# ---- led_mirror_counter ----
led_mirror_counter, placement density heat map:
11 x 11 tiles, from white (low) to dark blue (high), 0 to 100% covered.
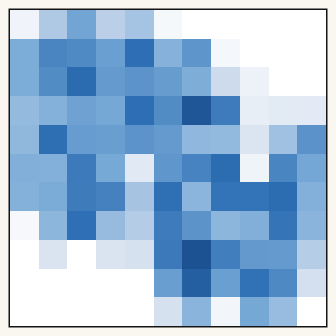
**src/rtl/led_mirror_counter.sv**
```systemverilog
`default_nettype none
// ============================================================================
// Module : led_mirror_counter
// Debounced push-button up/down counter shown on two 7-segment digits, plus
// switch-to-LED mirroring that BT3 can freeze and release.
// Rev    : 1.0
// ============================================================================
module led_mirror_counter #(
  parameter int SW_W      = 10,
  parameter int DB_CYCLES = 16,
  parameter int CNT_MAX   = 99
) (
  input  logic            CLOCK_50,
  input  logic            RESET,
  input  logic [0:SW_W-1] V_SW,
  input  logic [3:0]      V_BT,
  output logic [0:SW_W-1] G_LED,
  output logic [0:6]      G_HEX0,
  output logic [0:6]      G_HEX1
);

  localparam int                c_DB_W      = (DB_CYCLES > 1) ? $clog2(DB_CYCLES) : 1;
  localparam logic [c_DB_W-1:0] c_DB_LAST   = c_DB_W'(DB_CYCLES - 1);
  localparam logic [6:0]        c_CNT_MAX   = 7'(CNT_MAX);
  localparam logic [6:0]        c_SEG_BLANK = 7'b1111111;

  typedef enum logic [0:0] {
    MODE_MIRROR = 1'b0,
    MODE_FREEZE = 1'b1
  } mode_t;

  logic [0:SW_W-1] r_sw_s1;
  logic [0:SW_W-1] r_sw_s2;
  logic [3:0]      r_bt_s1;
  logic [3:0]      r_bt_s2;
  logic [3:0]      w_press;
  mode_t           r_mode;
  mode_t           w_mode_nxt;
  logic [6:0]      r_cnt;
  logic [6:0]      w_cnt_nxt;
  logic [0:SW_W-1] r_led;
  logic [3:0]      w_ones;
  logic [3:0]      w_tens;

  // Two-flop synchronisers; reset parks everything at the released level.
  always_ff @(posedge CLOCK_50) begin
    if (RESET) begin
      r_sw_s1 <= '1;
      r_sw_s2 <= '1;
      r_bt_s1 <= '1;
      r_bt_s2 <= '1;
    end else begin
      r_sw_s1 <= V_SW;
      r_sw_s2 <= r_sw_s1;
      r_bt_s1 <= V_BT;
      r_bt_s2 <= r_bt_s1;
    end
  end

  generate
    for (genvar gi = 0; gi < 4; gi++) begin : g_db
      logic              r_level;
      logic [c_DB_W-1:0] r_stab;
      logic              r_press;

      // Level flips once the input has disagreed for DB_CYCLES samples; a
      // flip away from 1 is a press, so the pulse is simply the old level.
      always_ff @(posedge CLOCK_50) begin
        if (RESET) begin
          r_level <= 1'b1;
          r_stab  <= '0;
          r_press <= 1'b0;
        end else begin
          r_press <= 1'b0;
          if (r_bt_s2[gi] == r_level) begin
            r_stab <= '0;
          end else if (r_stab == c_DB_LAST) begin
            r_stab  <= '0;
            r_level <= r_bt_s2[gi];
            r_press <= r_level;
          end else begin
            r_stab <= r_stab + 1'b1;
          end
        end
      end

      assign w_press[gi] = r_press;
    end
  endgenerate

  always_comb begin
    w_cnt_nxt = r_cnt;
    if (w_press[2]) begin
      w_cnt_nxt = '0;
    end else if (w_press[0] && !w_press[1]) begin
      w_cnt_nxt = (r_cnt == c_CNT_MAX) ? 7'd0 : r_cnt + 7'd1;
    end else if (w_press[1] && !w_press[0]) begin
      w_cnt_nxt = (r_cnt == 7'd0) ? c_CNT_MAX : r_cnt - 7'd1;
    end
  end

  always_comb begin
    w_mode_nxt = r_mode;
    if (w_press[3]) begin
      w_mode_nxt = (r_mode == MODE_MIRROR) ? MODE_FREEZE : MODE_MIRROR;
    end
  end

  always_ff @(posedge CLOCK_50) begin
    if (RESET) begin
      r_cnt  <= '0;
      r_mode <= MODE_MIRROR;
    end else begin
      r_cnt  <= w_cnt_nxt;
      r_mode <= w_mode_nxt;
    end
  end

  // The LED register follows the current mode, so it still loads on the
  // edge that enters FREEZE and resumes one edge after returning to MIRROR.
  always_ff @(posedge CLOCK_50) begin
    if (RESET) begin
      r_led <= '0;
    end else if (r_mode == MODE_MIRROR) begin
      r_led <= r_sw_s2;
    end
  end

  function automatic logic [6:0] f_seg7(input logic [3:0] digit);
    logic [6:0] seg;
    case (digit)
      4'd0:    seg = 7'b0000001;
      4'd1:    seg = 7'b1001111;
      4'd2:    seg = 7'b0010010;
      4'd3:    seg = 7'b0000110;
      4'd4:    seg = 7'b1001100;
      4'd5:    seg = 7'b0100100;
      4'd6:    seg = 7'b0100000;
      4'd7:    seg = 7'b0001111;
      4'd8:    seg = 7'b0000000;
      4'd9:    seg = 7'b0000100;
      default: seg = c_SEG_BLANK;
    endcase
    return seg;
  endfunction

  assign w_ones = 4'(r_cnt % 7'd10);
  assign w_tens = 4'(r_cnt / 7'd10);

  assign G_LED  = r_led;
  assign G_HEX0 = f_seg7(w_ones);
  assign G_HEX1 = (r_cnt < 7'd10) ? c_SEG_BLANK : f_seg7(w_tens);

endmodule
`default_nettype wire

```
**config.mk**
```make
export PLATFORM = sky130hd
export DESIGN_NAME = led_mirror_counter
export DESIGN_NICKNAME = d
export VERILOG_FILES = /design/src/rtl/led_mirror_counter.sv
export SDC_FILE = /design/constraint.sdc
export NUM_CORES = 1
export LEC_CHECK = 0
export CORE_UTILIZATION = 32
export CTS_BUF_LIST = sky130_fd_sc_hd__clkbuf_8 sky130_fd_sc_hd__clkbuf_16
export DETAILED_ROUTE_END_ITERATION = 7
export GPL_TIMING_DRIVEN = 0
export PLACE_DENSITY = 0.54
export SETUP_SLACK_MARGIN = 0.4
export SYNTH_ARGS = -nofsm -noshare
export SYNTH_HDL_FRONTEND = slang
export SYNTH_SLANG_ARGS = --single-unit
```
**constraint.sdc**
```tcl
create_clock -name CLOCK_50 -period 4 [get_ports CLOCK_50]
set_input_delay 0.4 -clock CLOCK_50 [delete_from_list [all_inputs] [get_ports CLOCK_50]]
set_output_delay 0.4 -clock CLOCK_50 [all_outputs]
set_load 0.03 [all_outputs]
```
==> flow_metrics.env <==
# implementation run metrics
export IMPL_grt_max_degree=14
export IMPL_outcome="complete, no violations"
export IMPL_post_cts_resized=100
export IMPL_nWellTaps=140
export IMPL_place_ws_ns=-0.414
export IMPL_drive_gt1_share_pct=29.3
export IMPL_clockBufferDepth=2
export IMPL_dominant_cells="combinational gates"
export IMPL_via_per_inst=4.88
export IMPL_r2r_slack_ns=1.73
export IMPL_yosysWarnings=0
export IMPL_dieHeight_um=108
export IMPL_lay_top_count="dfxtp_1"
export IMPL_signal_buffers=87
export IMPL_num_nets_final=507
export IMPL_setup_slack_ns=0.366
export IMPL_edf_count=0
export IMPL_htreeDepth=3
export IMPL_grt_pass1_wl_um=13200
export IMPL_power_share_clock_pct=41.1
export IMPL_startpoint="r_cnt[6]"
export IMPL_power_frac_comb_pct=5.4
export IMPL_cp_top_family="simple AND/OR/NAND/NOR gates"
export IMPL_synth_xor_xnor_area_share_pct=4.68
export IMPL_final_clk_cell_share_pct=4.15
export IMPL_chipArea_um2=11600
export IMPL_total_power_mw=1.36
About 'placement density heat map' of led_mirror_counter:
fullest tile: 87%
nearly empty tiles: 19%
mean over tiles: 39%
tiles over 75% full: 5.8%
emptiest ninth of the die: upper right
post-layout util: 43.5%
core area: 10900 µm²
Pre-Place Util: 32.9%

==> registers in the layout, summed over array words and instances, names as in the netlist <==
name	flops
G_LED	10
g_db.r_level	4
g_db.r_press	4
g_db.r_stab	16
r_bt_s1	4
r_bt_s2	4
r_cnt	7
r_mode	1
r_sw_s1	10
r_sw_s2	10
==> worst min-delay path by stage <==
| stage | startpoint | endpoint | slack, ns | depth (start not counted) |
|---|---|---|---|---|
| 2_1_floorplan | r_bt_s1[0] | r_bt_s2[0] | 0.39 | 1 |
| 3_3_place_gp | r_sw_s1[0] | r_sw_s2[0] | 0.39 | 1 |
| 3_5_place_dp | r_bt_s1[2] | r_bt_s2[2] | 0.39 | 1 |
| 4_1_cts | r_sw_s1[9] | r_sw_s2[9] | 0.41 | 1 |
| 5_1_grt | r_bt_s1[2] | r_bt_s2[2] | 0.42 | 1 |
| 6_report | r_sw_s1[9] | r_sw_s2[9] | 0.41 | 1 |
==> routing by layer <==
layer / up-vias / GRT usage (%) / share of wire [%]
li1: 1522 / - / -
met1: 1389 / 17.8 / 46
met2: 80 / 24.2 / 49
met3: 12 / 2.91 / 3.9
met4: 0 / 5.09 / 1.4
met5: - / 0 / 0

# ---- vdp_cpu_bridge ----
File: src/rtl/vdp_bridge_pkg.sv
// Shared types and parameter defaults for the VDP CPU bridge.
// Provides the bridge FSM state enum and default synchronizer/filter/timeout sizes.
package vdp_bridge_pkg;

    typedef enum logic [1:0] {
        IDLE,
        REQ,
        HOLD
    } state_t;

    localparam int SYNC_STAGES_DEF = 2;
    localparam int FILTER_LEN_DEF  = 4;
    localparam int ACK_TIMEOUT_DEF = 64;

endpackage

File: src/rtl/strobe_filter.sv
// One-bit synchronizer plus persistence filter for an active-low bus strobe.
// Ports: clk, reset (sync, active-high), pin (async strobe), level (filtered strobe).
module strobe_filter #(
    parameter int SYNC_STAGES = 2,
    parameter int FILTER_LEN  = 4
) (
    input  logic clk,
    input  logic reset,
    input  logic pin,
    output logic level
);

    localparam int CW = $clog2(FILTER_LEN + 1);

    logic [SYNC_STAGES-1:0] sync;
    logic [CW-1:0]          cnt;
    logic                   s;

    assign s = sync[SYNC_STAGES-1];

    // level only follows s after FILTER_LEN consecutive differing samples;
    // any agreeing sample clears the run.
    always_ff @(posedge clk) begin
        if (reset) begin
            sync  <= '1;
            cnt   <= '0;
            level <= 1'b1;
        end else begin
            sync <= {sync[SYNC_STAGES-2:0], pin};
            if (s == level) begin
                cnt <= '0;
            end else if (cnt == CW'(FILTER_LEN - 1)) begin
                level <= s;
                cnt   <= '0;
            end else begin
                cnt <= cnt + CW'(1);
            end
        end
    end

endmodule

File: src/rtl/vdp_cpu_bridge.sv
// Turns raw MSX bus strobes into one acknowledged VDP request per access.
// Ports: csr_n/csw_n/mode/cdo (async CPU side), cdi (read data), vdp_* (VDP port), collision/timeout pulses.
module vdp_cpu_bridge
    import vdp_bridge_pkg::*;
#(
    parameter int SYNC_STAGES = SYNC_STAGES_DEF,
    parameter int FILTER_LEN  = FILTER_LEN_DEF,
    parameter int ACK_TIMEOUT = ACK_TIMEOUT_DEF
) (
    input  logic       clk,
    input  logic       reset,
    input  logic       csr_n,
    input  logic       csw_n,
    input  logic [1:0] mode,
    input  logic [7:0] cdo,
    output logic [7:0] cdi,
    output logic       vdp_req,
    output logic       vdp_wrt,
    output logic [1:0] vdp_adr,
    output logic [7:0] vdp_dbo,
    input  logic       vdp_ack,
    input  logic [7:0] vdp_dbi,
    output logic       collision,
    output logic       timeout
);

    localparam int TW = $clog2(ACK_TIMEOUT);

    state_t state, state_n;

    logic                        rd_lvl, wr_lvl;
    logic                        rd_prev, wr_prev;
    logic                        rd_fall, wr_fall;
    logic [SYNC_STAGES-1:0][1:0] mode_s;
    logic [SYNC_STAGES-1:0][7:0] cdo_s;
    logic [TW-1:0]               tcnt, tcnt_n;
    logic                        wrt_n, coll_n, to_n;
    logic [1:0]                  adr_n;
    logic [7:0]                  dbo_n, cdi_n;

    strobe_filter #(
        .SYNC_STAGES(SYNC_STAGES),
        .FILTER_LEN (FILTER_LEN)
    ) u_rd (
        .clk  (clk),
        .reset(reset),
        .pin  (csr_n),
        .level(rd_lvl)
    );

    strobe_filter #(
        .SYNC_STAGES(SYNC_STAGES),
        .FILTER_LEN (FILTER_LEN)
    ) u_wr (
        .clk  (clk),
        .reset(reset),
        .pin  (csw_n),
        .level(wr_lvl)
    );

    assign rd_fall = rd_prev & ~rd_lvl;
    assign wr_fall = wr_prev & ~wr_lvl;
    assign vdp_req = (state == REQ);

    always_ff @(posedge clk) begin
        if (reset) begin
            state     <= IDLE;
            tcnt      <= '0;
            rd_prev   <= 1'b1;
            wr_prev   <= 1'b1;
            mode_s    <= '0;
            cdo_s     <= '0;
            vdp_wrt   <= 1'b0;
            vdp_adr   <= '0;
            vdp_dbo   <= '0;
            cdi       <= '0;
            collision <= 1'b0;
            timeout   <= 1'b0;
        end else begin
            state     <= state_n;
            tcnt      <= tcnt_n;
            rd_prev   <= rd_lvl;
            wr_prev   <= wr_lvl;
            mode_s    <= {mode_s[SYNC_STAGES-2:0], mode};
            cdo_s     <= {cdo_s[SYNC_STAGES-2:0], cdo};
            vdp_wrt   <= wrt_n;
            vdp_adr   <= adr_n;
            vdp_dbo   <= dbo_n;
            cdi       <= cdi_n;
            collision <= coll_n;
            timeout   <= to_n;
        end
    end

    always_comb begin
        state_n = state;
        tcnt_n  = tcnt;
        wrt_n   = vdp_wrt;
        adr_n   = vdp_adr;
        dbo_n   = vdp_dbo;
        cdi_n   = cdi;
        coll_n  = 1'b0;
        to_n    = 1'b0;
        unique case (state)
            IDLE: begin
                // Any edge while both filtered strobes are low is ambiguous.
                if ((rd_fall || wr_fall) && !rd_lvl && !wr_lvl) begin
                    coll_n  = 1'b1;
                    state_n = HOLD;
                end else if (rd_fall || wr_fall) begin
                    adr_n  = mode_s[SYNC_STAGES-1];
                    wrt_n  = wr_fall;
                    if (wr_fall) begin
                        dbo_n = cdo_s[SYNC_STAGES-1];
                    end
                    tcnt_n  = '0;
                    state_n = REQ;
                end
            end
            REQ: begin
                if (vdp_ack) begin
                    if (!vdp_wrt) begin
                        cdi_n = vdp_dbi;
                    end
                    state_n = HOLD;
                end else if (tcnt == TW'(ACK_TIMEOUT - 1)) begin
                    to_n    = 1'b1;
                    state_n = HOLD;
                end else begin
                    tcnt_n = tcnt + TW'(1);
                end
            end
            HOLD: begin
                if (rd_lvl && wr_lvl) begin
                    state_n = IDLE;
                end
            end
            default: state_n = IDLE;
        endcase
    end

endmodule

File: config.mk
export PLATFORM = sky130hd
export DESIGN_NAME = vdp_cpu_bridge
export DESIGN_NICKNAME = d
export VERILOG_FILES = /design/src/rtl/vdp_bridge_pkg.sv /design/src/rtl/strobe_filter.sv /design/src/rtl/vdp_cpu_bridge.sv
export SDC_FILE = /design/constraint.sdc
export NUM_CORES = 1
export LEC_CHECK = 0
export ABC_CLOCK_PERIOD_IN_PS = 1500
export CAP_MARGIN = 10
export CORE_AREA = 2 2 93 95
export DETAILED_ROUTE_END_ITERATION = 8
export DIE_AREA = 0 0 95 97
export PLACE_DENSITY_LB_ADDON = 0.12
export SETUP_SLACK_MARGIN = 0.3
export SLEW_MARGIN = 20
export SYNTH_ARGS = -nofsm -noshare
export SYNTH_HDL_FRONTEND = slang
export SYNTH_HIERARCHICAL = 1
export SYNTH_SLANG_ARGS = --single-unit
File: constraint.sdc
create_clock -name clk -period 1.5 [get_ports clk]
set_clock_uncertainty 0.05 [all_clocks]
set_input_delay 0.225 -clock clk [delete_from_list [all_inputs] [get_ports clk]]
set_output_delay 0.225 -clock clk [all_outputs]
set_load 0.02 [all_outputs]
vdp_cpu_bridge, signal wires on met3:
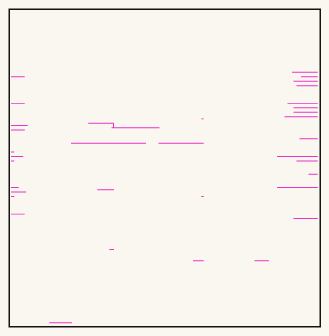
nets with wire on the layer: 28
main direction: horizontal
share of all routed wire: 4.6%
vias: 1683
met3 GRT Util: 2.73%
WL final: 4670 µm

## state kept, by name, indices dropped and copies added, names as in the netlist, 3 cells and up
| name | flops |
|---|---|
| u_rd/cnt | 3 |
| mode_s | 4 |
| tcnt | 6 |
| vdp_dbo | 8 |
| u_wr/cnt | 3 |
| cdi | 8 |
| cdo_s | 16 |
## cell families after synthesis
logic type / after synthesis / synth area share [%]
XOR/XNOR: 2 / 0.786
AND/OR/NAND/NOR: 81 / 21.0
AND-OR/OR-AND: 26 / 9.32
buffers and inverters: 13 / 2.30
flip-flops: 63 / 56.6
multiplexers: 16 / 7.18
adder cells (fa/ha/maj): 5 / 2.81
## path summary, 6_finish.rpt
kind                            cells after the start    startpoint  slack, ns            to
worst max-delay path                                4      state[1]       0.10       tcnt[5]
worst min-delay path                                2         reset       0.29       tcnt[1]
worst max register to register                      4      state[1]       0.10       tcnt[5]
worst min register to register                      1  u_rd/sync[0]       0.36  u_rd/sync[1]
## where the power goes
group	switching, mW	internal, mW
logic	0.0467	0.0771
registers	0.00780	1.69
clock network	0.680	0.818
total	0.735	2.59
## timing repair
action	CTS	global route
endpoints found under the hold margin	0	0
cloned	1	0
setup endpoints to repair	52	35
buffers inserted	14	2
pin swaps	12	17
resized	109	19
==> flow_metrics.env <==
# implementation run metrics
export IMPL_dieHeight_um=97
export IMPL_sh_comb_area_pct=32.9
export IMPL_fill_cells=813
export IMPL_initialDrtViolationCount=33
export IMPL_htreeDepth=3
export IMPL_synth_seq_share_pct=56.6
export IMPL_clk_pin_slew_ns=0.07
export IMPL_via_per_inst=4.28
export IMPL_ys_chip_area_um2=2230
export IMPL_outcome="complete, no violations"
export IMPL_dp_cells=360
export IMPL_clock_insertion_delay_worst_skew_ns=0.34
export IMPL_critPathMaxFanout=3
export IMPL_cp_top_family="simple AND/OR/NAND/NOR gates"
export IMPL_final_min_clock_period_ns=1.40

# ---- alu_issue ----
alu_issue, clock distribution:
Scale bar: 100 µm.
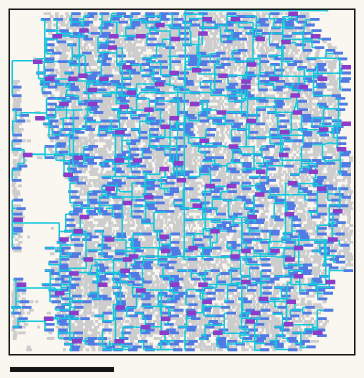
alu_issue, signal wires on met3:
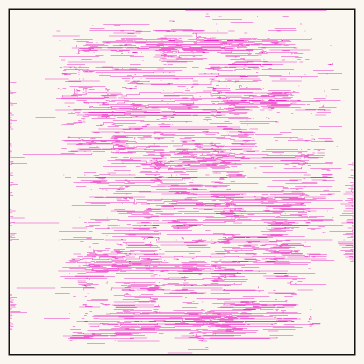
alu_issue, pin placement:
Pins as bars across the die edge, other pins in grey.
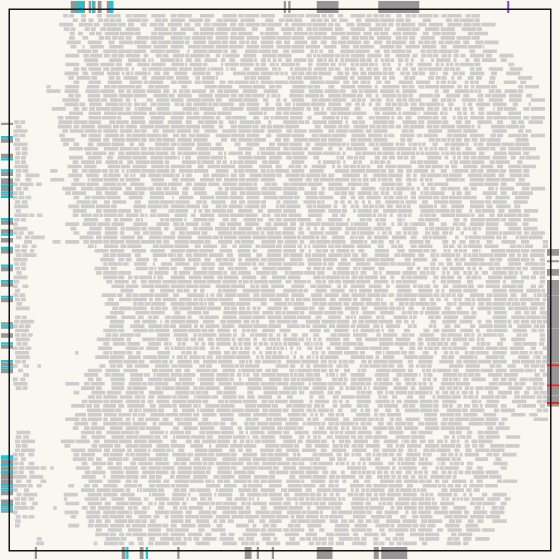
**src/rtl/riscy_pkg.sv**
```systemverilog
// Shared constants, enums and the instruction legality check for the ALU issue block.
// Optional feature: RISCY_OPIMM_EN adds acceptance of OP-IMM (I-type) instructions.
package riscy_pkg;

  localparam logic [6:0] OPC_OP    = 7'b0110011;
  localparam logic [6:0] OPC_OPIMM = 7'b0010011;
  localparam logic [6:0] F7_BASE   = 7'b0000000;
  localparam logic [6:0] F7_ALT    = 7'b0100000;

  typedef enum logic [2:0] {
    F3_ADD  = 3'd0,
    F3_SLL  = 3'd1,
    F3_SLT  = 3'd2,
    F3_SLTU = 3'd3,
    F3_XOR  = 3'd4,
    F3_SRL  = 3'd5,
    F3_OR   = 3'd6,
    F3_AND  = 3'd7
  } funct3_t;

  typedef enum logic [1:0] {
    IDLE = 2'd0,
    EXEC = 2'd1,
    WB   = 2'd2
  } issue_state_t;

  // The alternate funct7 encoding only exists for SUB and SRA (and SRAI).
  function automatic logic is_legal(input logic [31:0] instr);
    logic [6:0] opc;
    logic [2:0] f3;
    logic [6:0] f7;
    logic       legal;
    opc   = instr[6:0];
    f3    = instr[14:12];
    f7    = instr[31:25];
    legal = 1'b0;
    if (opc == OPC_OP) begin
      if (f7 == F7_BASE)
        legal = 1'b1;
      else if (f7 == F7_ALT && (f3 == F3_ADD || f3 == F3_SRL))
        legal = 1'b1;
    end
`ifdef RISCY_OPIMM_EN
    else if (opc == OPC_OPIMM) begin
      if (f3 == F3_SLL)
        legal = (f7 == F7_BASE);
      else if (f3 == F3_SRL)
        legal = (f7 == F7_BASE) || (f7 == F7_ALT);
      else
        legal = 1'b1;
    end
`endif
    return legal;
  endfunction

endpackage

```
**src/rtl/alu_issue_regfile.sv**
```systemverilog
// 32 x XLEN architectural register file: two operand reads, one debug read,
// one shared write port; x0 is hardwired to zero.
module alu_issue_regfile
  import riscy_pkg::*;
#(
  parameter int XLEN = 32
) (
  input  logic            clk,
  input  logic            rst_n,
  input  logic [4:0]      i_ra1,
  input  logic [4:0]      i_ra2,
  input  logic [4:0]      i_ra3,
  input  logic            i_we,
  input  logic [4:0]      i_wa,
  input  logic [XLEN-1:0] i_wd,
  output logic [XLEN-1:0] o_rd1,
  output logic [XLEN-1:0] o_rd2,
  output logic [XLEN-1:0] o_rd3
);

  logic [31:0][XLEN-1:0] w_regs;

  genvar gi;
  generate
    for (gi = 0; gi < 32; gi++) begin : g_reg
      if (gi == 0) begin : g_zero
        assign w_regs[gi] = '0;
      end else begin : g_cell
        logic [XLEN-1:0] r_q;
        // One register per address; all clear on reset so debug reads start at zero.
        always_ff @(posedge clk or negedge rst_n) begin
          if (!rst_n)
            r_q <= '0;
          else if (i_we && i_wa == 5'(gi))
            r_q <= i_wd;
        end
        assign w_regs[gi] = r_q;
      end
    end
  endgenerate

  assign o_rd1 = w_regs[i_ra1];
  assign o_rd2 = w_regs[i_ra2];
  assign o_rd3 = w_regs[i_ra3];

endmodule

```
**src/rtl/alu_issue.sv**
```systemverilog
// Issue / write-back front end for a clocked ALU. One R-type op in flight:
// IDLE -> EXEC (ALU_LAT cycles) -> WB (1 cycle) -> IDLE.
// Optional feature: RISCY_OPIMM_EN also issues OP-IMM instructions with a
// sign-extended 12-bit immediate as operand B.
module alu_issue
  import riscy_pkg::*;
#(
  parameter int ALU_LAT = 1,
  parameter int XLEN    = 32
) (
  input  logic            clk,
  input  logic            rst_n,
  input  logic            instr_valid,
  output logic            instr_ready,
  input  logic [31:0]     instr,
  output logic [XLEN-1:0] alu_rs1,
  output logic [XLEN-1:0] alu_rs2,
  output logic [2:0]      alu_funct3,
  output logic            alu_funct7,
  input  logic [XLEN-1:0] alu_rd,
  input  logic            alu_z,
  output logic            wb_valid,
  output logic [4:0]      wb_addr,
  output logic [XLEN-1:0] wb_data,
  output logic            zero,
  output logic            illegal,
  input  logic            dbg_we,
  input  logic [4:0]      dbg_addr,
  input  logic [XLEN-1:0] dbg_wdata,
  output logic [XLEN-1:0] dbg_rdata
);

  localparam int CW = (ALU_LAT > 1) ? $clog2(ALU_LAT) : 1;

  issue_state_t    r_state, w_state_next;
  logic [CW-1:0]   r_cnt;
  logic [XLEN-1:0] r_rs1, r_rs2, r_wb_data;
  logic [2:0]      r_f3;
  logic            r_f7, r_zero, r_illegal;
  logic [4:0]      r_rd;

  logic            w_accept, w_legal, w_f7, w_rf_we;
  logic [XLEN-1:0] w_rd1, w_rd2, w_op_b, w_rf_wd;
  logic [4:0]      w_rf_wa;

  assign w_accept = (r_state == IDLE) && instr_valid;
  assign w_legal  = is_legal(instr);

`ifdef RISCY_OPIMM_EN
  logic w_is_imm;
  assign w_is_imm = (instr[6:0] == OPC_OPIMM);
  // Immediates have no subtract form, so funct7 only matters for SRAI.
  assign w_op_b   = w_is_imm ? {{(XLEN-12){instr[31]}}, instr[31:20]} : w_rd2;
  assign w_f7     = w_is_imm ? ((instr[14:12] == F3_SRL) ? instr[30] : 1'b0) : instr[30];
`else
  assign w_op_b   = w_rd2;
  assign w_f7     = instr[30];
`endif

  // Write-back and debug writes never collide: WB only owns the port outside IDLE.
  assign w_rf_we = ((r_state == WB) && (r_rd != 5'd0)) ||
                   ((r_state == IDLE) && dbg_we && (dbg_addr != 5'd0));
  assign w_rf_wa = (r_state == WB) ? r_rd : dbg_addr;
  assign w_rf_wd = (r_state == WB) ? r_wb_data : dbg_wdata;

  alu_issue_regfile #(.XLEN(XLEN)) u_regfile (
    .clk   (clk),
    .rst_n (rst_n),
    .i_ra1 (instr[19:15]),
    .i_ra2 (instr[24:20]),
    .i_ra3 (dbg_addr),
    .i_we  (w_rf_we),
    .i_wa  (w_rf_wa),
    .i_wd  (w_rf_wd),
    .o_rd1 (w_rd1),
    .o_rd2 (w_rd2),
    .o_rd3 (dbg_rdata)
  );

  // State register.
  always_ff @(posedge clk or negedge rst_n) begin
    if (!rst_n) r_state <= IDLE;
    else        r_state <= w_state_next;
  end

  // Next-state logic: leave EXEC when the latency counter has run down.
  always_comb begin
    w_state_next = r_state;
    case (r_state)
      IDLE:    if (w_accept && w_legal) w_state_next = EXEC;
      EXEC:    if (r_cnt == '0)         w_state_next = WB;
      WB:      w_state_next = IDLE;
      default: w_state_next = IDLE;
    endcase
  end

  // Datapath: operand latch on accept, result capture on the last EXEC edge.
  always_ff @(posedge clk or negedge rst_n) begin
    if (!rst_n) begin
      r_rs1     <= '0;
      r_rs2     <= '0;
      r_f3      <= '0;
      r_f7      <= 1'b0;
      r_rd      <= '0;
      r_cnt     <= '0;
      r_wb_data <= '0;
      r_zero    <= 1'b0;
      r_illegal <= 1'b0;
    end else begin
      r_illegal <= 1'b0;
      case (r_state)
        IDLE: begin
          if (w_accept) begin
            if (w_legal) begin
              r_rs1 <= w_rd1;
              r_rs2 <= w_op_b;
              r_f3  <= instr[14:12];
              r_f7  <= w_f7;
              r_rd  <= instr[11:7];
              r_cnt <= CW'(ALU_LAT - 1);
            end else begin
              r_illegal <= 1'b1;
            end
          end
        end
        EXEC: begin
          if (r_cnt == '0) begin
            r_wb_data <= alu_rd;
            r_zero    <= alu_z;
          end else begin
            r_cnt <= r_cnt - 1'b1;
          end
        end
        default: ;
      endcase
    end
  end

  assign instr_ready = (r_state == IDLE);
  assign alu_rs1     = r_rs1;
  assign alu_rs2     = r_rs2;
  assign alu_funct3  = r_f3;
  assign alu_funct7  = r_f7;
  assign wb_valid    = (r_state == WB);
  assign wb_addr     = r_rd;
  assign wb_data     = r_wb_data;
  assign zero        = r_zero;
  assign illegal     = r_illegal;

endmodule
```
**config.mk**
```make
export PLATFORM = sky130hd
export DESIGN_NAME = alu_issue
export DESIGN_NICKNAME = d
export VERILOG_FILES = /design/src/rtl/riscy_pkg.sv /design/src/rtl/alu_issue_regfile.sv /design/src/rtl/alu_issue.sv
export SDC_FILE = /design/constraint.sdc
export NUM_CORES = 2
export LEC_CHECK = 0
export CORE_UTILIZATION = 61
export DETAILED_ROUTE_END_ITERATION = 8
export PLACE_DENSITY = 0.8
export SLEW_MARGIN = 20
export SYNTH_ARGS = -nofsm -noshare
export SYNTH_HDL_FRONTEND = slang
export SYNTH_HIERARCHICAL = 1
export SYNTH_SLANG_ARGS = --single-unit
```
**constraint.sdc**
```tcl
create_clock -name clk -period 3.9 [get_ports clk]
set_input_delay 0.39 -clock clk [delete_from_list [all_inputs] [get_ports clk]]
set_output_delay 0.39 -clock clk [all_outputs]
set_load 0.005 [all_outputs]
```
==> flow_metrics.env <==
# implementation run metrics
export IMPL_outcome="complete, no violations"
export IMPL_hold_path_endpoint="wb_addr[0]"
export IMPL_clockBufferDepth=3
export IMPL_dp_cells=5948
export IMPL_via_per_inst=7.60
export IMPL_p_sw_mw=10.5
export IMPL_fin_util_pct=69.7
export IMPL_antenna_found_initial=7
export IMPL_sh_seq_area_pct=36.8
export IMPL_signal_buffers=490
export IMPL_tns_ns=0
export IMPL_dr_wl_met3_um=30600
export IMPL_crit_path_end_kind="output pin"
export IMPL_grt_pass1_wl_um=319000
export IMPL_dominant_cells="combinational gates"
export IMPL_io_pins=247
export IMPL_synth_cells=4581
export IMPL_ys_sh_adder_pct=0
export IMPL_vdd_drop_max_v=0.000387
## Picture notes: 'clock distribution' of alu_issue
[cells driving clock nets] purple | count: 121
[clock wires] cyan | length: 13900 µm
[flip-flops] blue | count: 1101
flops lie: spread over the die
Latency at later pin: 0.74 ns
clock share of power: 32.8%

## Picture notes: 'signal wires on met3' of alu_issue
nets with wire on the layer: 798
main direction: horizontal
share of all routed wire: 14%
met3 GRT Util: 14.5%
WL final: 214000 µm
vias: 46908

## Picture notes: 'pin placement' of alu_issue
[`alu_funct3`] red | pins: 3 | direction: output | edge: right
[`dbg_wdata`] cyan | pins: 32 | direction: input | edge: 24 left, 6 top, 2 bottom
[`clk`] purple | pins: 1 | direction: input | edge: top
Die Wd: 331 µm
number of buffers added on ports: 246
DIE HEIGHT: 331 µm

-- synth_stat cells, drive strengths merged (96+ instances only) --
cell type | n | share of area, %
o21ai | 97 | 0.73
a211oi | 96 | 1.1
a22o | 287 | 3.8
buf | 249 | 2.2
mux2i | 290 | 4.4
and2 | 99 | 0.94
o31ai | 96 | 1.1
mux2 | 1230 | 21
o22ai | 96 | 0.91
clkbuf | 276 | 1.6
dfrtp | 1101 | 42
mux4 | 576 | 20
-- stage by stage --
step	setup slack, ns	instance area [µm²]
finish	0.283	74800
global route	0.250	74800
CTS	0.452	74800
detailed placement	0.464	70800
global placement	0.461	70800
floorplan	1.08	66100
-- worst max-delay path by stage --
stage / from / to / slack (ns)
floorplan: r_state[1] / u_regfile/g_reg[26].g_cell.r_q[10] / 1.08
global placement: dbg_addr[0] / dbg_rdata[10] / 0.46
detailed placement: dbg_addr[0] / dbg_rdata[11] / 0.46
CTS: u_regfile/g_reg[29].g_cell.r_q[10] / dbg_rdata[10] / 0.45
global route: dbg_addr[0] / dbg_rdata[29] / 0.25
finish: dbg_addr[0] / dbg_rdata[29] / 0.28

# ---- ser_byte_tx_flat ----
ser_byte_tx_flat, pin placement:
Pins as bars across the die edge, other pins in grey.
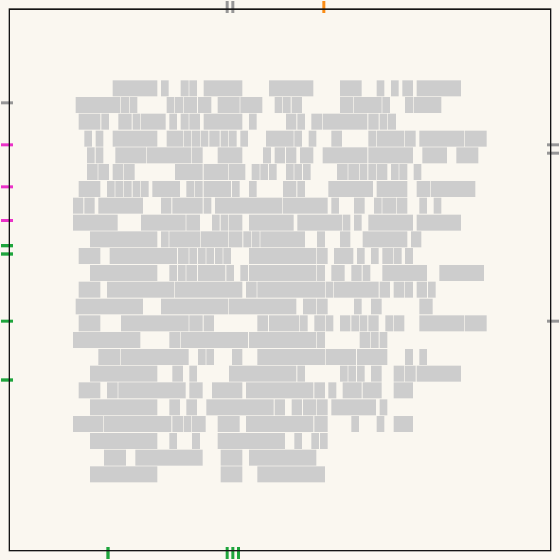
ser_byte_tx_flat, placement density heat map:
9 x 9 tiles, from white (low) to dark blue (high), 0 to 100% covered.
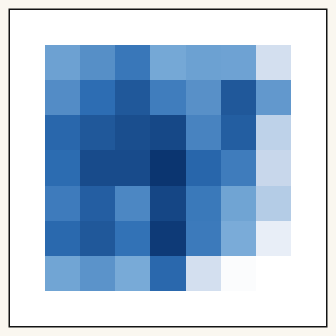
ser_byte_tx_flat, clock distribution:
Scale bar: 20 µm.
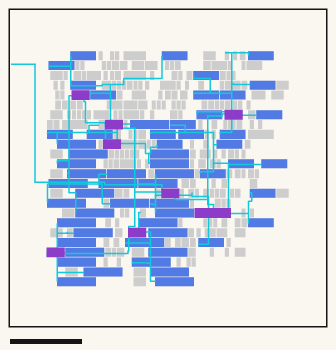
--- src/rtl/ser_byte_tx_pkg.sv ---
// Shared types for the serial byte transmitter feeding the sequence detector.
package seq_det_pkg;

    localparam int BITS_PER_BYTE = 8;

    typedef logic [BITS_PER_BYTE-1:0] byte_t;

    typedef enum logic [1:0] {
        IDLE  = 2'd0,
        SHIFT = 2'd1,
        GAP   = 2'd2
    } tx_state_e;

endpackage

--- src/rtl/ser_byte_tx_if.sv ---
// Byte-input handshake and serial-output bundle of ser_byte_tx.
interface ser_byte_tx_if #(
    parameter int DEPTH = 4
);
    import seq_det_pkg::*;

    localparam int LVL_W = $clog2(DEPTH) + 1;

    byte_t            in_data;
    logic             in_valid;
    logic             in_ready;
    logic             ser_data;
    logic             tx_active;
    logic             byte_done;
    logic [LVL_W-1:0] fifo_level;

    modport master (
        output in_data,
        output in_valid,
        input  in_ready,
        input  ser_data,
        input  tx_active,
        input  byte_done,
        input  fifo_level
    );

    modport slave (
        input  in_data,
        input  in_valid,
        output in_ready,
        output ser_data,
        output tx_active,
        output byte_done,
        output fifo_level
    );

endinterface

--- src/rtl/ser_tx_fifo.sv ---
// Show-ahead synchronous byte FIFO; pointers carry one extra wrap bit.
module ser_tx_fifo #(
    parameter int DEPTH = 4
) (
    input  logic                     clk,
    input  logic                     rst,
    input  logic                     push_i,
    input  logic                     pop_i,
    input  seq_det_pkg::byte_t       wdata_i,
    output seq_det_pkg::byte_t       rdata_o,
    output logic                     full_o,
    output logic                     empty_o,
    output logic [$clog2(DEPTH):0]   level_o
);
    import seq_det_pkg::*;

    localparam int AW = $clog2(DEPTH);

    byte_t       mem_q [DEPTH];
    logic [AW:0] wr_ptr_q;
    logic [AW:0] rd_ptr_q;
    logic [AW:0] level_q;
    logic        push_ok;
    logic        pop_ok;

    // Same address with differing wrap bits means the write side lapped the read side.
    assign full_o  = (wr_ptr_q[AW-1:0] == rd_ptr_q[AW-1:0]) && (wr_ptr_q[AW] != rd_ptr_q[AW]);
    assign empty_o = (wr_ptr_q == rd_ptr_q);
    assign push_ok = push_i && !full_o;
    assign pop_ok  = pop_i && !empty_o;
    assign rdata_o = mem_q[rd_ptr_q[AW-1:0]];
    assign level_o = level_q;

    always_ff @(posedge clk) begin
        if (push_ok) begin
            mem_q[wr_ptr_q[AW-1:0]] <= wdata_i;
        end
    end

    always_ff @(posedge clk) begin
        if (rst) begin
            wr_ptr_q <= '0;
            rd_ptr_q <= '0;
            level_q  <= '0;
        end else begin
            if (push_ok) begin
                wr_ptr_q <= wr_ptr_q + 1'b1;
            end
            if (pop_ok) begin
                rd_ptr_q <= rd_ptr_q + 1'b1;
            end
            case ({push_ok, pop_ok})
                2'b10:   level_q <= level_q + 1'b1;
                2'b01:   level_q <= level_q - 1'b1;
                default: level_q <= level_q;
            endcase
        end
    end

endmodule

--- src/rtl/ser_byte_tx.sv ---
// Byte-to-serial transmitter: FIFO-buffered bytes shifted out LSB-first, one bit per clock.
module ser_byte_tx #(
    parameter int DEPTH = 4,
    parameter int GAP   = 0
) (
    input  logic          clk,
    input  logic          rst,
    ser_byte_tx_if.slave  bus
);
    import seq_det_pkg::*;

    localparam int              CNT_W    = $clog2(BITS_PER_BYTE);
    localparam logic [CNT_W-1:0] CNT_LAST = CNT_W'(BITS_PER_BYTE - 1);
    localparam logic [7:0]      GAP_LAST = (GAP > 0) ? 8'(GAP - 1) : 8'd0;

    localparam logic [1:0] S_IDLE  = seq_det_pkg::IDLE;
    localparam logic [1:0] S_SHIFT = seq_det_pkg::SHIFT;
    localparam logic [1:0] S_GAP   = seq_det_pkg::GAP;

    logic [1:0]       state_q,   state_d;
    byte_t            shift_q,   shift_d;
    logic [CNT_W-1:0] bit_cnt_q, bit_cnt_d;
    logic [7:0]       gap_cnt_q, gap_cnt_d;
    logic             ser_q,     ser_d;
    logic             active_q,  active_d;
    logic             done_q,    done_d;

    logic             fifo_pop;
    logic             fifo_full;
    logic             fifo_empty;
    byte_t            fifo_rdata;
    logic [$clog2(DEPTH):0] fifo_level;

    ser_tx_fifo #(
        .DEPTH (DEPTH)
    ) u_fifo (
        .clk     (clk),
        .rst     (rst),
        .push_i  (bus.in_valid && bus.in_ready),
        .pop_i   (fifo_pop),
        .wdata_i (bus.in_data),
        .rdata_o (fifo_rdata),
        .full_o  (fifo_full),
        .empty_o (fifo_empty),
        .level_o (fifo_level)
    );

    assign bus.in_ready   = !fifo_full && !rst;
    assign bus.ser_data   = ser_q;
    assign bus.tx_active  = active_q;
    assign bus.byte_done  = done_q;
    assign bus.fifo_level = fifo_level;

    // Outputs are registered, so each bit appears the cycle after the SHIFT edge that consumes it.
    always_comb begin
        state_d   = state_q;
        shift_d   = shift_q;
        bit_cnt_d = bit_cnt_q;
        gap_cnt_d = gap_cnt_q;
        fifo_pop  = 1'b0;
        ser_d     = 1'b0;
        active_d  = 1'b0;
        done_d    = 1'b0;
        case (state_q)
            S_IDLE: begin
                if (!fifo_empty) begin
                    fifo_pop  = 1'b1;
                    shift_d   = fifo_rdata;
                    bit_cnt_d = '0;
                    state_d   = S_SHIFT;
                end
            end
            S_SHIFT: begin
                ser_d     = shift_q[0];
                active_d  = 1'b1;
                shift_d   = shift_q >> 1;
                bit_cnt_d = bit_cnt_q + 1'b1;
                if (bit_cnt_q == CNT_LAST) begin
                    done_d = 1'b1;
                    if (GAP > 0) begin
                        gap_cnt_d = '0;
                        state_d   = S_GAP;
                    end else if (!fifo_empty) begin
                        fifo_pop  = 1'b1;
                        shift_d   = fifo_rdata;
                        bit_cnt_d = '0;
                    end else begin
                        state_d = S_IDLE;
                    end
                end
            end
            S_GAP: begin
                gap_cnt_d = gap_cnt_q + 8'd1;
                if (gap_cnt_q == GAP_LAST) begin
                    if (!fifo_empty) begin
                        fifo_pop  = 1'b1;
                        shift_d   = fifo_rdata;
                        bit_cnt_d = '0;
                        state_d   = S_SHIFT;
                    end else begin
                        state_d = S_IDLE;
                    end
                end
            end
            default: state_d = S_IDLE;
        endcase
    end

    always_ff @(posedge clk) begin
        if (rst) begin
            state_q   <= S_IDLE;
            shift_q   <= '0;
            bit_cnt_q <= '0;
            gap_cnt_q <= '0;
            ser_q     <= 1'b0;
            active_q  <= 1'b0;
            done_q    <= 1'b0;
        end else begin
            state_q   <= state_d;
            shift_q   <= shift_d;
            bit_cnt_q <= bit_cnt_d;
            gap_cnt_q <= gap_cnt_d;
            ser_q     <= ser_d;
            active_q  <= active_d;
            done_q    <= done_d;
        end
    end

endmodule

--- src/flat_wrapper.sv ---
// flat-port wrapper written by rule: the top's interface ports become plain ports
module ser_byte_tx_flat import seq_det_pkg::*;
#(
    parameter int DEPTH = 4,
    parameter int GAP   = 0
)
  (clk, rst, bus_in_data, bus_in_valid, bus_in_ready, bus_ser_data, bus_tx_active, bus_byte_done, bus_fifo_level);
  ser_byte_tx_if #(.DEPTH(DEPTH)) bus_i ();
  input  logic clk;
  input  logic rst;
  input wire logic [$bits(bus_i.in_data)-1:0] bus_in_data;
  input wire logic [$bits(bus_i.in_valid)-1:0] bus_in_valid;
  output wire logic [$bits(bus_i.in_ready)-1:0] bus_in_ready;
  output wire logic [$bits(bus_i.ser_data)-1:0] bus_ser_data;
  output wire logic [$bits(bus_i.tx_active)-1:0] bus_tx_active;
  output wire logic [$bits(bus_i.byte_done)-1:0] bus_byte_done;
  output wire logic [$bits(bus_i.fifo_level)-1:0] bus_fifo_level;
  assign bus_i.in_data = bus_in_data;
  assign bus_i.in_valid = bus_in_valid;
  assign bus_in_ready = bus_i.in_ready;
  assign bus_ser_data = bus_i.ser_data;
  assign bus_tx_active = bus_i.tx_active;
  assign bus_byte_done = bus_i.byte_done;
  assign bus_fifo_level = bus_i.fifo_level;
  ser_byte_tx #(.DEPTH(DEPTH), .GAP(GAP)) u_core (.clk(clk), .rst(rst), .bus(bus_i));
endmodule
--- config.mk ---
export PLATFORM = sky130hd
export DESIGN_NAME = ser_byte_tx_flat
export DESIGN_NICKNAME = d
export VERILOG_FILES = /design/src/rtl/ser_byte_tx_pkg.sv /design/src/rtl/ser_byte_tx_if.sv /design/src/rtl/ser_tx_fifo.sv /design/src/rtl/ser_byte_tx.sv /design/src/flat_wrapper.sv
export SDC_FILE = /design/constraint.sdc
export NUM_CORES = 1
export LEC_CHECK = 0
export ABC_AREA = 1
export CAP_MARGIN = 25
export CORE_MARGIN = 10
export CORE_UTILIZATION = 58
export DETAILED_ROUTE_END_ITERATION = 7
export PLACE_DENSITY = 0.79
export SLEW_MARGIN = 5
export SYNTH_ARGS = -nofsm -noshare
export SYNTH_HDL_FRONTEND = slang
export SYNTH_HIERARCHICAL = 1
export SYNTH_SLANG_ARGS = --single-unit
--- constraint.sdc ---
create_clock -name clk -period 3.63 [get_ports clk]
set_clock_uncertainty 0.1 [all_clocks]
set_input_delay 0.363 -clock clk [delete_from_list [all_inputs] [get_ports clk]]
set_output_delay 0.363 -clock clk [all_outputs]
set_load 0.02 [all_outputs]
==> flow_metrics.env <==
# implementation run metrics
export IMPL_final_min_clock_period_ns=2.77
export IMPL_ant_nets=0
export IMPL_critPathSlowestCell="nor2_1"
export IMPL_power_frac_comb_pct=28.2
export IMPL_ys_sh_aoi_pct=11.1
export IMPL_fin_area_um2=2970
export IMPL_synth_seq_share_pct=56.1
export IMPL_outcome="complete, no violations"
export IMPL_p_sw_share_pct=35.3
export IMPL_sh_seq_area_pct=49.8
export IMPL_chipArea_um2=7650
export IMPL_vias=1811
export IMPL_max_stage_delay_ns=0.63
export IMPL_synth_cells=274
export IMPL_sh_comb_area_pct=32.2
export IMPL_dieHeight_um=87.5
export IMPL_r2r_slack_ns=0.86
export IMPL_vdd_drop_max_v=0.000397
export IMPL_placed_area_um2=2810
export IMPL_r2r_end="u_core/u_fifo/mem_q[0][2]"
export IMPL_p_sw_mw=0.668
export IMPL_setup_slack_ns=0.861
export IMPL_endpoint="u_core/u_fifo/mem_q[0][2]"
## Picture notes: 'pin placement' of ser_byte_tx_flat
[`bus_in_data`] green | pins: 8 | direction: input | edge: 4 bottom, 4 left
[`bus_fifo_level`] magenta | pins: 3 | direction: output | edge: left
[`rst`] orange | pins: 1 | direction: input | edge: top
all pins by edge: 8 left, 4 bottom, 3 right, 3 top

## Picture notes: 'placement density heat map' of ser_byte_tx_flat
nearly empty tiles: 42%
tiles over 75% full: 24%
emptiest ninth of the die: lower right
densest ninth of the die: centre
mean over tiles: 38%
fullest tile: 98%
core area: 4380 µm²
post-layout util: 67.8%
Pre-Place Util: 60.2%

## Picture notes: 'clock distribution' of ser_byte_tx_flat
[cells driving clock nets] purple | count: 9
[clock wires] cyan | length: 711 µm
[flip-flops] blue | count: 58
routed clock nets: 10
Latency at later pin: 0.33 ns
Clk. pwr: 0.485 mW
clock share of power: 25.6%

==> routing by layer <==
layer / up-vias / global-route usage [%]
met5: - / 0
met3: 9 / 5.34
li1: 955 / -
met2: 38 / 20.8
met4: 0 / 7.68
met1: 809 / 16.0
==> state kept, by name, indices dropped and copies added, names as in the netlist, named ones only <==
| signal | cells |
|---|---|
| u_core/bit_cnt_q | 3 |
| u_core/shift_q | 8 |
| u_core/u_fifo/mem_q | 32 |
| u_core/u_fifo/level_o | 3 |
| u_core/bus.ser_data | 1 |
| u_core/u_fifo/rd_ptr_q | 3 |
| u_core/u_fifo/wr_ptr_q | 3 |
| u_core/bus.byte_done | 1 |
| u_core/bus.tx_active | 1 |
| u_core/state_q | 1 |
==> power groups by stage <==
| stage | Sequential [mW] | Clock [mW] | Combinational (mW) |
|---|---|---|---|
| final | 0.872 | 0.485 | 0.533 |
| after global routing | 0.887 | 0.528 | 0.620 |
| after CTS | 0.872 | 0.496 | 0.538 |
| after detailed placement | 0.885 | 0 | 0.535 |
| after global placement | 0.881 | 0 | 0.521 |
| after floorplan | 0.854 | 0 | 0.452 |

# ---- tdm_mux81_flat ----
tdm_mux81_flat, clock distribution:
Scale bar: 20 µm.
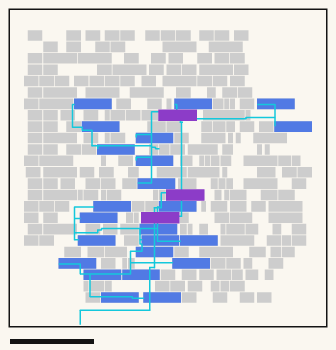
tdm_mux81_flat, signal wires on met3:
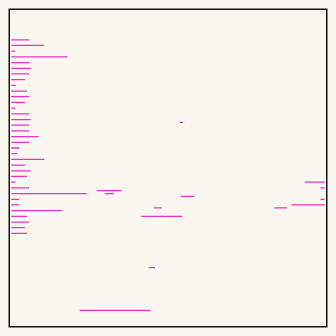
tdm_mux81_flat, pin placement:
Pins as bars across the die edge, other pins in grey.
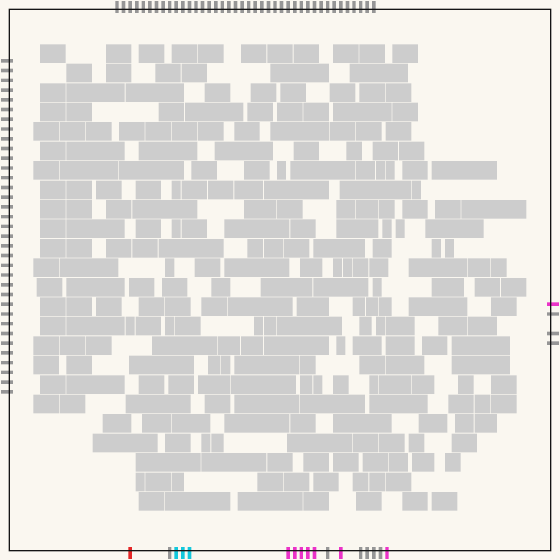
### config.mk
export PLATFORM = sky130hd
export DESIGN_NAME = tdm_mux81_flat
export DESIGN_NICKNAME = d
export VERILOG_FILES = /design/src/rtl/tdm_mux81_if.sv /design/src/rtl/tdm_mux81.sv /design/src/flat_wrapper.sv
export SDC_FILE = /design/constraint.sdc
export NUM_CORES = 1
export LEC_CHECK = 0
export CAP_MARGIN = 20
export CORE_MARGIN = 3
export CORE_UTILIZATION = 42
export CTS_BUF_LIST = sky130_fd_sc_hd__clkbuf_16
export DETAILED_ROUTE_END_ITERATION = 10
export PLACE_DENSITY_LB_ADDON = 0.25
export SKIP_CTS_REPAIR_TIMING = 1
export SLEW_MARGIN = 20
export SYNTH_ARGS = -nofsm -noshare
export SYNTH_HDL_FRONTEND = slang
export SYNTH_SLANG_ARGS = --single-unit
### constraint.sdc
create_clock -name clk -period 5 [get_ports clk]
set_input_delay 1 -clock clk [delete_from_list [all_inputs] [get_ports clk]]
set_output_delay 1 -clock clk [all_outputs]
set_load 0.03 [all_outputs]
### src/rtl/tdm_mux81_if.sv
// ---------------------------------------------------------------------------
// tdm_mux81_if
// Bundle of the data/handshake signals between eight producers (plus the
// downstream ready) and the tdm_mux81 collector.
//   en    : block enable
//   d     : 8 x WIDTH channel data, channel i at d[i*WIDTH +: WIDTH]
//   req   : per-channel request, held with data until the matching ack
//   ready : downstream accepts y when valid & ready
//   y     : registered selected data
//   s     : index of the channel held in y
//   valid : y/s hold an unconsumed word
//   ack   : one-hot, one-cycle grant to the served channel
// Modports: master drives the inputs of the collector, slave is the collector.
// ---------------------------------------------------------------------------
interface tdm_mux81_if #(
  parameter int WIDTH = 8
);
  logic               en;
  logic [8*WIDTH-1:0] d;
  logic [7:0]         req;
  logic               ready;
  logic [WIDTH-1:0]   y;
  logic [2:0]         s;
  logic               valid;
  logic [7:0]         ack;

  modport master (
    output en, d, req, ready,
    input  y, s, valid, ack
  );

  modport slave (
    input  en, d, req, ready,
    output y, s, valid, ack
  );
endinterface

### src/rtl/tdm_mux81.sv
// ---------------------------------------------------------------------------
// tdm_mux81
// Round-robin 8-to-1 collector. Picks the first eligible requester starting
// at an internal pointer, registers its data on y and its index on s, and
// returns a one-cycle one-hot ack to that channel. Output uses valid/ready.
// Ports:
//   clk   : clock, rising edge
//   rst_n : asynchronous active-low reset
//   bus   : tdm_mux81_if.slave (en, d, req, ready in; y, s, valid, ack out)
// ---------------------------------------------------------------------------
module tdm_mux81 #(
  parameter int WIDTH = 8
) (
  input  logic           clk,
  input  logic           rst_n,
  tdm_mux81_if.slave     bus
);

  typedef enum logic {EMPTY = 1'b0, FULL = 1'b1} state_t;

  state_t           state_reg, state_next;
  logic [2:0]       ptr_reg, ptr_next;
  logic [WIDTH-1:0] y_reg, y_next;
  logic [2:0]       s_reg, s_next;
  logic [7:0]       ack_reg, ack_next;

  logic [WIDTH-1:0] d_ch [8];
  logic [7:0]       elig;
  logic [2:0]       cand_idx [8];
  logic [7:0]       rot_elig;
  logic [2:0]       offset;
  logic             found;
  logic [2:0]       ch;
  logic             load;

  // The channel acked this cycle still has req high; masking it stops a
  // second grant for the same word.
  assign elig = bus.req & ~ack_reg;

  // Rotate the eligibility vector so that bit 0 is the channel at ptr; the
  // 3-bit add wraps 7 back to 0.
  genvar gi;
  generate
    for (gi = 0; gi < 8; gi++) begin : g_chan
      assign d_ch[gi]     = bus.d[gi*WIDTH +: WIDTH];
      assign cand_idx[gi] = ptr_reg + 3'(gi);
      assign rot_elig[gi] = elig[cand_idx[gi]];
    end
  endgenerate

  // Lowest set bit of the rotated vector is the nearest requester after ptr.
  always_comb begin
    found  = 1'b0;
    offset = 3'd0;
    for (int k = 7; k >= 0; k--) begin
      if (rot_elig[k]) begin
        found  = 1'b1;
        offset = 3'(k);
      end
    end
  end

  assign ch   = ptr_reg + offset;
  assign load = bus.en & ((state_reg == EMPTY) | bus.ready) & found;

  always_ff @(posedge clk or negedge rst_n) begin
    if (!rst_n) begin
      state_reg <= EMPTY;
      ptr_reg   <= 3'd0;
      y_reg     <= '0;
      s_reg     <= 3'd0;
      ack_reg   <= 8'd0;
    end else begin
      state_reg <= state_next;
      ptr_reg   <= ptr_next;
      y_reg     <= y_next;
      s_reg     <= s_next;
      ack_reg   <= ack_next;
    end
  end

  always_comb begin
    state_next = state_reg;
    ptr_next   = ptr_reg;
    y_next     = y_reg;
    s_next     = s_reg;
    ack_next   = 8'd0;

    if (!bus.en) begin
      // Any held word is dropped; s and ptr keep their values so the
      // rotation resumes where it left off.
      state_next = EMPTY;
      y_next     = '0;
    end else if (load) begin
      // Covers both a fresh load and consume-plus-reload in the same edge.
      state_next = FULL;
      y_next     = d_ch[ch];
      s_next     = ch;
      ack_next   = 8'd1 << ch;
      ptr_next   = ch + 3'd1;
    end else if ((state_reg == FULL) && bus.ready) begin
      state_next = EMPTY;
    end
  end

  assign bus.y     = y_reg;
  assign bus.s     = s_reg;
  assign bus.valid = (state_reg == FULL);
  assign bus.ack   = ack_reg;

endmodule

### src/flat_wrapper.sv
// flat-port wrapper written by rule: the top's interface ports become plain ports
module tdm_mux81_flat 
#(
  parameter int WIDTH = 8
)
  (clk, rst_n, bus_en, bus_d, bus_req, bus_ready, bus_y, bus_s, bus_valid, bus_ack);
  tdm_mux81_if #(.WIDTH(WIDTH)) bus_i ();
  input  logic clk;
  input  logic rst_n;
  input wire logic [$bits(bus_i.en)-1:0] bus_en;
  input wire logic [$bits(bus_i.d)-1:0] bus_d;
  input wire logic [$bits(bus_i.req)-1:0] bus_req;
  input wire logic [$bits(bus_i.ready)-1:0] bus_ready;
  output wire logic [$bits(bus_i.y)-1:0] bus_y;
  output wire logic [$bits(bus_i.s)-1:0] bus_s;
  output wire logic [$bits(bus_i.valid)-1:0] bus_valid;
  output wire logic [$bits(bus_i.ack)-1:0] bus_ack;
  assign bus_i.en = bus_en;
  assign bus_i.d = bus_d;
  assign bus_i.req = bus_req;
  assign bus_i.ready = bus_ready;
  assign bus_y = bus_i.y;
  assign bus_s = bus_i.s;
  assign bus_valid = bus_i.valid;
  assign bus_ack = bus_i.ack;
  tdm_mux81 #(.WIDTH(WIDTH)) u_core (.clk(clk), .rst_n(rst_n), .bus(bus_i));
endmodule
==> flow_metrics.env <==
# implementation run metrics
export IMPL_gr_usage_met1_pct=22.1
export IMPL_fill_cells=336
export IMPL_drive_gt1_share_pct=19.0
export IMPL_initCoreUtil_pct=45.0
export IMPL_crit_required_ns=5.14
export IMPL_lay_top_count="clkdlybuf4s50_1"
export IMPL_final_max_slew_viol_count=0
export IMPL_place_ws_ns=0.245
export IMPL_nClkBuffers=3
export IMPL_outcome="complete, no violations"
export IMPL_cts_buffers=3
export IMPL_async_flop_share_pct=100
export IMPL_grt_usage_pct=18.2
export IMPL_comb_cells=119
export IMPL_met2_usage_pct=33.5
export IMPL_clk_pin_slew_ns=0.06
export IMPL_ff_type="dfrtp_1"
export IMPL_hp_class="reg -> reg"
export IMPL_buf_share_pct=32.2
export IMPL_synthesis_area_um2=2030
export IMPL_flops=23
export IMPL_ant_nets=0
export IMPL_fin_cells=305
export IMPL_tns_ns=0
export IMPL_path_class="in -> reg"
export IMPL_whs_ns=0.512
Notes on 'clock distribution' of tdm_mux81_flat above:
[cells driving clock nets] purple | count: 3
[clock wires] cyan | length: 310 µm
[flip-flops] blue | count: 23
routed clock nets: 4
Latency at later pin: 0.26 ns
clock skew: 0.00193 ns

Notes on 'signal wires on met3' of tdm_mux81_flat above:
main direction: horizontal
longest straight run: 17.7 µm
share of all routed wire: 4.1%
wire length on this layer: 206 µm
nets with wire on the layer: 43
met3 GRT Util: 2.77%
vias: 1690
WL final: 5060 µm

Notes on 'pin placement' of tdm_mux81_flat above:
[`bus_ack`] magenta | pins: 8 | direction: output | edge: 7 bottom, 1 right
[`clk`] red | pins: 1 | direction: input | edge: bottom
[`bus_s`] cyan | pins: 3 | direction: output | edge: bottom
all pins by edge: 40 top, 35 left, 17 bottom, 4 right

-- metal layers --
layer / wire, µm / vias to the layer above / part of all wire [%]
met5: 0 / - / 0
met4: 36 / 0 / 0.71
met3: 206 / 5 / 4.1
met2: 2780 / 52 / 55
met1: 2030 / 833 / 40
li1: - / 800 / -
-- critical path: stages --
cell and delay [ns]:
clkdlybuf4s50_1 0.41, nor4bb_1 0.14, or4_1 0.56, mux2_2 0.33
inv_1 0.07, a21oi_1 0.05, o21ai_0 0.14, a21oi_1 0.09
nor2_1 0.11, ha_1 0.15, inv_1 0.05, fa_1 0.37
xor2_1 0.37, xnor2_4 0.22, buf_4 0.26, mux2i_1 0.20
mux2i_1 0.09
-- path summary, 6_finish.rpt --
path | startpoint | endpoint | slack (ns)
max | bus_req[7] | u_core.bus.y[3] | 0.52
min | u_core.bus.s[2] | u_core.bus.s[2] | 0.51
max reg2reg | u_core.ptr_reg[0] | u_core.bus.y[3] | 0.85
min reg2reg | u_core.bus.s[2] | u_core.bus.s[2] | 0.51
max in group asynchronous | rst_n | u_core.bus.ack[7] | 3.94
min in group asynchronous | rst_n | u_core.bus.ack[6] | 0.71

# ---- flatten_stream_flat ----
flatten_stream_flat, signal wires on met3:
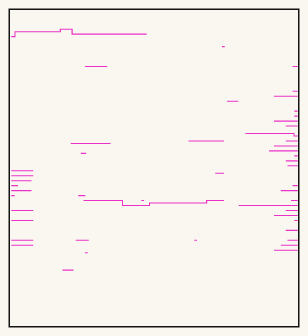
flatten_stream_flat, placement view:
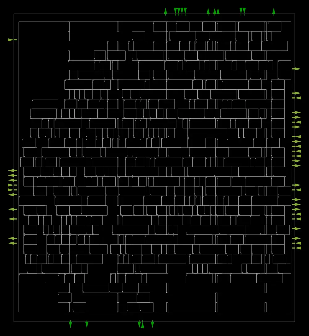
## src/rtl/nn_pkg.sv

```systemverilog
// Shared types for the flatten_stream slice: FSM state encoding, order-mode codes
// and a width helper that never returns zero for degenerate (size-1) dimensions.
package nn_pkg;

    typedef enum logic [1:0] {
        IDLE  = 2'd0,
        RUN   = 2'd1,
        DRAIN = 2'd2,
        DONE  = 2'd3
    } flat_state_t;

    localparam logic ORDER_CHW = 1'b0;
    localparam logic ORDER_HWC = 1'b1;

    function automatic int cnt_w(input int n);
        return (n > 1) ? $clog2(n) : 1;
    endfunction

endpackage

```

## src/rtl/flatten_stream_if.sv

```systemverilog
// Memory read port and output pixel stream of flatten_stream, bundled as one interface.
// master = the flattener, slave = the feature-map memory plus the downstream consumer.
interface flatten_stream_if #(
    parameter int DATA_W = 16,
    parameter int ADDR_W = 10
);
    logic              mem_rd_en;
    logic [ADDR_W-1:0] mem_addr;
    logic [DATA_W-1:0] mem_rdata;
    logic [DATA_W-1:0] pixel_out;
    logic              pixel_valid;
    logic              pixel_ready;
    logic              pixel_last;

    modport master (
        output mem_rd_en, mem_addr, pixel_out, pixel_valid, pixel_last,
        input  mem_rdata, pixel_ready
    );

    modport slave (
        input  mem_rd_en, mem_addr, pixel_out, pixel_valid, pixel_last,
        output mem_rdata, pixel_ready
    );
endinterface

```

## src/rtl/flatten_skid.sv

```systemverilog
// Two-entry valid/ready buffer carrying pixel word + last flag, with occupancy output.
// Define FLATTEN_RELU_EN to clamp negative words to zero on the read side.
module flatten_skid #(
    parameter int DATA_W = 16
) (
    input  logic              clk,
    input  logic              reset,
    input  logic              in_valid,
    input  logic [DATA_W-1:0] in_data,
    input  logic              in_last,
    output logic              out_valid,
    input  logic              out_ready,
    output logic [DATA_W-1:0] out_data,
    output logic              out_last,
    output logic [1:0]        occ
);
    logic [DATA_W:0] ent0_q, ent0_d;
    logic [DATA_W:0] ent1_q, ent1_d;
    logic [1:0]      occ_q, occ_d;
    logic            pop;

    assign out_valid = (occ_q != 2'd0);
    assign pop       = out_valid & out_ready;

    // Writer never pushes into a full buffer: the read issuer holds a credit for every slot.
    always_comb begin
        ent0_d = ent0_q;
        ent1_d = ent1_q;
        occ_d  = occ_q;
        case ({in_valid, pop})
            2'b10: begin
                if (occ_q == 2'd0) ent0_d = {in_last, in_data};
                else               ent1_d = {in_last, in_data};
                occ_d = occ_q + 2'd1;
            end
            2'b01: begin
                ent0_d = ent1_q;
                occ_d  = occ_q - 2'd1;
            end
            2'b11: begin
                if (occ_q == 2'd1) begin
                    ent0_d = {in_last, in_data};
                end else begin
                    ent0_d = ent1_q;
                    ent1_d = {in_last, in_data};
                end
            end
            default: ;
        endcase
    end

    always_ff @(posedge clk) begin
        if (!reset) begin
            ent0_q <= '0;
            ent1_q <= '0;
            occ_q  <= 2'd0;
        end else begin
            ent0_q <= ent0_d;
            ent1_q <= ent1_d;
            occ_q  <= occ_d;
        end
    end

    assign occ      = occ_q;
    assign out_last = out_valid & ent0_q[DATA_W];

`ifdef FLATTEN_RELU_EN
    assign out_data = ent0_q[DATA_W-1] ? '0 : ent0_q[DATA_W-1:0];
`else
    assign out_data = ent0_q[DATA_W-1:0];
`endif

endmodule

```

## src/rtl/flatten_stream.sv

```systemverilog
// Reads an HxWxC CHW-laid-out feature map and streams it out in CHW or HWC order.
// Optional FLATTEN_RELU_EN (applied inside flatten_skid) zeroes negative words.
//
//   state | meaning
//   IDLE  | waiting for start; the accepting cycle already issues the first read
//   RUN   | issuing reads as buffer credit allows
//   DRAIN | all addresses issued, waiting for the last beat handshake
//   DONE  | one-cycle done pulse, then back to IDLE
module flatten_stream
    import nn_pkg::*;
#(
    parameter int DATA_W   = 16,
    parameter int HEIGHT   = 28,
    parameter int WIDTH    = 28,
    parameter int CHANNELS = 1,
    parameter int ADDR_W   = cnt_w(HEIGHT * WIDTH * CHANNELS)
) (
    input  logic clk,
    input  logic reset,
    input  logic start,
    input  logic order_mode,
    output logic busy,
    output logic done,
    flatten_stream_if.master bus
);
    localparam int COL_W = cnt_w(WIDTH);
    localparam int ROW_W = cnt_w(HEIGHT);
    localparam int CH_W  = cnt_w(CHANNELS);
    localparam int PLANE = HEIGHT * WIDTH;
    localparam logic [ADDR_W-1:0] PLANE_STEP = ADDR_W'(PLANE);
    localparam logic [ADDR_W-1:0] CH_REWIND  = ADDR_W'((CHANNELS - 1) * PLANE);

    flat_state_t       state_q, state_d;
    logic              mode_q, mode_d;
    logic [COL_W-1:0]  col_q, col_d;
    logic [ROW_W-1:0]  row_q, row_d;
    logic [CH_W-1:0]   ch_q, ch_d;
    logic [ADDR_W-1:0] addr_q, addr_d;
    logic              infl_q, infl_d;
    logic              infl_last_q, infl_last_d;

    logic              issue, mode_sel, pop, credit_ok;
    logic              col_max, row_max, ch_max, at_last;
    logic [1:0]        occ;
    logic [2:0]        load;
    logic              sk_valid, sk_last;
    logic [DATA_W-1:0] sk_data;

    assign col_max  = (col_q == COL_W'(WIDTH - 1));
    assign row_max  = (row_q == ROW_W'(HEIGHT - 1));
    assign ch_max   = (ch_q == CH_W'(CHANNELS - 1));
    assign at_last  = col_max & row_max & ch_max;
    assign mode_sel = (state_q == IDLE) ? order_mode : mode_q;

    // The beat leaving this cycle frees its slot now, which keeps one beat per cycle.
    assign pop       = sk_valid & bus.pixel_ready;
    assign load      = {1'b0, occ} + {2'b00, infl_q} - {2'b00, pop};
    assign credit_ok = (load < 3'd2);

    always_comb begin
        state_d = state_q;
        mode_d  = mode_q;
        col_d   = col_q;
        row_d   = row_q;
        ch_d    = ch_q;
        addr_d  = addr_q;
        issue   = 1'b0;
        case (state_q)
            IDLE: begin
                if (start && credit_ok) begin
                    issue   = 1'b1;
                    mode_d  = order_mode;
                    state_d = at_last ? DRAIN : RUN;
                end
            end
            RUN: begin
                if (credit_ok) begin
                    issue = 1'b1;
                    if (at_last) state_d = DRAIN;
                end
            end
            DRAIN: if (pop && sk_last) state_d = DONE;
            DONE:  state_d = IDLE;
            default: state_d = IDLE;
        endcase
        if (!reset) issue = 1'b0;

        if (issue) begin
            if (at_last) begin
                col_d  = '0;
                row_d  = '0;
                ch_d   = '0;
                addr_d = '0;
            end else if (mode_sel == ORDER_CHW) begin
                addr_d = addr_q + ADDR_W'(1);
                col_d  = col_max ? '0 : col_q + COL_W'(1);
                if (col_max) begin
                    row_d = row_max ? '0 : row_q + ROW_W'(1);
                    if (row_max) ch_d = ch_q + CH_W'(1);
                end
            end else begin
                ch_d = ch_max ? '0 : ch_q + CH_W'(1);
                // Channel wrap rewinds to plane 0 and steps one pixel; row carry needs no extra term.
                if (ch_max) begin
                    addr_d = addr_q + ADDR_W'(1) - CH_REWIND;
                    col_d  = col_max ? '0 : col_q + COL_W'(1);
                    if (col_max) row_d = row_q + ROW_W'(1);
                end else begin
                    addr_d = addr_q + PLANE_STEP;
                end
            end
        end

        infl_d      = issue;
        infl_last_d = issue & at_last;
    end

    always_ff @(posedge clk) begin
        if (!reset) begin
            state_q     <= IDLE;
            mode_q      <= ORDER_CHW;
            col_q       <= '0;
            row_q       <= '0;
            ch_q        <= '0;
            addr_q      <= '0;
            infl_q      <= 1'b0;
            infl_last_q <= 1'b0;
        end else begin
            state_q     <= state_d;
            mode_q      <= mode_d;
            col_q       <= col_d;
            row_q       <= row_d;
            ch_q        <= ch_d;
            addr_q      <= addr_d;
            infl_q      <= infl_d;
            infl_last_q <= infl_last_d;
        end
    end

    flatten_skid #(.DATA_W(DATA_W)) u_skid (
        .clk       (clk),
        .reset     (reset),
        .in_valid  (infl_q),
        .in_data   (bus.mem_rdata),
        .in_last   (infl_last_q),
        .out_valid (sk_valid),
        .out_ready (bus.pixel_ready),
        .out_data  (sk_data),
        .out_last  (sk_last),
        .occ       (occ)
    );

    assign bus.mem_rd_en   = issue;
    assign bus.mem_addr    = addr_q;
    assign bus.pixel_out   = sk_data;
    assign bus.pixel_valid = sk_valid;
    assign bus.pixel_last  = sk_last;
    assign busy            = (state_q != IDLE);
    assign done            = (state_q == DONE);

endmodule

```

## src/flat_wrapper.sv

```systemverilog
// flat-port wrapper written by rule: the top's interface ports become plain ports
module flatten_stream_flat import nn_pkg::*;
#(
    parameter int DATA_W   = 16,
    parameter int HEIGHT   = 28,
    parameter int WIDTH    = 28,
    parameter int CHANNELS = 1,
    parameter int ADDR_W   = cnt_w(HEIGHT * WIDTH * CHANNELS)
)
  (clk, reset, start, order_mode, busy, done, bus_mem_rd_en, bus_mem_addr, bus_pixel_out, bus_pixel_valid, bus_pixel_last, bus_mem_rdata, bus_pixel_ready);
  flatten_stream_if #(.DATA_W(DATA_W), .ADDR_W(ADDR_W)) bus_i ();
  input  logic clk;
  input  logic reset;
  input  logic start;
  input  logic order_mode;
  output logic busy;
  output logic done;
  output wire logic [$bits(bus_i.mem_rd_en)-1:0] bus_mem_rd_en;
  output wire logic [$bits(bus_i.mem_addr)-1:0] bus_mem_addr;
  output wire logic [$bits(bus_i.pixel_out)-1:0] bus_pixel_out;
  output wire logic [$bits(bus_i.pixel_valid)-1:0] bus_pixel_valid;
  output wire logic [$bits(bus_i.pixel_last)-1:0] bus_pixel_last;
  input wire logic [$bits(bus_i.mem_rdata)-1:0] bus_mem_rdata;
  input wire logic [$bits(bus_i.pixel_ready)-1:0] bus_pixel_ready;
  assign bus_mem_rd_en = bus_i.mem_rd_en;
  assign bus_mem_addr = bus_i.mem_addr;
  assign bus_pixel_out = bus_i.pixel_out;
  assign bus_pixel_valid = bus_i.pixel_valid;
  assign bus_pixel_last = bus_i.pixel_last;
  assign bus_i.mem_rdata = bus_mem_rdata;
  assign bus_i.pixel_ready = bus_pixel_ready;
  flatten_stream #(.DATA_W(DATA_W), .HEIGHT(HEIGHT), .WIDTH(WIDTH), .CHANNELS(CHANNELS), .ADDR_W(ADDR_W)) u_core (.clk(clk), .reset(reset), .start(start), .order_mode(order_mode), .busy(busy), .done(done), .bus(bus_i));
endmodule
```

## config.mk

```make
export PLATFORM = sky130hd
export DESIGN_NAME = flatten_stream_flat
export DESIGN_NICKNAME = d
export VERILOG_FILES = /design/src/rtl/nn_pkg.sv /design/src/rtl/flatten_stream_if.sv /design/src/rtl/flatten_skid.sv /design/src/rtl/flatten_stream.sv /design/src/flat_wrapper.sv
export SDC_FILE = /design/constraint.sdc
export NUM_CORES = 1
export LEC_CHECK = 0
export CORE_ASPECT_RATIO = 1.1
export CORE_UTILIZATION = 48
export CTS_CLUSTER_SIZE = 25
export DETAILED_ROUTE_END_ITERATION = 8
export PLACE_DENSITY = 0.76
export SYNTH_ARGS = -nofsm -noshare
export SYNTH_HDL_FRONTEND = slang
export SYNTH_SLANG_ARGS = --single-unit
```

## constraint.sdc

```tcl
create_clock -name clk -period 3.25 [get_ports clk]
set_input_delay 0.325 -clock clk [delete_from_list [all_inputs] [get_ports clk]]
set_output_delay 0.325 -clock clk [all_outputs]
set_load 0.01 [all_outputs]
```

==> flow_metrics.env <==
# implementation run metrics
export IMPL_outcome="complete, no violations"
export IMPL_comb_cell_power_mw=1.15
export IMPL_cellPowerDensity_nw_per_um2=733
export IMPL_via_per_inst=5.37
export IMPL_max_stage_delay_ns=0.63
export IMPL_cts_buffers=9
export IMPL_top_cells_by_area="dfxtp_1, mux2i_1, nor2_1"
export IMPL_period_used_pct=94.1
export IMPL_post_cts_resized=2
export IMPL_grt_pass1_vias=2434
export IMPL_nWellTaps=80
export IMPL_drcViolationCount=0
export IMPL_mi_logic_area_um2=1660
export IMPL_intPower_mw=1.89
export IMPL_chipArea_um2=6820
export IMPL_yosysWarnings=0
export IMPL_critPathMaxFanout=6
export IMPL_maxCapViolCount=0
About 'signal wires on met3' of flatten_stream_flat:
main direction: horizontal
longest straight run: 20.2 µm
nets with wire on the layer: 41
wire length on this layer: 274 µm
vias: 2565
WL final: 6410 µm
met3 GRT Util: 4.00%

About 'placement view' of flatten_stream_flat:
flop count: 62
Site Rows: 30
Filler Cell Count: 522

-- stage by stage --
stage | instances | util (%) | cell area [µm²] | worst slack, ns
after global placement | 461 | 59.1 | 3680 | 0.0644
after detailed placement | 461 | 59.1 | 3680 | 0.0288
after global routing | 478 | 62.6 | 3900 | 0.0352
after CTS | 477 | 62.3 | 3880 | 0.122
after floorplan | 346 | - | 3130 | 0.0608
final | 478 | 62.6 | 3900 | 0.192
-- kinds of logic (layout without fill, tap and decap cells) --
group | after synthesis | after routing | share of synthesized area [%]
AND-OR/OR-AND | 56 | 56 | 12.2
XOR/XNOR | 8 | 8 | 2.85
adder cells (fa/ha/maj) | 12 | 12 | 5.06
buffers and inverters | 45 | 97 | 7.59
flip-flops | 62 | 62 | 39.8
multiplexers | 40 | 40 | 12.9
AND/OR/NAND/NOR | 123 | 123 | 19.6
-- worst paths after layout --
kind,start,to,slack (ns),cells after the start
setup reg to reg,u_core.u_skid.occ[0],u_core.row_q[2],0.19,10
hold reg to reg,u_core.col_q[1],u_core.col_q[1],0.48,2
setup / recovery,u_core.u_skid.occ[0],u_core.row_q[2],0.19,10
hold / removal,u_core.col_q[1],u_core.col_q[1],0.48,2

# ---- pipeline_hazard_ctrl ----
pipeline_hazard_ctrl, clock distribution:
Scale bar: 20 µm.
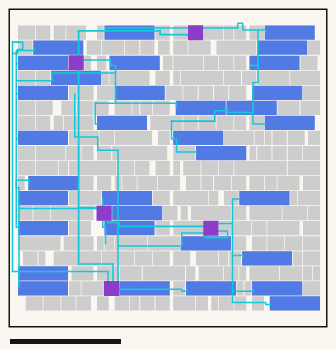
pipeline_hazard_ctrl, pin placement:
Pins as bars across the die edge, other pins in grey.
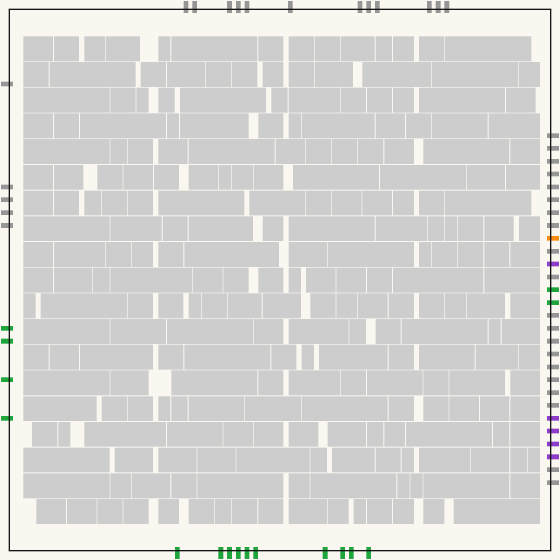
pipeline_hazard_ctrl, placement density heat map:
11 x 11 tiles, from white (low) to dark blue (high), 0 to 100% covered.
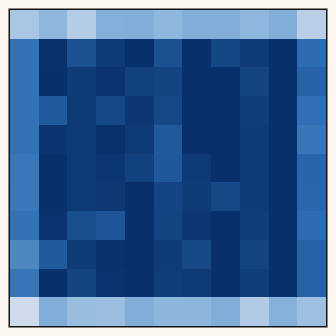
`config.mk`:
```
export PLATFORM = sky130hd
export DESIGN_NAME = pipeline_hazard_ctrl
export DESIGN_NICKNAME = d
export VERILOG_FILES = /design/src/rtl/pipeline_hazard_ctrl_pkg.sv /design/src/rtl/pipeline_hazard_ctrl_load_use_detect.sv /design/src/rtl/pipeline_hazard_ctrl.sv
export SDC_FILE = /design/constraint.sdc
export NUM_CORES = 1
export LEC_CHECK = 0
export CORE_MARGIN = 1
export CORE_UTILIZATION = 59
export CTS_BUF_LIST = sky130_fd_sc_hd__clkbuf_4 sky130_fd_sc_hd__clkbuf_8
export DETAILED_ROUTE_END_ITERATION = 8
export DONT_BUFFER_PORTS = 1
export MAX_ROUTING_LAYER = met4
export PLACE_DENSITY = 0.82
export SLEW_MARGIN = 15
export SYNTH_ARGS = -nofsm -noshare
export SYNTH_HDL_FRONTEND = slang
export SYNTH_SLANG_ARGS = --single-unit
```
`constraint.sdc`:
```
create_clock -name clk -period 1.7 [get_ports clk]
set_input_delay 0.34 -clock clk [delete_from_list [all_inputs] [get_ports clk]]
set_output_delay 0.34 -clock clk [all_outputs]
set_load 0.01 [all_outputs]
```
`src/rtl/pipeline_hazard_ctrl_pkg.sv`:
```
// rtl/pipeline_hazard_ctrl_pkg.sv - shared register-address width, FSM encoding and counter helper
package pipeline_hazard_ctrl_pkg;

    localparam int REG_ADDR_LEN = 5;
    localparam logic [15:0] CNT_MAX = 16'hFFFF;

    typedef enum logic [1:0] {
        RUN        = 2'd0,
        LOAD_STALL = 2'd1,
        HALTED     = 2'd2
    } hz_state_t;

    function automatic logic [15:0] sat_inc(input logic [15:0] v);
        return (v == CNT_MAX) ? v : v + 16'd1;
    endfunction

endpackage

```
`src/rtl/pipeline_hazard_ctrl_load_use_detect.sv`:
```
// rtl/pipeline_hazard_ctrl_load_use_detect.sv - load-use RAW hazard between EX load and IF/ID sources
module load_use_detect
    import pipeline_hazard_ctrl_pkg::*;
(
    input  logic                    i_ex_mem_read,
    input  logic [REG_ADDR_LEN-1:0] i_ex_rd,
    input  logic [REG_ADDR_LEN-1:0] i_id_rs1,
    input  logic [REG_ADDR_LEN-1:0] i_id_rs2,
    output logic                    o_load_use
);

    // x0 is hardwired zero, so a load targeting it never creates a dependency
    assign o_load_use = i_ex_mem_read && (i_ex_rd != '0) &&
                        ((i_ex_rd == i_id_rs1) || (i_ex_rd == i_id_rs2));

endmodule

```
`src/rtl/pipeline_hazard_ctrl.sv`:
```
// rtl/pipeline_hazard_ctrl.sv - pipeline stall/flush/halt sequencer with saturating event counters
module pipeline_hazard_ctrl
    import pipeline_hazard_ctrl_pkg::*;
#(
    parameter int LOAD_STALL_CYCLES = 1
) (
    input  logic                    clk,
    input  logic                    rst,
    input  logic [REG_ADDR_LEN-1:0] ID_rs1,
    input  logic [REG_ADDR_LEN-1:0] ID_rs2,
    input  logic                    ID_halt,
    input  logic                    EX_mem_read,
    input  logic [REG_ADDR_LEN-1:0] EX_rd,
    input  logic                    EX_branch_taken,
    input  logic                    mem_busy,
    output logic                    pc_write_en,
    output logic                    if_id_write_en,
    output logic                    if_id_flush,
    output logic                    id_ex_write_en,
    output logic                    id_ex_bubble,
    output logic                    halted,
    output logic [15:0]             stall_count,
    output logic [15:0]             flush_count
);

    localparam logic [1:0] STALL_RELOAD = 2'(LOAD_STALL_CYCLES - 1);

    hz_state_t  r_state;
    hz_state_t  w_next_state;
    logic [1:0] r_stall_cnt;
    logic [1:0] w_next_cnt;
    logic       w_load_use;
    logic       w_stall_inc;
    logic       w_flush_inc;

    load_use_detect u_load_use_detect (
        .i_ex_mem_read (EX_mem_read),
        .i_ex_rd       (EX_rd),
        .i_id_rs1      (ID_rs1),
        .i_id_rs2      (ID_rs2),
        .o_load_use    (w_load_use)
    );

    always_comb begin
        w_next_state   = r_state;
        w_next_cnt     = r_stall_cnt;
        w_stall_inc    = 1'b0;
        w_flush_inc    = 1'b0;
        pc_write_en    = 1'b0;
        if_id_write_en = 1'b0;
        if_id_flush    = 1'b0;
        id_ex_write_en = 1'b0;
        id_ex_bubble   = 1'b0;
        halted         = 1'b0;
        // Outputs are gated while reset is held so the pipeline cannot advance.
        if (!rst) begin
            case (r_state)
                RUN: begin
                    if (mem_busy) begin
                        w_stall_inc = 1'b1;
                    end else if (EX_branch_taken) begin
                        pc_write_en    = 1'b1;
                        if_id_write_en = 1'b1;
                        if_id_flush    = 1'b1;
                        id_ex_write_en = 1'b1;
                        id_ex_bubble   = 1'b1;
                        w_flush_inc    = 1'b1;
                    end else if (w_load_use) begin
                        id_ex_write_en = 1'b1;
                        id_ex_bubble   = 1'b1;
                        w_stall_inc    = 1'b1;
                        if (LOAD_STALL_CYCLES > 1) begin
                            w_next_cnt   = STALL_RELOAD;
                            w_next_state = LOAD_STALL;
                        end
                    end else if (ID_halt) begin
                        id_ex_write_en = 1'b1;
                        id_ex_bubble   = 1'b1;
                        w_next_state   = HALTED;
                    end else begin
                        pc_write_en    = 1'b1;
                        if_id_write_en = 1'b1;
                        id_ex_write_en = 1'b1;
                    end
                end
                LOAD_STALL: begin
                    if (mem_busy) begin
                        w_stall_inc = 1'b1;
                    end else if (EX_branch_taken) begin
                        pc_write_en    = 1'b1;
                        if_id_write_en = 1'b1;
                        if_id_flush    = 1'b1;
                        id_ex_write_en = 1'b1;
                        id_ex_bubble   = 1'b1;
                        w_flush_inc    = 1'b1;
                        w_next_cnt     = 2'd0;
                        w_next_state   = RUN;
                    end else begin
                        id_ex_write_en = 1'b1;
                        id_ex_bubble   = 1'b1;
                        w_stall_inc    = 1'b1;
                        w_next_cnt     = r_stall_cnt - 2'd1;
                        if (r_stall_cnt <= 2'd1) begin
                            w_next_state = RUN;
                        end
                    end
                end
                HALTED: begin
                    halted = 1'b1;
                end
                default: begin
                    w_next_state = RUN;
                end
            endcase
        end
    end

    always_ff @(posedge clk or posedge rst) begin
        if (rst) begin
            r_state     <= RUN;
            r_stall_cnt <= 2'd0;
            stall_count <= 16'd0;
            flush_count <= 16'd0;
        end else begin
            r_state     <= w_next_state;
            r_stall_cnt <= w_next_cnt;
            if (w_stall_inc) begin
                stall_count <= sat_inc(stall_count);
            end
            if (w_flush_inc) begin
                flush_count <= sat_inc(flush_count);
            end
        end
    end

endmodule

```
==> flow_metrics.env <==
# implementation run metrics
export IMPL_hp_class="in -> reg"
export IMPL_setup_slack_ns=-0.239
export IMPL_ys_chip_area_um2=1790
export IMPL_async_flop_share_pct=100
export IMPL_path_class="reg -> reg"
export IMPL_antenna_found_initial=1
export IMPL_syn_to_final_growth_pct=52.9
export IMPL_critPathMaxFanout=5
export IMPL_grt_overflow=0
export IMPL_busiest_layer="met2"
export IMPL_synth_cell_type_count=34
export IMPL_crit_required_ns=1.98
export IMPL_drcViolationCount=13
export IMPL_initialDrtViolationCount=176
export IMPL_hpwl_um=3070
export IMPL_grt_pass1_wl_um=8380
export IMPL_warning_count=31
export IMPL_gp_congestion=0.900
export IMPL_setup_viol=35
export IMPL_grt_usage_pct=36.8
export IMPL_outcome="finished with violations"
export IMPL_start_kind="flop"
export IMPL_io_pins=59
export IMPL_violations="DRC, setup timing"
export IMPL_synth_cells=168
## Picture notes: 'clock distribution' of pipeline_hazard_ctrl
[flip-flops] blue | count: 33
[clock wires] cyan | length: 516 µm
[cells driving clock nets] purple | count: 5
routed clock nets: 6
flops lie: spread over the die

## Picture notes: 'pin placement' of pipeline_hazard_ctrl
[`stall_count`] green | pins: 16 | direction: output | edge: 10 bottom, 4 left, 2 right
[`rst`] orange | pins: 1 | direction: input | edge: right
[`ID_rs2`] purple | pins: 5 | direction: input | edge: right

## Picture notes: 'placement density heat map' of pipeline_hazard_ctrl
mean over tiles: 83%
fullest tile: 100%
tiles over 75% full: 73%

[layout make-up]
class	count	area (µm²)
sequential	33	826
clock buffer	6	45.0
timing repair buffer	68	588
tap	31	38.8
multi-input combinational	126	1210
inverter	5	18.8
fill	49	86.3
clock inverter	2	10.0
antenna	1	2.50
[cells in the mapped netlist, types with 2 or more instances]
cell type	n
a31oi_1	2
and3_1	4
and4_1	3
buf_2	2
dfrtp_1	33
ha_1	2
inv_1	5
mux2_2	4
nand2_1	11
nand3_1	14
nand4_1	5
nor2_1	13
nor3_1	10
nor4_2	2
nor4_4	2
nor4b_1	2
o21a_1	2
o31a_1	2
xnor2_1	10
xor2_1	26
[logic make-up (layout without fill, tap and decap cells)]
logic type / count (synthesis) / count (layout) / synth area share (%)
simple gates: 73 / 73 / 24.3
xor+xnor: 36 / 36 / 17.6
flops: 33 / 33 / 46.0
compound gates: 11 / 11 / 5.58
buf+inv: 9 / 81 / 2.65
mux: 4 / 4 / 2.51
fa+ha+maj: 2 / 2 / 1.39
other cells: 0 / 1 / 0
[worst max-delay path: stages (launching register included)]
cell and delay [ns]:
dfrtp_1 0.42, or4_4 0.51, a2bb2oi_4 0.19, buf_4 0.18, buf_16 0.14, nor3_4 0.17, xor2_1 0.23

# ---- fp_addsub_seq ----
fp_addsub_seq, pin placement:
Pins as bars across the die edge, other pins in grey.
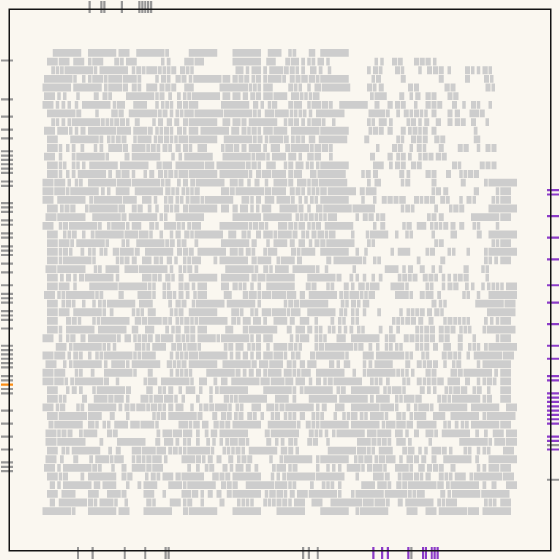
fp_addsub_seq, clock distribution:
Scale bar: 50 µm.
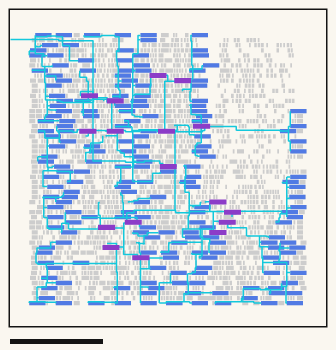
fp_addsub_seq, placement density heat map:
17 x 17 tiles, from white (low) to dark blue (high), 0 to 100% covered.
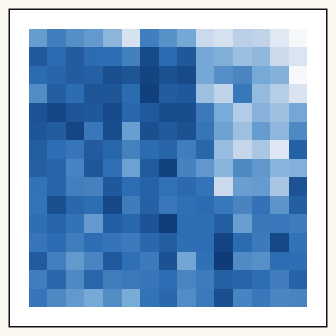
**src/rtl/fp_addsub_seq.sv**
```systemverilog
// Multi-cycle IEEE-754 single-precision add/subtract sequencer with truncating rounding.
// Operands are latched on start, aligned one bit per cycle, then summed, normalised and packed.

module fp_norm24 (
    input  logic [23:0] in_i,
    input  logic        ovf_i,
    output logic [22:0] out_o,
    output logic [7:0]  count_o,
    output logic        zero_o
);
    logic [4:0]  lead_pos;
    logic [4:0]  shamt;
    logic [23:0] shifted;

    // The highest set bit wins because later loop iterations overwrite earlier ones.
    always_comb begin
        lead_pos = 5'd0;
        for (int i = 0; i < 24; i++) begin
            if (in_i[i]) begin
                lead_pos = i[4:0];
            end
        end
    end

    assign shamt   = 5'd23 - lead_pos;
    assign shifted = in_i << shamt;

    always_comb begin
        out_o   = shifted[22:0];
        count_o = 8'd0 - {3'd0, shamt};
        zero_o  = (in_i == 24'd0);
        if (ovf_i) begin
            out_o   = in_i[23:1];
            count_o = 8'd1;
            zero_o  = 1'b0;
        end
    end
endmodule

module fp_addsub_seq #(
    parameter int ALIGN_CAP = 25
) (
    input  logic        clk_i,
    input  logic        rst_i,
    input  logic        start_i,
    input  logic [31:0] a_i,
    input  logic [31:0] b_i,
    input  logic        sub_i,
    output logic        busy_o,
    output logic        done_o,
    output logic [31:0] result_o,
    output logic        zero_o,
    output logic        ovf_o
);
    localparam int         CW   = $clog2(ALIGN_CAP + 1);
    localparam logic [7:0] CAP8 = 8'(ALIGN_CAP);

    typedef enum logic [2:0] {
        S_IDLE,
        S_UNPACK,
        S_ALIGN,
        S_ADD,
        S_NORM,
        S_DONE
    } state_t;

    state_t state_q, state_d;

    logic [31:0]   a_q, b_q;
    logic          sb_q;
    logic [23:0]   ml_q, ms_q;
    logic [7:0]    expl_q;
    logic          sl_q, ss_q;
    logic [CW-1:0] k_q, cnt_q;
    logic [24:0]   sum_q;
    logic [31:0]   result_q;
    logic          zero_q, ovf_q;

    logic [7:0]    exp_a, exp_b, diff;
    logic [23:0]   man_a, man_b;
    logic          a_is_l, special, special_sign;
    logic [CW-1:0] k_d;
    logic [24:0]   sum_d;
    logic [22:0]   norm_out;
    logic [7:0]    norm_count;
    logic          norm_zero;
    logic [9:0]    exp_res;
    logic          exp_ovf, exp_unf;

    assign exp_a  = a_q[30:23];
    assign exp_b  = b_q[30:23];
    assign man_a  = (exp_a != 8'd0) ? {1'b1, a_q[22:0]} : 24'd0;
    assign man_b  = (exp_b != 8'd0) ? {1'b1, b_q[22:0]} : 24'd0;
    assign a_is_l = (a_q[30:0] >= b_q[30:0]);
    assign diff   = a_is_l ? (exp_a - exp_b) : (exp_b - exp_a);
    assign k_d    = (diff > CAP8) ? CAP8[CW-1:0] : diff[CW-1:0];

    assign special      = (exp_a == 8'hFF) || (exp_b == 8'hFF);
    assign special_sign = (exp_a == 8'hFF) ? a_q[31] : sb_q;

    // Magnitude ordering guarantees the subtraction never goes negative.
    assign sum_d = (sl_q == ss_q) ? ({1'b0, ml_q} + {1'b0, ms_q})
                                  : ({1'b0, ml_q} - {1'b0, ms_q});

    fp_norm24 u_norm (
        .in_i    (sum_q[23:0]),
        .ovf_i   (sum_q[24]),
        .out_o   (norm_out),
        .count_o (norm_count),
        .zero_o  (norm_zero)
    );

    assign exp_res = {2'b00, expl_q} + {{2{norm_count[7]}}, norm_count};
    assign exp_ovf = !exp_res[9] && (exp_res >= 10'd255);
    assign exp_unf = exp_res[9] || (exp_res == 10'd0);

    always_ff @(posedge clk_i or posedge rst_i) begin
        if (rst_i) begin
            state_q <= S_IDLE;
        end else begin
            state_q <= state_d;
        end
    end

    always_comb begin
        state_d = state_q;
        busy_o  = 1'b0;
        done_o  = 1'b0;
        case (state_q)
            S_IDLE: begin
                if (start_i) begin
                    state_d = S_UNPACK;
                end
            end
            S_UNPACK: begin
                busy_o  = 1'b1;
                state_d = special ? S_DONE : S_ALIGN;
            end
            S_ALIGN: begin
                busy_o = 1'b1;
                if (cnt_q == k_q) begin
                    state_d = S_ADD;
                end
            end
            S_ADD: begin
                busy_o  = 1'b1;
                state_d = S_NORM;
            end
            S_NORM: begin
                busy_o  = 1'b1;
                state_d = S_DONE;
            end
            S_DONE: begin
                done_o  = 1'b1;
                state_d = S_IDLE;
            end
            default: state_d = S_IDLE;
        endcase
    end

    always_ff @(posedge clk_i or posedge rst_i) begin
        if (rst_i) begin
            a_q      <= 32'd0;
            b_q      <= 32'd0;
            sb_q     <= 1'b0;
            ml_q     <= 24'd0;
            ms_q     <= 24'd0;
            expl_q   <= 8'd0;
            sl_q     <= 1'b0;
            ss_q     <= 1'b0;
            k_q      <= '0;
            cnt_q    <= '0;
            sum_q    <= 25'd0;
            result_q <= 32'd0;
            zero_q   <= 1'b0;
            ovf_q    <= 1'b0;
        end else begin
            case (state_q)
                S_IDLE: begin
                    if (start_i) begin
                        a_q  <= a_i;
                        b_q  <= b_i;
                        sb_q <= b_i[31] ^ sub_i;
                    end
                end
                S_UNPACK: begin
                    ml_q   <= a_is_l ? man_a : man_b;
                    ms_q   <= a_is_l ? man_b : man_a;
                    expl_q <= a_is_l ? exp_a : exp_b;
                    sl_q   <= a_is_l ? a_q[31] : sb_q;
                    ss_q   <= a_is_l ? sb_q : a_q[31];
                    k_q    <= k_d;
                    cnt_q  <= '0;
                    if (special) begin
                        result_q <= {special_sign, 8'hFF, 23'd0};
                        ovf_q    <= 1'b1;
                        zero_q   <= 1'b0;
                    end
                end
                S_ALIGN: begin
                    if (cnt_q != k_q) begin
                        ms_q  <= ms_q >> 1;
                        cnt_q <= cnt_q + CW'(1);
                    end
                end
                S_ADD: begin
                    sum_q <= sum_d;
                end
                S_NORM: begin
                    if (norm_zero) begin
                        result_q <= 32'd0;
                        zero_q   <= 1'b1;
                        ovf_q    <= 1'b0;
                    end else if (exp_ovf) begin
                        result_q <= {sl_q, 8'hFF, 23'd0};
                        zero_q   <= 1'b0;
                        ovf_q    <= 1'b1;
                    end else if (exp_unf) begin
                        result_q <= {sl_q, 31'd0};
                        zero_q   <= 1'b1;
                        ovf_q    <= 1'b0;
                    end else begin
                        result_q <= {sl_q, exp_res[7:0], norm_out};
                        zero_q   <= 1'b0;
                        ovf_q    <= 1'b0;
                    end
                end
                default: ;
            endcase
        end
    end

    assign result_o = result_q;
    assign zero_o   = zero_q;
    assign ovf_o    = ovf_q;
endmodule

```
**config.mk**
```make
export PLATFORM = sky130hd
export DESIGN_NAME = fp_addsub_seq
export DESIGN_NICKNAME = d
export VERILOG_FILES = /design/src/rtl/fp_addsub_seq.sv
export SDC_FILE = /design/constraint.sdc
export NUM_CORES = 1
export LEC_CHECK = 0
export ABC_AREA = 1
export CORE_MARGIN = 10
export CORE_UTILIZATION = 60
export DETAILED_ROUTE_END_ITERATION = 10
export GPL_TIMING_DRIVEN = 0
export PLACE_DENSITY = 0.82
export RECOVER_POWER = 50
export SYNTH_ARGS = -nofsm -noshare
export SYNTH_HDL_FRONTEND = slang
export SYNTH_SLANG_ARGS = --single-unit
```
**constraint.sdc**
```tcl
create_clock -name clk_i -period 12.4 [get_ports clk_i]
set_input_delay 2.48 -clock clk_i [delete_from_list [all_inputs] [get_ports clk_i]]
set_output_delay 2.48 -clock clk_i [all_outputs]
set_load 0.02 [all_outputs]
```
==> flow_metrics.env <==
# implementation run metrics
export IMPL_ff_type="dfrtp_1"
export IMPL_outcome="finished with violations"
export IMPL_top_layer="met4"
export IMPL_final_clk_cell_share_pct=3.82
export IMPL_cp_depth=6
export IMPL_top_cell_area_share_pct=36.0
export IMPL_path_cells="inv_1 > nor3_1 > inv_2 > clkbuf_1 > nand3_1 > clkdlybuf4s50_1"
export IMPL_synth_largest_area_cell="dfrtp_1"
export IMPL_met2_usage_pct=47.0
export IMPL_vias=13503
export IMPL_final_max_slew_viol_count=70
export IMPL_clockBufferDepth=2
export IMPL_via_per_inst=5.87
export IMPL_maxCapViolCount=1
export IMPL_cts_tree="yes"
export IMPL_r2r_cells=44
export IMPL_yosysWarnings=0
export IMPL_period_used_pct=45.5
export IMPL_synth_seq_share_pct=36.0
export IMPL_hold_depth=2
export IMPL_crit_path_end_kind="output pin"
export IMPL_antenna_found_initial=0
export IMPL_cts_buffers=17
export IMPL_busiest_layer="met2"
export IMPL_whs_ns=0.479
export IMPL_wl_met1_um=16800
export IMPL_buf_share_pct=9.30
export IMPL_violations="capacitance limit, slew limit"
Notes on 'pin placement' of fp_addsub_seq above:
[`sub_i`] orange | pins: 1 | direction: input | edge: left
[`result_o`] purple | pins: 32 | direction: output | edge: 23 right, 9 bottom
Die Wd: 170 µm
number of buffers added on ports: 103
DIE HEIGHT: 170 µm

Notes on 'clock distribution' of fp_addsub_seq above:
[cells driving clock nets] purple | count: 17
[clock wires] cyan | length: 2330 µm
[flip-flops] blue | count: 194
routed clock nets: 18
flops lie: spread over the die
Latency at later pin: 0.45 ns
clock skew: 0.0215 ns

Notes on 'placement density heat map' of fp_addsub_seq above:
tiles over 75% full: 33%
nearly empty tiles: 22%
emptiest ninth of the die: upper right

[logic make-up after synthesis]
family	Yosys count	share of synthesized area, %
adder cells (fa/ha/maj)	79	7.55
buffers and inverters	281	8.22
AND/OR/NAND/NOR	892	28.5
flip-flops	194	36.0
XOR/XNOR	52	3.38
AND-OR/OR-AND	385	16.4
[worst paths after layout]
path                              start      endpoint  slack, ns
min reg2reg                result_o[15]  result_o[15]       0.48
max                          state_q[1]        busy_o       6.75
min in group asynchronous         rst_i  result_o[10]       3.36
max in group asynchronous         rst_i       b_q[15]       7.54
min                        result_o[15]  result_o[15]       0.48
max reg2reg                    sum_q[2]  result_o[25]       7.03
[per-stage QoR]
stage	instance area [µm²]	util [%]
2_1_floorplan	13500	-
3_3_place_gp	14900	67.7
3_5_place_dp	14900	67.9
4_1_cts	15500	70.5
5_1_grt	15500	70.5
6_report	15500	70.5

# ---- div_scheduler ----
div_scheduler, clock distribution:
Scale bar: 20 µm.
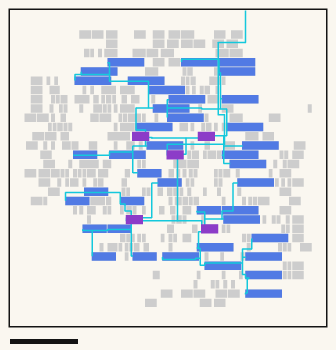
div_scheduler, signal wires on met3:
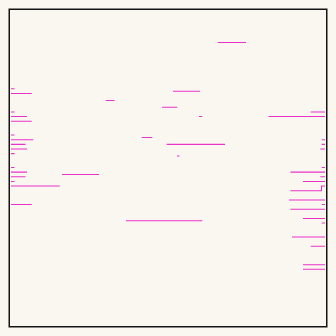
**config.mk**
```make
export PLATFORM = sky130hd
export DESIGN_NAME = div_scheduler
export DESIGN_NICKNAME = d
export VERILOG_FILES = /design/src/rtl/div_sched_pkg.sv /design/src/rtl/div_scheduler_rr_arbiter.sv /design/src/rtl/div_scheduler.sv
export SDC_FILE = /design/constraint.sdc
export NUM_CORES = 1
export LEC_CHECK = 0
export ABC_AREA = 1
export CAP_MARGIN = 20
export CORE_MARGIN = 4
export CORE_UTILIZATION = 30
export CTS_CLUSTER_DIAMETER = 80
export DETAILED_ROUTE_END_ITERATION = 8
export GPL_TIMING_DRIVEN = 1
export PLACE_DENSITY = 0.57
export SLEW_MARGIN = 20
export SYNTH_ARGS = -nofsm -noshare
export SYNTH_HDL_FRONTEND = slang
export SYNTH_SLANG_ARGS = --single-unit
```
**constraint.sdc**
```tcl
create_clock -name clk -period 3.1 [get_ports clk]
set_input_delay 0.62 -clock clk [delete_from_list [all_inputs] [get_ports clk]]
set_output_delay 0.62 -clock clk [all_outputs]
set_load 0.01 [all_outputs]
```
**src/rtl/div_sched_pkg.sv**
```systemverilog
// Shared types and constants for the divider scheduler: FSM states, operand
// widths, the order in which operand words go out and results come back.
package div_sched_pkg;

  localparam int DIVIDEND_W = 10;
  localparam int DIVISOR_W  = 5;
  localparam int WORD_W     = 6;

  typedef enum logic [2:0] {
    S_IDLE, S_START, S_SEND_LO, S_SEND_HI, S_SEND_DIV, S_WAIT, S_CAP_Q, S_RESP
  } state_t;

  typedef enum logic [1:0] {OP_LO = 2'd0, OP_HI = 2'd1, OP_DIV = 2'd2} op_sel_t;

  // The divider returns the remainder first, then the quotient one cycle later.
  typedef enum logic {RES_REM = 1'b0, RES_QUO = 1'b1} res_sel_t;

  function automatic logic [WORD_W-1:0] operand_word(
    input op_sel_t                 sel,
    input logic [DIVIDEND_W-1:0]   dvd,
    input logic [DIVISOR_W-1:0]    dvs
  );
    case (sel)
      OP_LO:   return {1'b0, dvd[DIVISOR_W-1:0]};
      OP_HI:   return {1'b0, dvd[DIVIDEND_W-1:DIVISOR_W]};
      default: return {1'b0, dvs};
    endcase
  endfunction

endpackage

```
**src/rtl/div_scheduler_rr_arbiter.sv**
```systemverilog
// Combinational round-robin arbiter: one-hot grant to the first requester
// found after last_grant, wrapping around.
module rr_arbiter #(
  parameter  int NREQ = 2,
  localparam int IDW  = $clog2(NREQ)
) (
  input  logic [NREQ-1:0] req,
  input  logic [IDW-1:0]  last_grant,
  output logic [NREQ-1:0] grant,
  output logic [IDW-1:0]  grant_idx
);

  logic [IDW-1:0] cand;
  logic           found;

  always_comb begin
    grant     = '0;
    grant_idx = '0;
    found     = 1'b0;
    cand      = '0;
    for (int k = 1; k <= NREQ; k++) begin
      cand = IDW'((int'(last_grant) + k) % NREQ);
      if (!found && req[cand]) begin
        found       = 1'b1;
        grant[cand] = 1'b1;
        grant_idx   = cand;
      end
    end
  end

endmodule

```
**src/rtl/div_scheduler.sv**
```systemverilog
// Shares one serial divider among NREQ requesters; trivially answerable
// requests (divide-by-zero, quotient overflow) never touch the divider.
module div_scheduler
  import div_sched_pkg::*;
#(
  parameter  int NREQ    = 2,
  parameter  int TIMEOUT = 64,
  localparam int IDW     = $clog2(NREQ)
) (
  input  logic                       clk,
  input  logic                       rst,
  input  logic [NREQ-1:0]            req_valid,
  input  logic [NREQ*DIVIDEND_W-1:0] req_dividend,
  input  logic [NREQ*DIVISOR_W-1:0]  req_divisor,
  output logic [NREQ-1:0]            req_ready,
  output logic                       rsp_valid,
  input  logic                       rsp_ready,
  output logic [IDW-1:0]             rsp_id,
  output logic [DIVISOR_W-1:0]       rsp_quotient,
  output logic [DIVISOR_W-1:0]       rsp_remainder,
  output logic                       rsp_ovf,
  output logic                       rsp_dbz,
  output logic                       rsp_err,
  output logic                       div_start,
  output logic [WORD_W-1:0]          div_a,
  input  logic [WORD_W-1:0]          div_result,
  input  logic                       div_done
);

  localparam int CNT_W = $clog2(TIMEOUT + 1);

  state_t                  state_q, state_d;
  logic [IDW-1:0]          last_q, last_d;
  logic [CNT_W-1:0]        cnt_q, cnt_d;
  logic [IDW-1:0]          id_q, id_d;
  logic [DIVIDEND_W-1:0]   dvd_q, dvd_d;
  logic [DIVISOR_W-1:0]    dvs_q, dvs_d;
  logic [DIVISOR_W-1:0]    res_q [2];
  logic [DIVISOR_W-1:0]    res_d [2];
  logic                    ovf_q, ovf_d, dbz_q, dbz_d, err_q, err_d;
  logic [NREQ-1:0]         grant;
  logic [IDW-1:0]          grant_idx;
  logic                    unused_result_msb;

  // The quotient always fits in 5 bits once the overflow pre-check passes.
  assign unused_result_msb = div_result[WORD_W-1];

  rr_arbiter #(.NREQ(NREQ)) u_arb (
    .req        (req_valid),
    .last_grant (last_q),
    .grant      (grant),
    .grant_idx  (grant_idx)
  );

  assign req_ready = (state_q == S_IDLE) ? grant : '0;

  always_comb begin
    state_d   = state_q;
    last_d    = last_q;
    cnt_d     = '0;
    id_d      = id_q;
    dvd_d     = dvd_q;
    dvs_d     = dvs_q;
    res_d     = res_q;
    ovf_d     = ovf_q;
    dbz_d     = dbz_q;
    err_d     = err_q;
    div_start = 1'b0;
    div_a     = '0;
    case (state_q)
      S_IDLE: begin
        if (|grant) begin
          id_d   = grant_idx;
          last_d = grant_idx;
          dvd_d  = req_dividend[int'(grant_idx)*DIVIDEND_W +: DIVIDEND_W];
          dvs_d  = req_divisor[int'(grant_idx)*DIVISOR_W +: DIVISOR_W];
          dbz_d  = (dvs_d == '0);
          ovf_d  = dbz_d || (dvd_d[DIVIDEND_W-1:DIVISOR_W] >= dvs_d);
          err_d  = 1'b0;
          if (ovf_d) begin
            res_d[RES_REM] = '0;
            res_d[RES_QUO] = '0;
            state_d        = S_RESP;
          end else begin
            state_d = S_START;
          end
        end
      end
      S_START: begin
        div_start = 1'b1;
        state_d   = S_SEND_LO;
      end
      S_SEND_LO: begin
        div_a   = operand_word(OP_LO, dvd_q, dvs_q);
        state_d = S_SEND_HI;
      end
      S_SEND_HI: begin
        div_a   = operand_word(OP_HI, dvd_q, dvs_q);
        state_d = S_SEND_DIV;
      end
      S_SEND_DIV: begin
        div_a   = operand_word(OP_DIV, dvd_q, dvs_q);
        state_d = S_WAIT;
      end
      S_WAIT: begin
        cnt_d = cnt_q + 1'b1;
        if (div_done) begin
          res_d[RES_REM] = div_result[DIVISOR_W-1:0];
          state_d        = S_CAP_Q;
        end else if (cnt_q == CNT_W'(TIMEOUT - 1)) begin
          err_d          = 1'b1;
          res_d[RES_REM] = '0;
          res_d[RES_QUO] = '0;
          state_d        = S_RESP;
        end
      end
      S_CAP_Q: begin
        res_d[RES_QUO] = div_result[DIVISOR_W-1:0];
        state_d        = S_RESP;
      end
      S_RESP: begin
        if (rsp_ready) state_d = S_IDLE;
      end
      default: state_d = S_IDLE;
    endcase
  end

  // Response fields are forced low outside RESP so the data registers need no reset.
  assign rsp_valid     = (state_q == S_RESP);
  assign rsp_id        = rsp_valid ? id_q : '0;
  assign rsp_quotient  = rsp_valid ? res_q[RES_QUO] : '0;
  assign rsp_remainder = rsp_valid ? res_q[RES_REM] : '0;
  assign rsp_ovf       = rsp_valid & ovf_q;
  assign rsp_dbz       = rsp_valid & dbz_q;
  assign rsp_err       = rsp_valid & err_q;

  always_ff @(posedge clk) begin
    if (rst) begin
      state_q <= S_IDLE;
      last_q  <= IDW'(NREQ - 1);
      cnt_q   <= '0;
    end else begin
      state_q <= state_d;
      last_q  <= last_d;
      cnt_q   <= cnt_d;
    end
    id_q  <= id_d;
    dvd_q <= dvd_d;
    dvs_q <= dvs_d;
    res_q <= res_d;
    ovf_q <= ovf_d;
    dbz_q <= dbz_d;
    err_q <= err_d;
  end

endmodule

```
==> flow_metrics.env <==
# implementation run metrics
export IMPL_inverters_excl_clock=56
export IMPL_comb_cells=157
export IMPL_antenna_found_initial=0
export IMPL_chipArea_um2=8620
export IMPL_hpwl_um=3650
export IMPL_edf_count=29
export IMPL_io_pins=66
export IMPL_path_class="in -> out"
export IMPL_ys_sh_mux_pct=4.69
export IMPL_yosys_cells=256
export IMPL_max_clock_freq_mhz=341
export IMPL_critPathSlowestCell="clkdlybuf4s50_1"
export IMPL_maxCapViolCount=0
export IMPL_tns_ns=0
export IMPL_worstHoldStart="cnt_q[0]"
export IMPL_total_power_mw=1.74
export IMPL_die_width_um=92.9
export IMPL_period_used_pct=94.5
export IMPL_rsz0062_at_grt="no"
export IMPL_top_cell_area_share_pct=40.3
export IMPL_place_ws_ns=-0.151
export IMPL_outcome="complete, no violations"
## Picture notes: 'clock distribution' of div_scheduler
[clock wires] cyan | length: 483 µm
[cells driving clock nets] purple | count: 5
[flip-flops] blue | count: 40
routed clock nets: 6

## Picture notes: 'signal wires on met3' of div_scheduler
main direction: horizontal
share of all routed wire: 5.5%
longest straight run: 22.1 µm
wire length on this layer: 243 µm
nets with wire on the layer: 41

metal layers:
metal / track usage (%) / part of all wire [%]
met5: 0 / 0
met4: 3.91 / 1.3
met3: 3.41 / 5.5
met2: 17.2 / 44
met1: 14.7 / 49
worst paths after layout:
kind / end / slack (ns) / cells past startpoint
worst max-delay path: req_ready[1] / 0.17 / 6
worst min register to register: cnt_q[0] / 0.45 / 1
worst min-delay path: cnt_q[0] / 0.45 / 1
worst max register to register: res_q[9] / 0.73 / 11
worst max-delay path: cells and delay by family:
family / cells / cell delay [ns]
AOI/OAI and AO/OA: 1 / 0.29
buffers and inverters: 4 / 1.31
and+or+nand+nor: 1 / 0.08
sequential cells by signal (all words and copies together) (netlist names):
name	cells
err_q	1
dvs_q	5
ovf_q	1
cnt_q	7
last_q	1
res_q	10
id_q	1
dvd_q	10
state_q	3
dbz_q	1
power by group:
group	switching, mW	internal [mW]	leakage [nW]	total [mW]
Clock	0.166	0.158	0.0422	0.324
Combinational	0.333	0.278	0.919	0.611
Sequential	0.0537	0.754	0.367	0.808
Total	0.553	1.19	1.33	1.74

# ---- seven_segment_scanner ----
seven_segment_scanner, signal wires on met3:
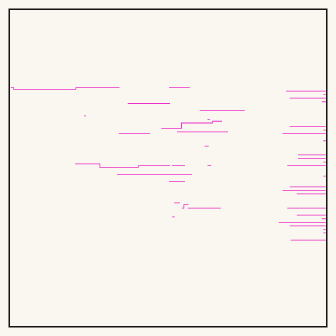
seven_segment_scanner, pin placement:
Pins as bars across the die edge, other pins in grey.
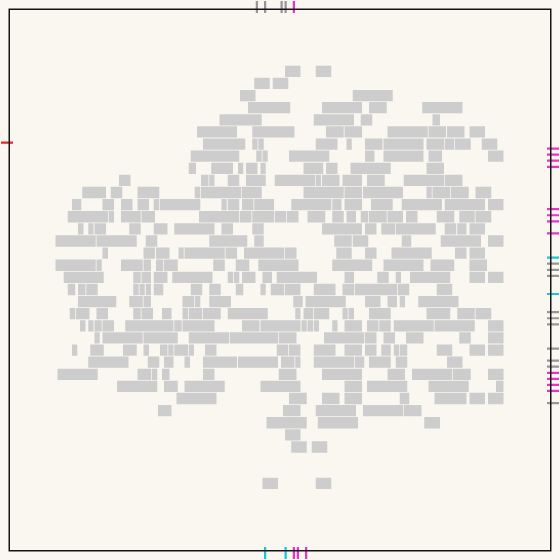
seven_segment_scanner, placement density heat map:
12 x 12 tiles, from white (low) to dark blue (high), 0 to 100% covered.
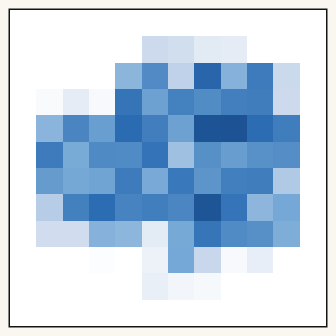
`src/rtl/seven_seg_pkg.sv`:
```
// Shared definitions for the seven-segment scanner.
// Contents:
//   DEFAULT_NUM_DIGITS - default digit count
//   scan_state_e       - slot phase encoding (BLANK, SHOW)
//   width_of()         - counter width helper (never returns less than 1)
package seven_seg_pkg;

  localparam int DEFAULT_NUM_DIGITS = 4;

  typedef enum logic {
    ST_BLANK = 1'b0,
    ST_SHOW  = 1'b1
  } scan_state_e;

  // Width needed to count 0..n-1; one bit minimum so degenerate sizes still elaborate.
  function automatic int width_of(input int n);
    int w;
    if (n <= 1) begin
      w = 1;
    end else begin
      w = $clog2(n);
    end
    return w;
  endfunction

endpackage

```
`src/rtl/seven_segment_scanner_scan_timer.sv`:
```
// Slot timing for the seven-segment scanner.
// The cycle counter holds the slot position of the cycle that the NEXT
// rising edge begins, so every export below describes that upcoming cycle
// and the top level can register its outputs from it directly.
// Ports:
//   clk, rst_n  - clock, asynchronous active-low reset
//   slot_start  - the next edge begins a new slot (position 0)
//   show        - the next cycle is in the SHOW phase
//   index       - digit index of the slot the next cycle belongs to
//   frame_tick  - registered one-cycle pulse on the first cycle of slot 0
module scan_timer
  import seven_seg_pkg::*;
#(
  parameter int NUM_DIGITS   = DEFAULT_NUM_DIGITS,
  parameter int REFRESH_DIV  = 50000,
  parameter int BLANK_CYCLES = 100,
  parameter int IW           = width_of(NUM_DIGITS)
) (
  input  logic          clk,
  input  logic          rst_n,
  output logic          slot_start,
  output logic          show,
  output logic [IW-1:0] index,
  output logic          frame_tick
);

  localparam int            CW        = width_of(REFRESH_DIV);
  localparam logic [CW-1:0] LAST_CNT  = CW'(REFRESH_DIV - 1);
  localparam logic [CW-1:0] BLANK_END = CW'(BLANK_CYCLES);
  localparam logic [IW-1:0] LAST_IDX  = IW'(NUM_DIGITS - 1);
  localparam logic          HAS_BLANK = (BLANK_CYCLES != 0);

  logic [CW-1:0] cnt_r;
  logic [IW-1:0] idx_r;
  scan_state_e   state_r;
  scan_state_e   state_next_s;
  logic          frame_tick_r;

  assign slot_start = (cnt_r == {CW{1'b0}});
  assign index      = idx_r;
  assign show       = (state_next_s == ST_SHOW);
  assign frame_tick = frame_tick_r;

  // Slot position counter and digit index; index advances on counter wrap.
  always_ff @(posedge clk or negedge rst_n) begin
    if (!rst_n) begin
      cnt_r <= {CW{1'b0}};
      idx_r <= {IW{1'b0}};
    end else if (cnt_r == LAST_CNT) begin
      cnt_r <= {CW{1'b0}};
      if (idx_r == LAST_IDX) begin
        idx_r <= {IW{1'b0}};
      end else begin
        idx_r <= idx_r + IW'(1);
      end
    end else begin
      cnt_r <= cnt_r + CW'(1);
    end
  end

  // Phase register: BLANK or SHOW for the current cycle.
  always_ff @(posedge clk or negedge rst_n) begin
    if (!rst_n) begin
      state_r <= ST_BLANK;
    end else begin
      state_r <= state_next_s;
    end
  end

  // Phase transitions; with no blank interval the FSM settles in SHOW.
  always_comb begin
    state_next_s = state_r;
    case (state_r)
      ST_BLANK: begin
        if (cnt_r == BLANK_END) begin
          state_next_s = ST_SHOW;
        end else begin
          state_next_s = ST_BLANK;
        end
      end
      ST_SHOW: begin
        if (slot_start && HAS_BLANK) begin
          state_next_s = ST_BLANK;
        end else begin
          state_next_s = ST_SHOW;
        end
      end
      default: state_next_s = ST_BLANK;
    endcase
  end

  // Frame pulse on the first cycle of every slot 0.
  always_ff @(posedge clk or negedge rst_n) begin
    if (!rst_n) begin
      frame_tick_r <= 1'b0;
    end else begin
      frame_tick_r <= slot_start && (idx_r == {IW{1'b0}});
    end
  end

endmodule

```
`src/rtl/seven_segment_scanner.sv`:
```
// Time-multiplexes NUM_DIGITS hex nibbles onto one shared seven-segment bus.
// The nibble-to-segment decoder sits beside this block and is fed by bin_out.
// Ports:
//   clk, rst_n  - clock, asynchronous active-low reset
//   digits_in   - nibble i at [4i+3:4i], digit 0 least significant
//   dp_in       - decimal point request per digit
//   load        - strobe capturing digits_in/dp_in into the pending frame
//   blank_lz    - enable leading-zero blanking (sampled at slot start)
//   bin_out     - nibble for the current slot
//   bin_valid   - 1 when the current slot shows a digit
//   dp_out      - decimal point for the current slot
//   digit_en    - one-hot digit enable, polarity set by EN_ACTIVE_LOW
//   frame_tick  - one-cycle pulse at the start of each frame
module seven_segment_scanner
  import seven_seg_pkg::*;
#(
  parameter int NUM_DIGITS    = DEFAULT_NUM_DIGITS,
  parameter int REFRESH_DIV   = 50000,
  parameter int BLANK_CYCLES  = 100,
  parameter int EN_ACTIVE_LOW = 1
) (
  input  logic                    clk,
  input  logic                    rst_n,
  input  logic [4*NUM_DIGITS-1:0] digits_in,
  input  logic [NUM_DIGITS-1:0]   dp_in,
  input  logic                    load,
  input  logic                    blank_lz,
  output logic [3:0]              bin_out,
  output logic                    bin_valid,
  output logic                    dp_out,
  output logic [NUM_DIGITS-1:0]   digit_en,
  output logic                    frame_tick
);

  localparam int            N      = NUM_DIGITS;
  localparam int            IW     = width_of(N);
  localparam int            DW     = 4 * N;
  localparam logic          ACT_LO = (EN_ACTIVE_LOW != 0);
  localparam logic [N-1:0]  EN_OFF = ACT_LO ? {N{1'b1}} : {N{1'b0}};

  logic          slot_start_s;
  logic          show_s;
  logic [IW-1:0] index_s;
  logic          frame_start_s;

  logic [DW-1:0] pend_dig_r;
  logic [N-1:0]  pend_dp_r;
  logic [DW-1:0] act_dig_r;
  logic [N-1:0]  act_dp_r;
  logic [DW-1:0] act_dig_next_s;
  logic [N-1:0]  act_dp_next_s;

  logic [N-1:0]  lz_zero_s;
  logic          zero_run_s;
  logic [N-1:0]  onehot_s;
  logic [3:0]    nib_sel_s;
  logic          dp_sel_s;
  logic          lz_sel_s;

  logic          slot_lit_s;
  logic          slot_valid_s;
  logic          slot_dp_s;
  logic [3:0]    slot_bin_s;
  logic          lit_now_s;
  logic [N-1:0]  en_next_s;

  logic          slot_lit_r;
  logic [3:0]    bin_r;
  logic          bin_valid_r;
  logic          dp_r;
  logic [N-1:0]  digit_en_r;

  scan_timer #(
    .NUM_DIGITS  (N),
    .REFRESH_DIV (REFRESH_DIV),
    .BLANK_CYCLES(BLANK_CYCLES),
    .IW          (IW)
  ) u_timer (
    .clk       (clk),
    .rst_n     (rst_n),
    .slot_start(slot_start_s),
    .show      (show_s),
    .index     (index_s),
    .frame_tick(frame_tick)
  );

  assign frame_start_s = slot_start_s && (index_s == {IW{1'b0}});

  // Frame contents for the next cycle: pending is adopted only at frame start,
  // and a load on that very edge bypasses pending so it is not a frame late.
  always_comb begin
    act_dig_next_s = act_dig_r;
    act_dp_next_s  = act_dp_r;
    if (frame_start_s) begin
      if (load) begin
        act_dig_next_s = digits_in;
        act_dp_next_s  = dp_in;
      end else begin
        act_dig_next_s = pend_dig_r;
        act_dp_next_s  = pend_dp_r;
      end
    end else begin
      act_dig_next_s = act_dig_r;
      act_dp_next_s  = act_dp_r;
    end
  end

  // Leading-zero map: scan from the top digit down while nibbles stay zero.
  always_comb begin
    lz_zero_s  = {N{1'b0}};
    zero_run_s = 1'b1;
    for (int i = N - 1; i >= 0; i--) begin
      zero_run_s   = zero_run_s & (act_dig_next_s[4*i +: 4] == 4'h0);
      lz_zero_s[i] = zero_run_s & blank_lz & (i != 0);
    end
  end

  // Current-digit select as an AND-OR mux, plus its one-hot position.
  always_comb begin
    nib_sel_s = 4'h0;
    dp_sel_s  = 1'b0;
    lz_sel_s  = 1'b0;
    onehot_s  = {N{1'b0}};
    for (int i = 0; i < N; i++) begin
      onehot_s[i] = (index_s == IW'(i));
      nib_sel_s   = nib_sel_s | (act_dig_next_s[4*i +: 4] & {4{onehot_s[i]}});
      dp_sel_s    = dp_sel_s | (act_dp_next_s[i] & onehot_s[i]);
      lz_sel_s    = lz_sel_s | (lz_zero_s[i] & onehot_s[i]);
    end
  end

  // Slot content: a leading zero with a decimal point still lights for the dot.
  always_comb begin
    slot_lit_s   = 1'b1;
    slot_valid_s = 1'b1;
    slot_dp_s    = dp_sel_s;
    slot_bin_s   = nib_sel_s;
    if (lz_sel_s && !dp_sel_s) begin
      slot_lit_s   = 1'b0;
      slot_valid_s = 1'b0;
      slot_dp_s    = 1'b0;
      slot_bin_s   = 4'h0;
    end else if (lz_sel_s) begin
      slot_lit_s   = 1'b1;
      slot_valid_s = 1'b0;
      slot_dp_s    = 1'b1;
      slot_bin_s   = nib_sel_s;
    end else begin
      slot_lit_s   = 1'b1;
      slot_valid_s = 1'b1;
      slot_dp_s    = dp_sel_s;
      slot_bin_s   = nib_sel_s;
    end
  end

  // Enable for the next cycle; the fresh slot decision is needed when SHOW
  // starts on the slot edge itself (no blank interval).
  always_comb begin
    lit_now_s = slot_lit_r;
    en_next_s = EN_OFF;
    if (slot_start_s) begin
      lit_now_s = slot_lit_s;
    end else begin
      lit_now_s = slot_lit_r;
    end
    if (show_s && lit_now_s) begin
      en_next_s = ACT_LO ? ~onehot_s : onehot_s;
    end else begin
      en_next_s = EN_OFF;
    end
  end

  // Pending frame: the last load before frame start wins.
  always_ff @(posedge clk or negedge rst_n) begin
    if (!rst_n) begin
      pend_dig_r <= {DW{1'b0}};
      pend_dp_r  <= {N{1'b0}};
    end else if (load) begin
      pend_dig_r <= digits_in;
      pend_dp_r  <= dp_in;
    end else begin
      pend_dig_r <= pend_dig_r;
      pend_dp_r  <= pend_dp_r;
    end
  end

  // Active frame register, changes only at frame start.
  always_ff @(posedge clk or negedge rst_n) begin
    if (!rst_n) begin
      act_dig_r <= {DW{1'b0}};
      act_dp_r  <= {N{1'b0}};
    end else begin
      act_dig_r <= act_dig_next_s;
      act_dp_r  <= act_dp_next_s;
    end
  end

  // Per-slot outputs, captured on the slot edge and held for the whole slot.
  always_ff @(posedge clk or negedge rst_n) begin
    if (!rst_n) begin
      slot_lit_r  <= 1'b0;
      bin_r       <= 4'h0;
      bin_valid_r <= 1'b0;
      dp_r        <= 1'b0;
    end else if (slot_start_s) begin
      slot_lit_r  <= slot_lit_s;
      bin_r       <= slot_bin_s;
      bin_valid_r <= slot_valid_s;
      dp_r        <= slot_dp_s;
    end else begin
      slot_lit_r  <= slot_lit_r;
      bin_r       <= bin_r;
      bin_valid_r <= bin_valid_r;
      dp_r        <= dp_r;
    end
  end

  // Digit enable register.
  always_ff @(posedge clk or negedge rst_n) begin
    if (!rst_n) begin
      digit_en_r <= EN_OFF;
    end else begin
      digit_en_r <= en_next_s;
    end
  end

  assign bin_out   = bin_r;
  assign bin_valid = bin_valid_r;
  assign dp_out    = dp_r;
  assign digit_en  = digit_en_r;

endmodule

```
`config.mk`:
```
export PLATFORM = sky130hd
export DESIGN_NAME = seven_segment_scanner
export DESIGN_NICKNAME = d
export VERILOG_FILES = /design/src/rtl/seven_seg_pkg.sv /design/src/rtl/seven_segment_scanner_scan_timer.sv /design/src/rtl/seven_segment_scanner.sv
export SDC_FILE = /design/constraint.sdc
export NUM_CORES = 1
export LEC_CHECK = 0
export CORE_MARGIN = 10
export CORE_UTILIZATION = 30
export DETAILED_ROUTE_END_ITERATION = 8
export GPL_ROUTABILITY_DRIVEN = 0
export PLACE_DENSITY = 0.59
export SLEW_MARGIN = 15
export SYNTH_ARGS = -nofsm -noshare
export SYNTH_HDL_FRONTEND = slang
export SYNTH_SLANG_ARGS = --single-unit
```
`constraint.sdc`:
```
create_clock -name clk -period 2.2 [get_ports clk]
set_input_delay 0.22 -clock clk [delete_from_list [all_inputs] [get_ports clk]]
set_output_delay 0.22 -clock clk [all_outputs]
set_load 0.01 [all_outputs]
```
==> flow_metrics.env <==
# implementation run metrics
export IMPL_yosys_cells=251
export IMPL_total_power_mw=2.80
export IMPL_start_kind="flop"
export IMPL_drive_gt1_share_pct=35.0
export IMPL_path_class="reg -> reg"
export IMPL_setup_slack_ns=-0.0643
export IMPL_drcViolationCount=0
export IMPL_violations="setup timing"
export IMPL_chipArea_um2=14700
export IMPL_cts_buffers=9
export IMPL_clk_pin_slew_ns=0.07
export IMPL_cts_tree="yes"
export IMPL_cellPowerDensity_nw_per_um2=678
export IMPL_power_leader="registers"
export IMPL_final_max_slew_viol_count=0
export IMPL_setup_viol=5
export IMPL_hp_class="in -> async"
export IMPL_crit_arrival_ns=2.50
export IMPL_powerSeq_mw=1.31
export IMPL_mi_logic_area_um2=1360
export IMPL_max_clock_freq_mhz=442
export IMPL_dominant_cells="flip-flops and latches"
export IMPL_p_clk_mw=1.27
export IMPL_outcome="finished with violations"
export IMPL_inverters_excl_clock=5
export IMPL_diodes=0
## Picture notes: 'signal wires on met3' of seven_segment_scanner
wire length on this layer: 451 µm
longest straight run: 28.5 µm
main direction: horizontal
met3 GRT Util: 3.58%
vias: 2166
WL final: 7060 µm

## Picture notes: 'pin placement' of seven_segment_scanner
[`bin_out`] cyan | pins: 4 | direction: output | edge: 2 right, 2 bottom
[`clk`] red | pins: 1 | direction: input | edge: left
[`digits_in`] magenta | pins: 16 | direction: input | edge: 12 right, 3 bottom, 1 top
all pins by edge: 24 right, 5 bottom, 5 top, 1 left

## Picture notes: 'placement density heat map' of seven_segment_scanner
tiles over 75% full: 4.9%
densest ninth of the die: centre
mean over tiles: 27%
nearly empty tiles: 45%
emptiest ninth of the die: upper left
fullest tile: 86%
core area: 9860 µm²
post-layout util: 41.9%

[worst register-to-register path, delay by kind of cell (launching register included)]
| family | cells | cell delay, ns |
|---|---|---|
| flip-flops | 1 | 0.38 |
| AND-OR/OR-AND | 2 | 0.44 |
| multiplexers | 1 | 0.34 |
| AND/OR/NAND/NOR | 3 | 0.77 |
| buffers and inverters | 1 | 0.06 |
| adder cells (fa/ha/maj) | 1 | 0.16 |
[path summary, 6_finish.rpt]
path                       cells after the start  slack [ns]            to        startpoint
max                                            8       -0.06    bin_out[3]  u_timer.cnt_r[1]
min                                            2        0.33  pend_dp_r[3]             rst_n
max reg2reg                                    8       -0.06    bin_out[3]  u_timer.cnt_r[1]
min reg2reg                                    1        0.49    slot_lit_r        slot_lit_r
max in group asynchronous                      3        1.18   digit_en[2]             rst_n
min in group clk                               1        0.49    slot_lit_r        slot_lit_r
[cell usage after synthesis (all sizes together), types with 2 or more instances]
master and count:
dfrtp 62, mux2 35, nand2 23, nor2 20, buf 10, nand3 10
xor2 8, ha 6, nor4 6, inv 5, nand4 5, xnor2 5
a22oi 4, and3 4, dfstp 4, nor3 4, o211a 4, o21ai 4
clkbuf 3, a22o 2, and2 2, and4 2, nor2b 2, nor4b 2
o21bai 2


==> layout pictures side by side <==
Placement density heat map.
image #1
9 x 9 tiles, from white (low) to dark blue (high), 0 to 100% covered.
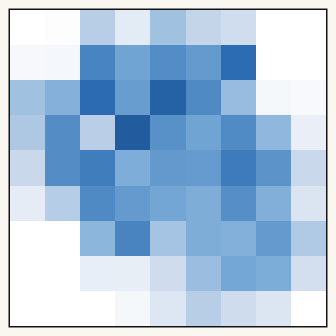
image #2
8 x 9 tiles, from white (low) to dark blue (high), 0 to 100% covered.
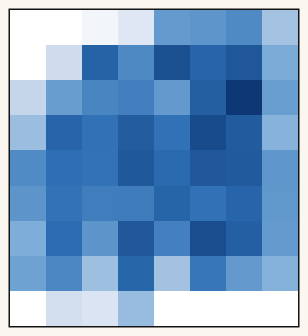
image #3
8 x 8 tiles, from white (low) to dark blue (high), 0 to 100% covered.
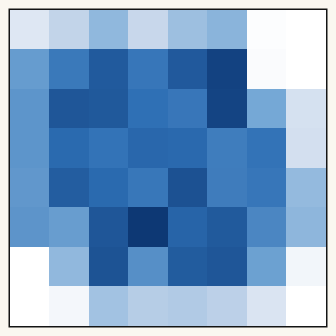
image #4
10 x 10 tiles, from white (low) to dark blue (high), 0 to 100% covered.
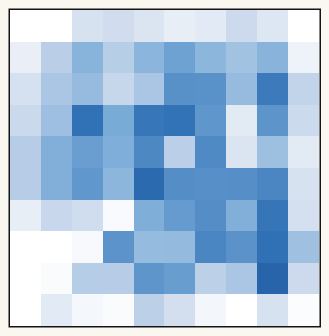
image #5
33 x 33 tiles, from white (low) to dark blue (high), 0 to 100% covered.
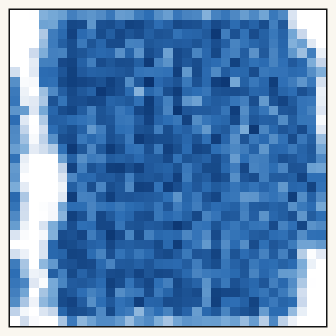
Image #2 is flatten_stream_flat.
Image #1 is div_scheduler.
Image #4 is vdp_cpu_bridge.
Image #3 is tdm_mux81_flat.
Image #5 is alu_issue.


==> notes/layouts.md <==
Pictures saved along the way, in no particular order.

Signal wires on met3.
(a)
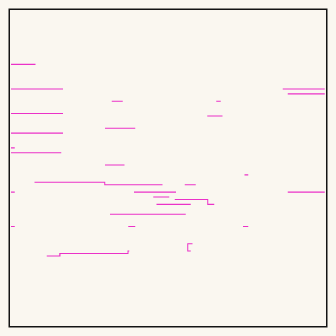
(b)
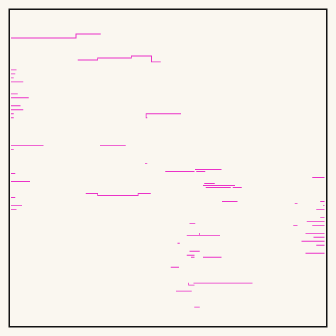
(c)
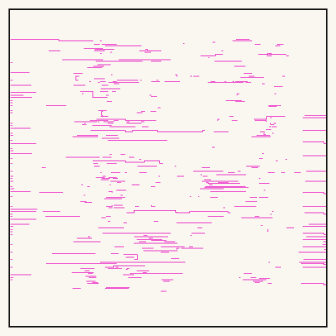
(d)
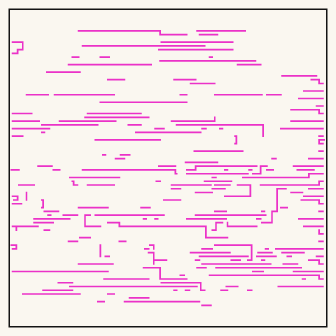
led_mirror_counter: (b)
ser_byte_tx_flat: (a)
fp_addsub_seq: (c)
pipeline_hazard_ctrl: (d)

Power figures rest on the tool's default switching activity, not on a simulated workload.
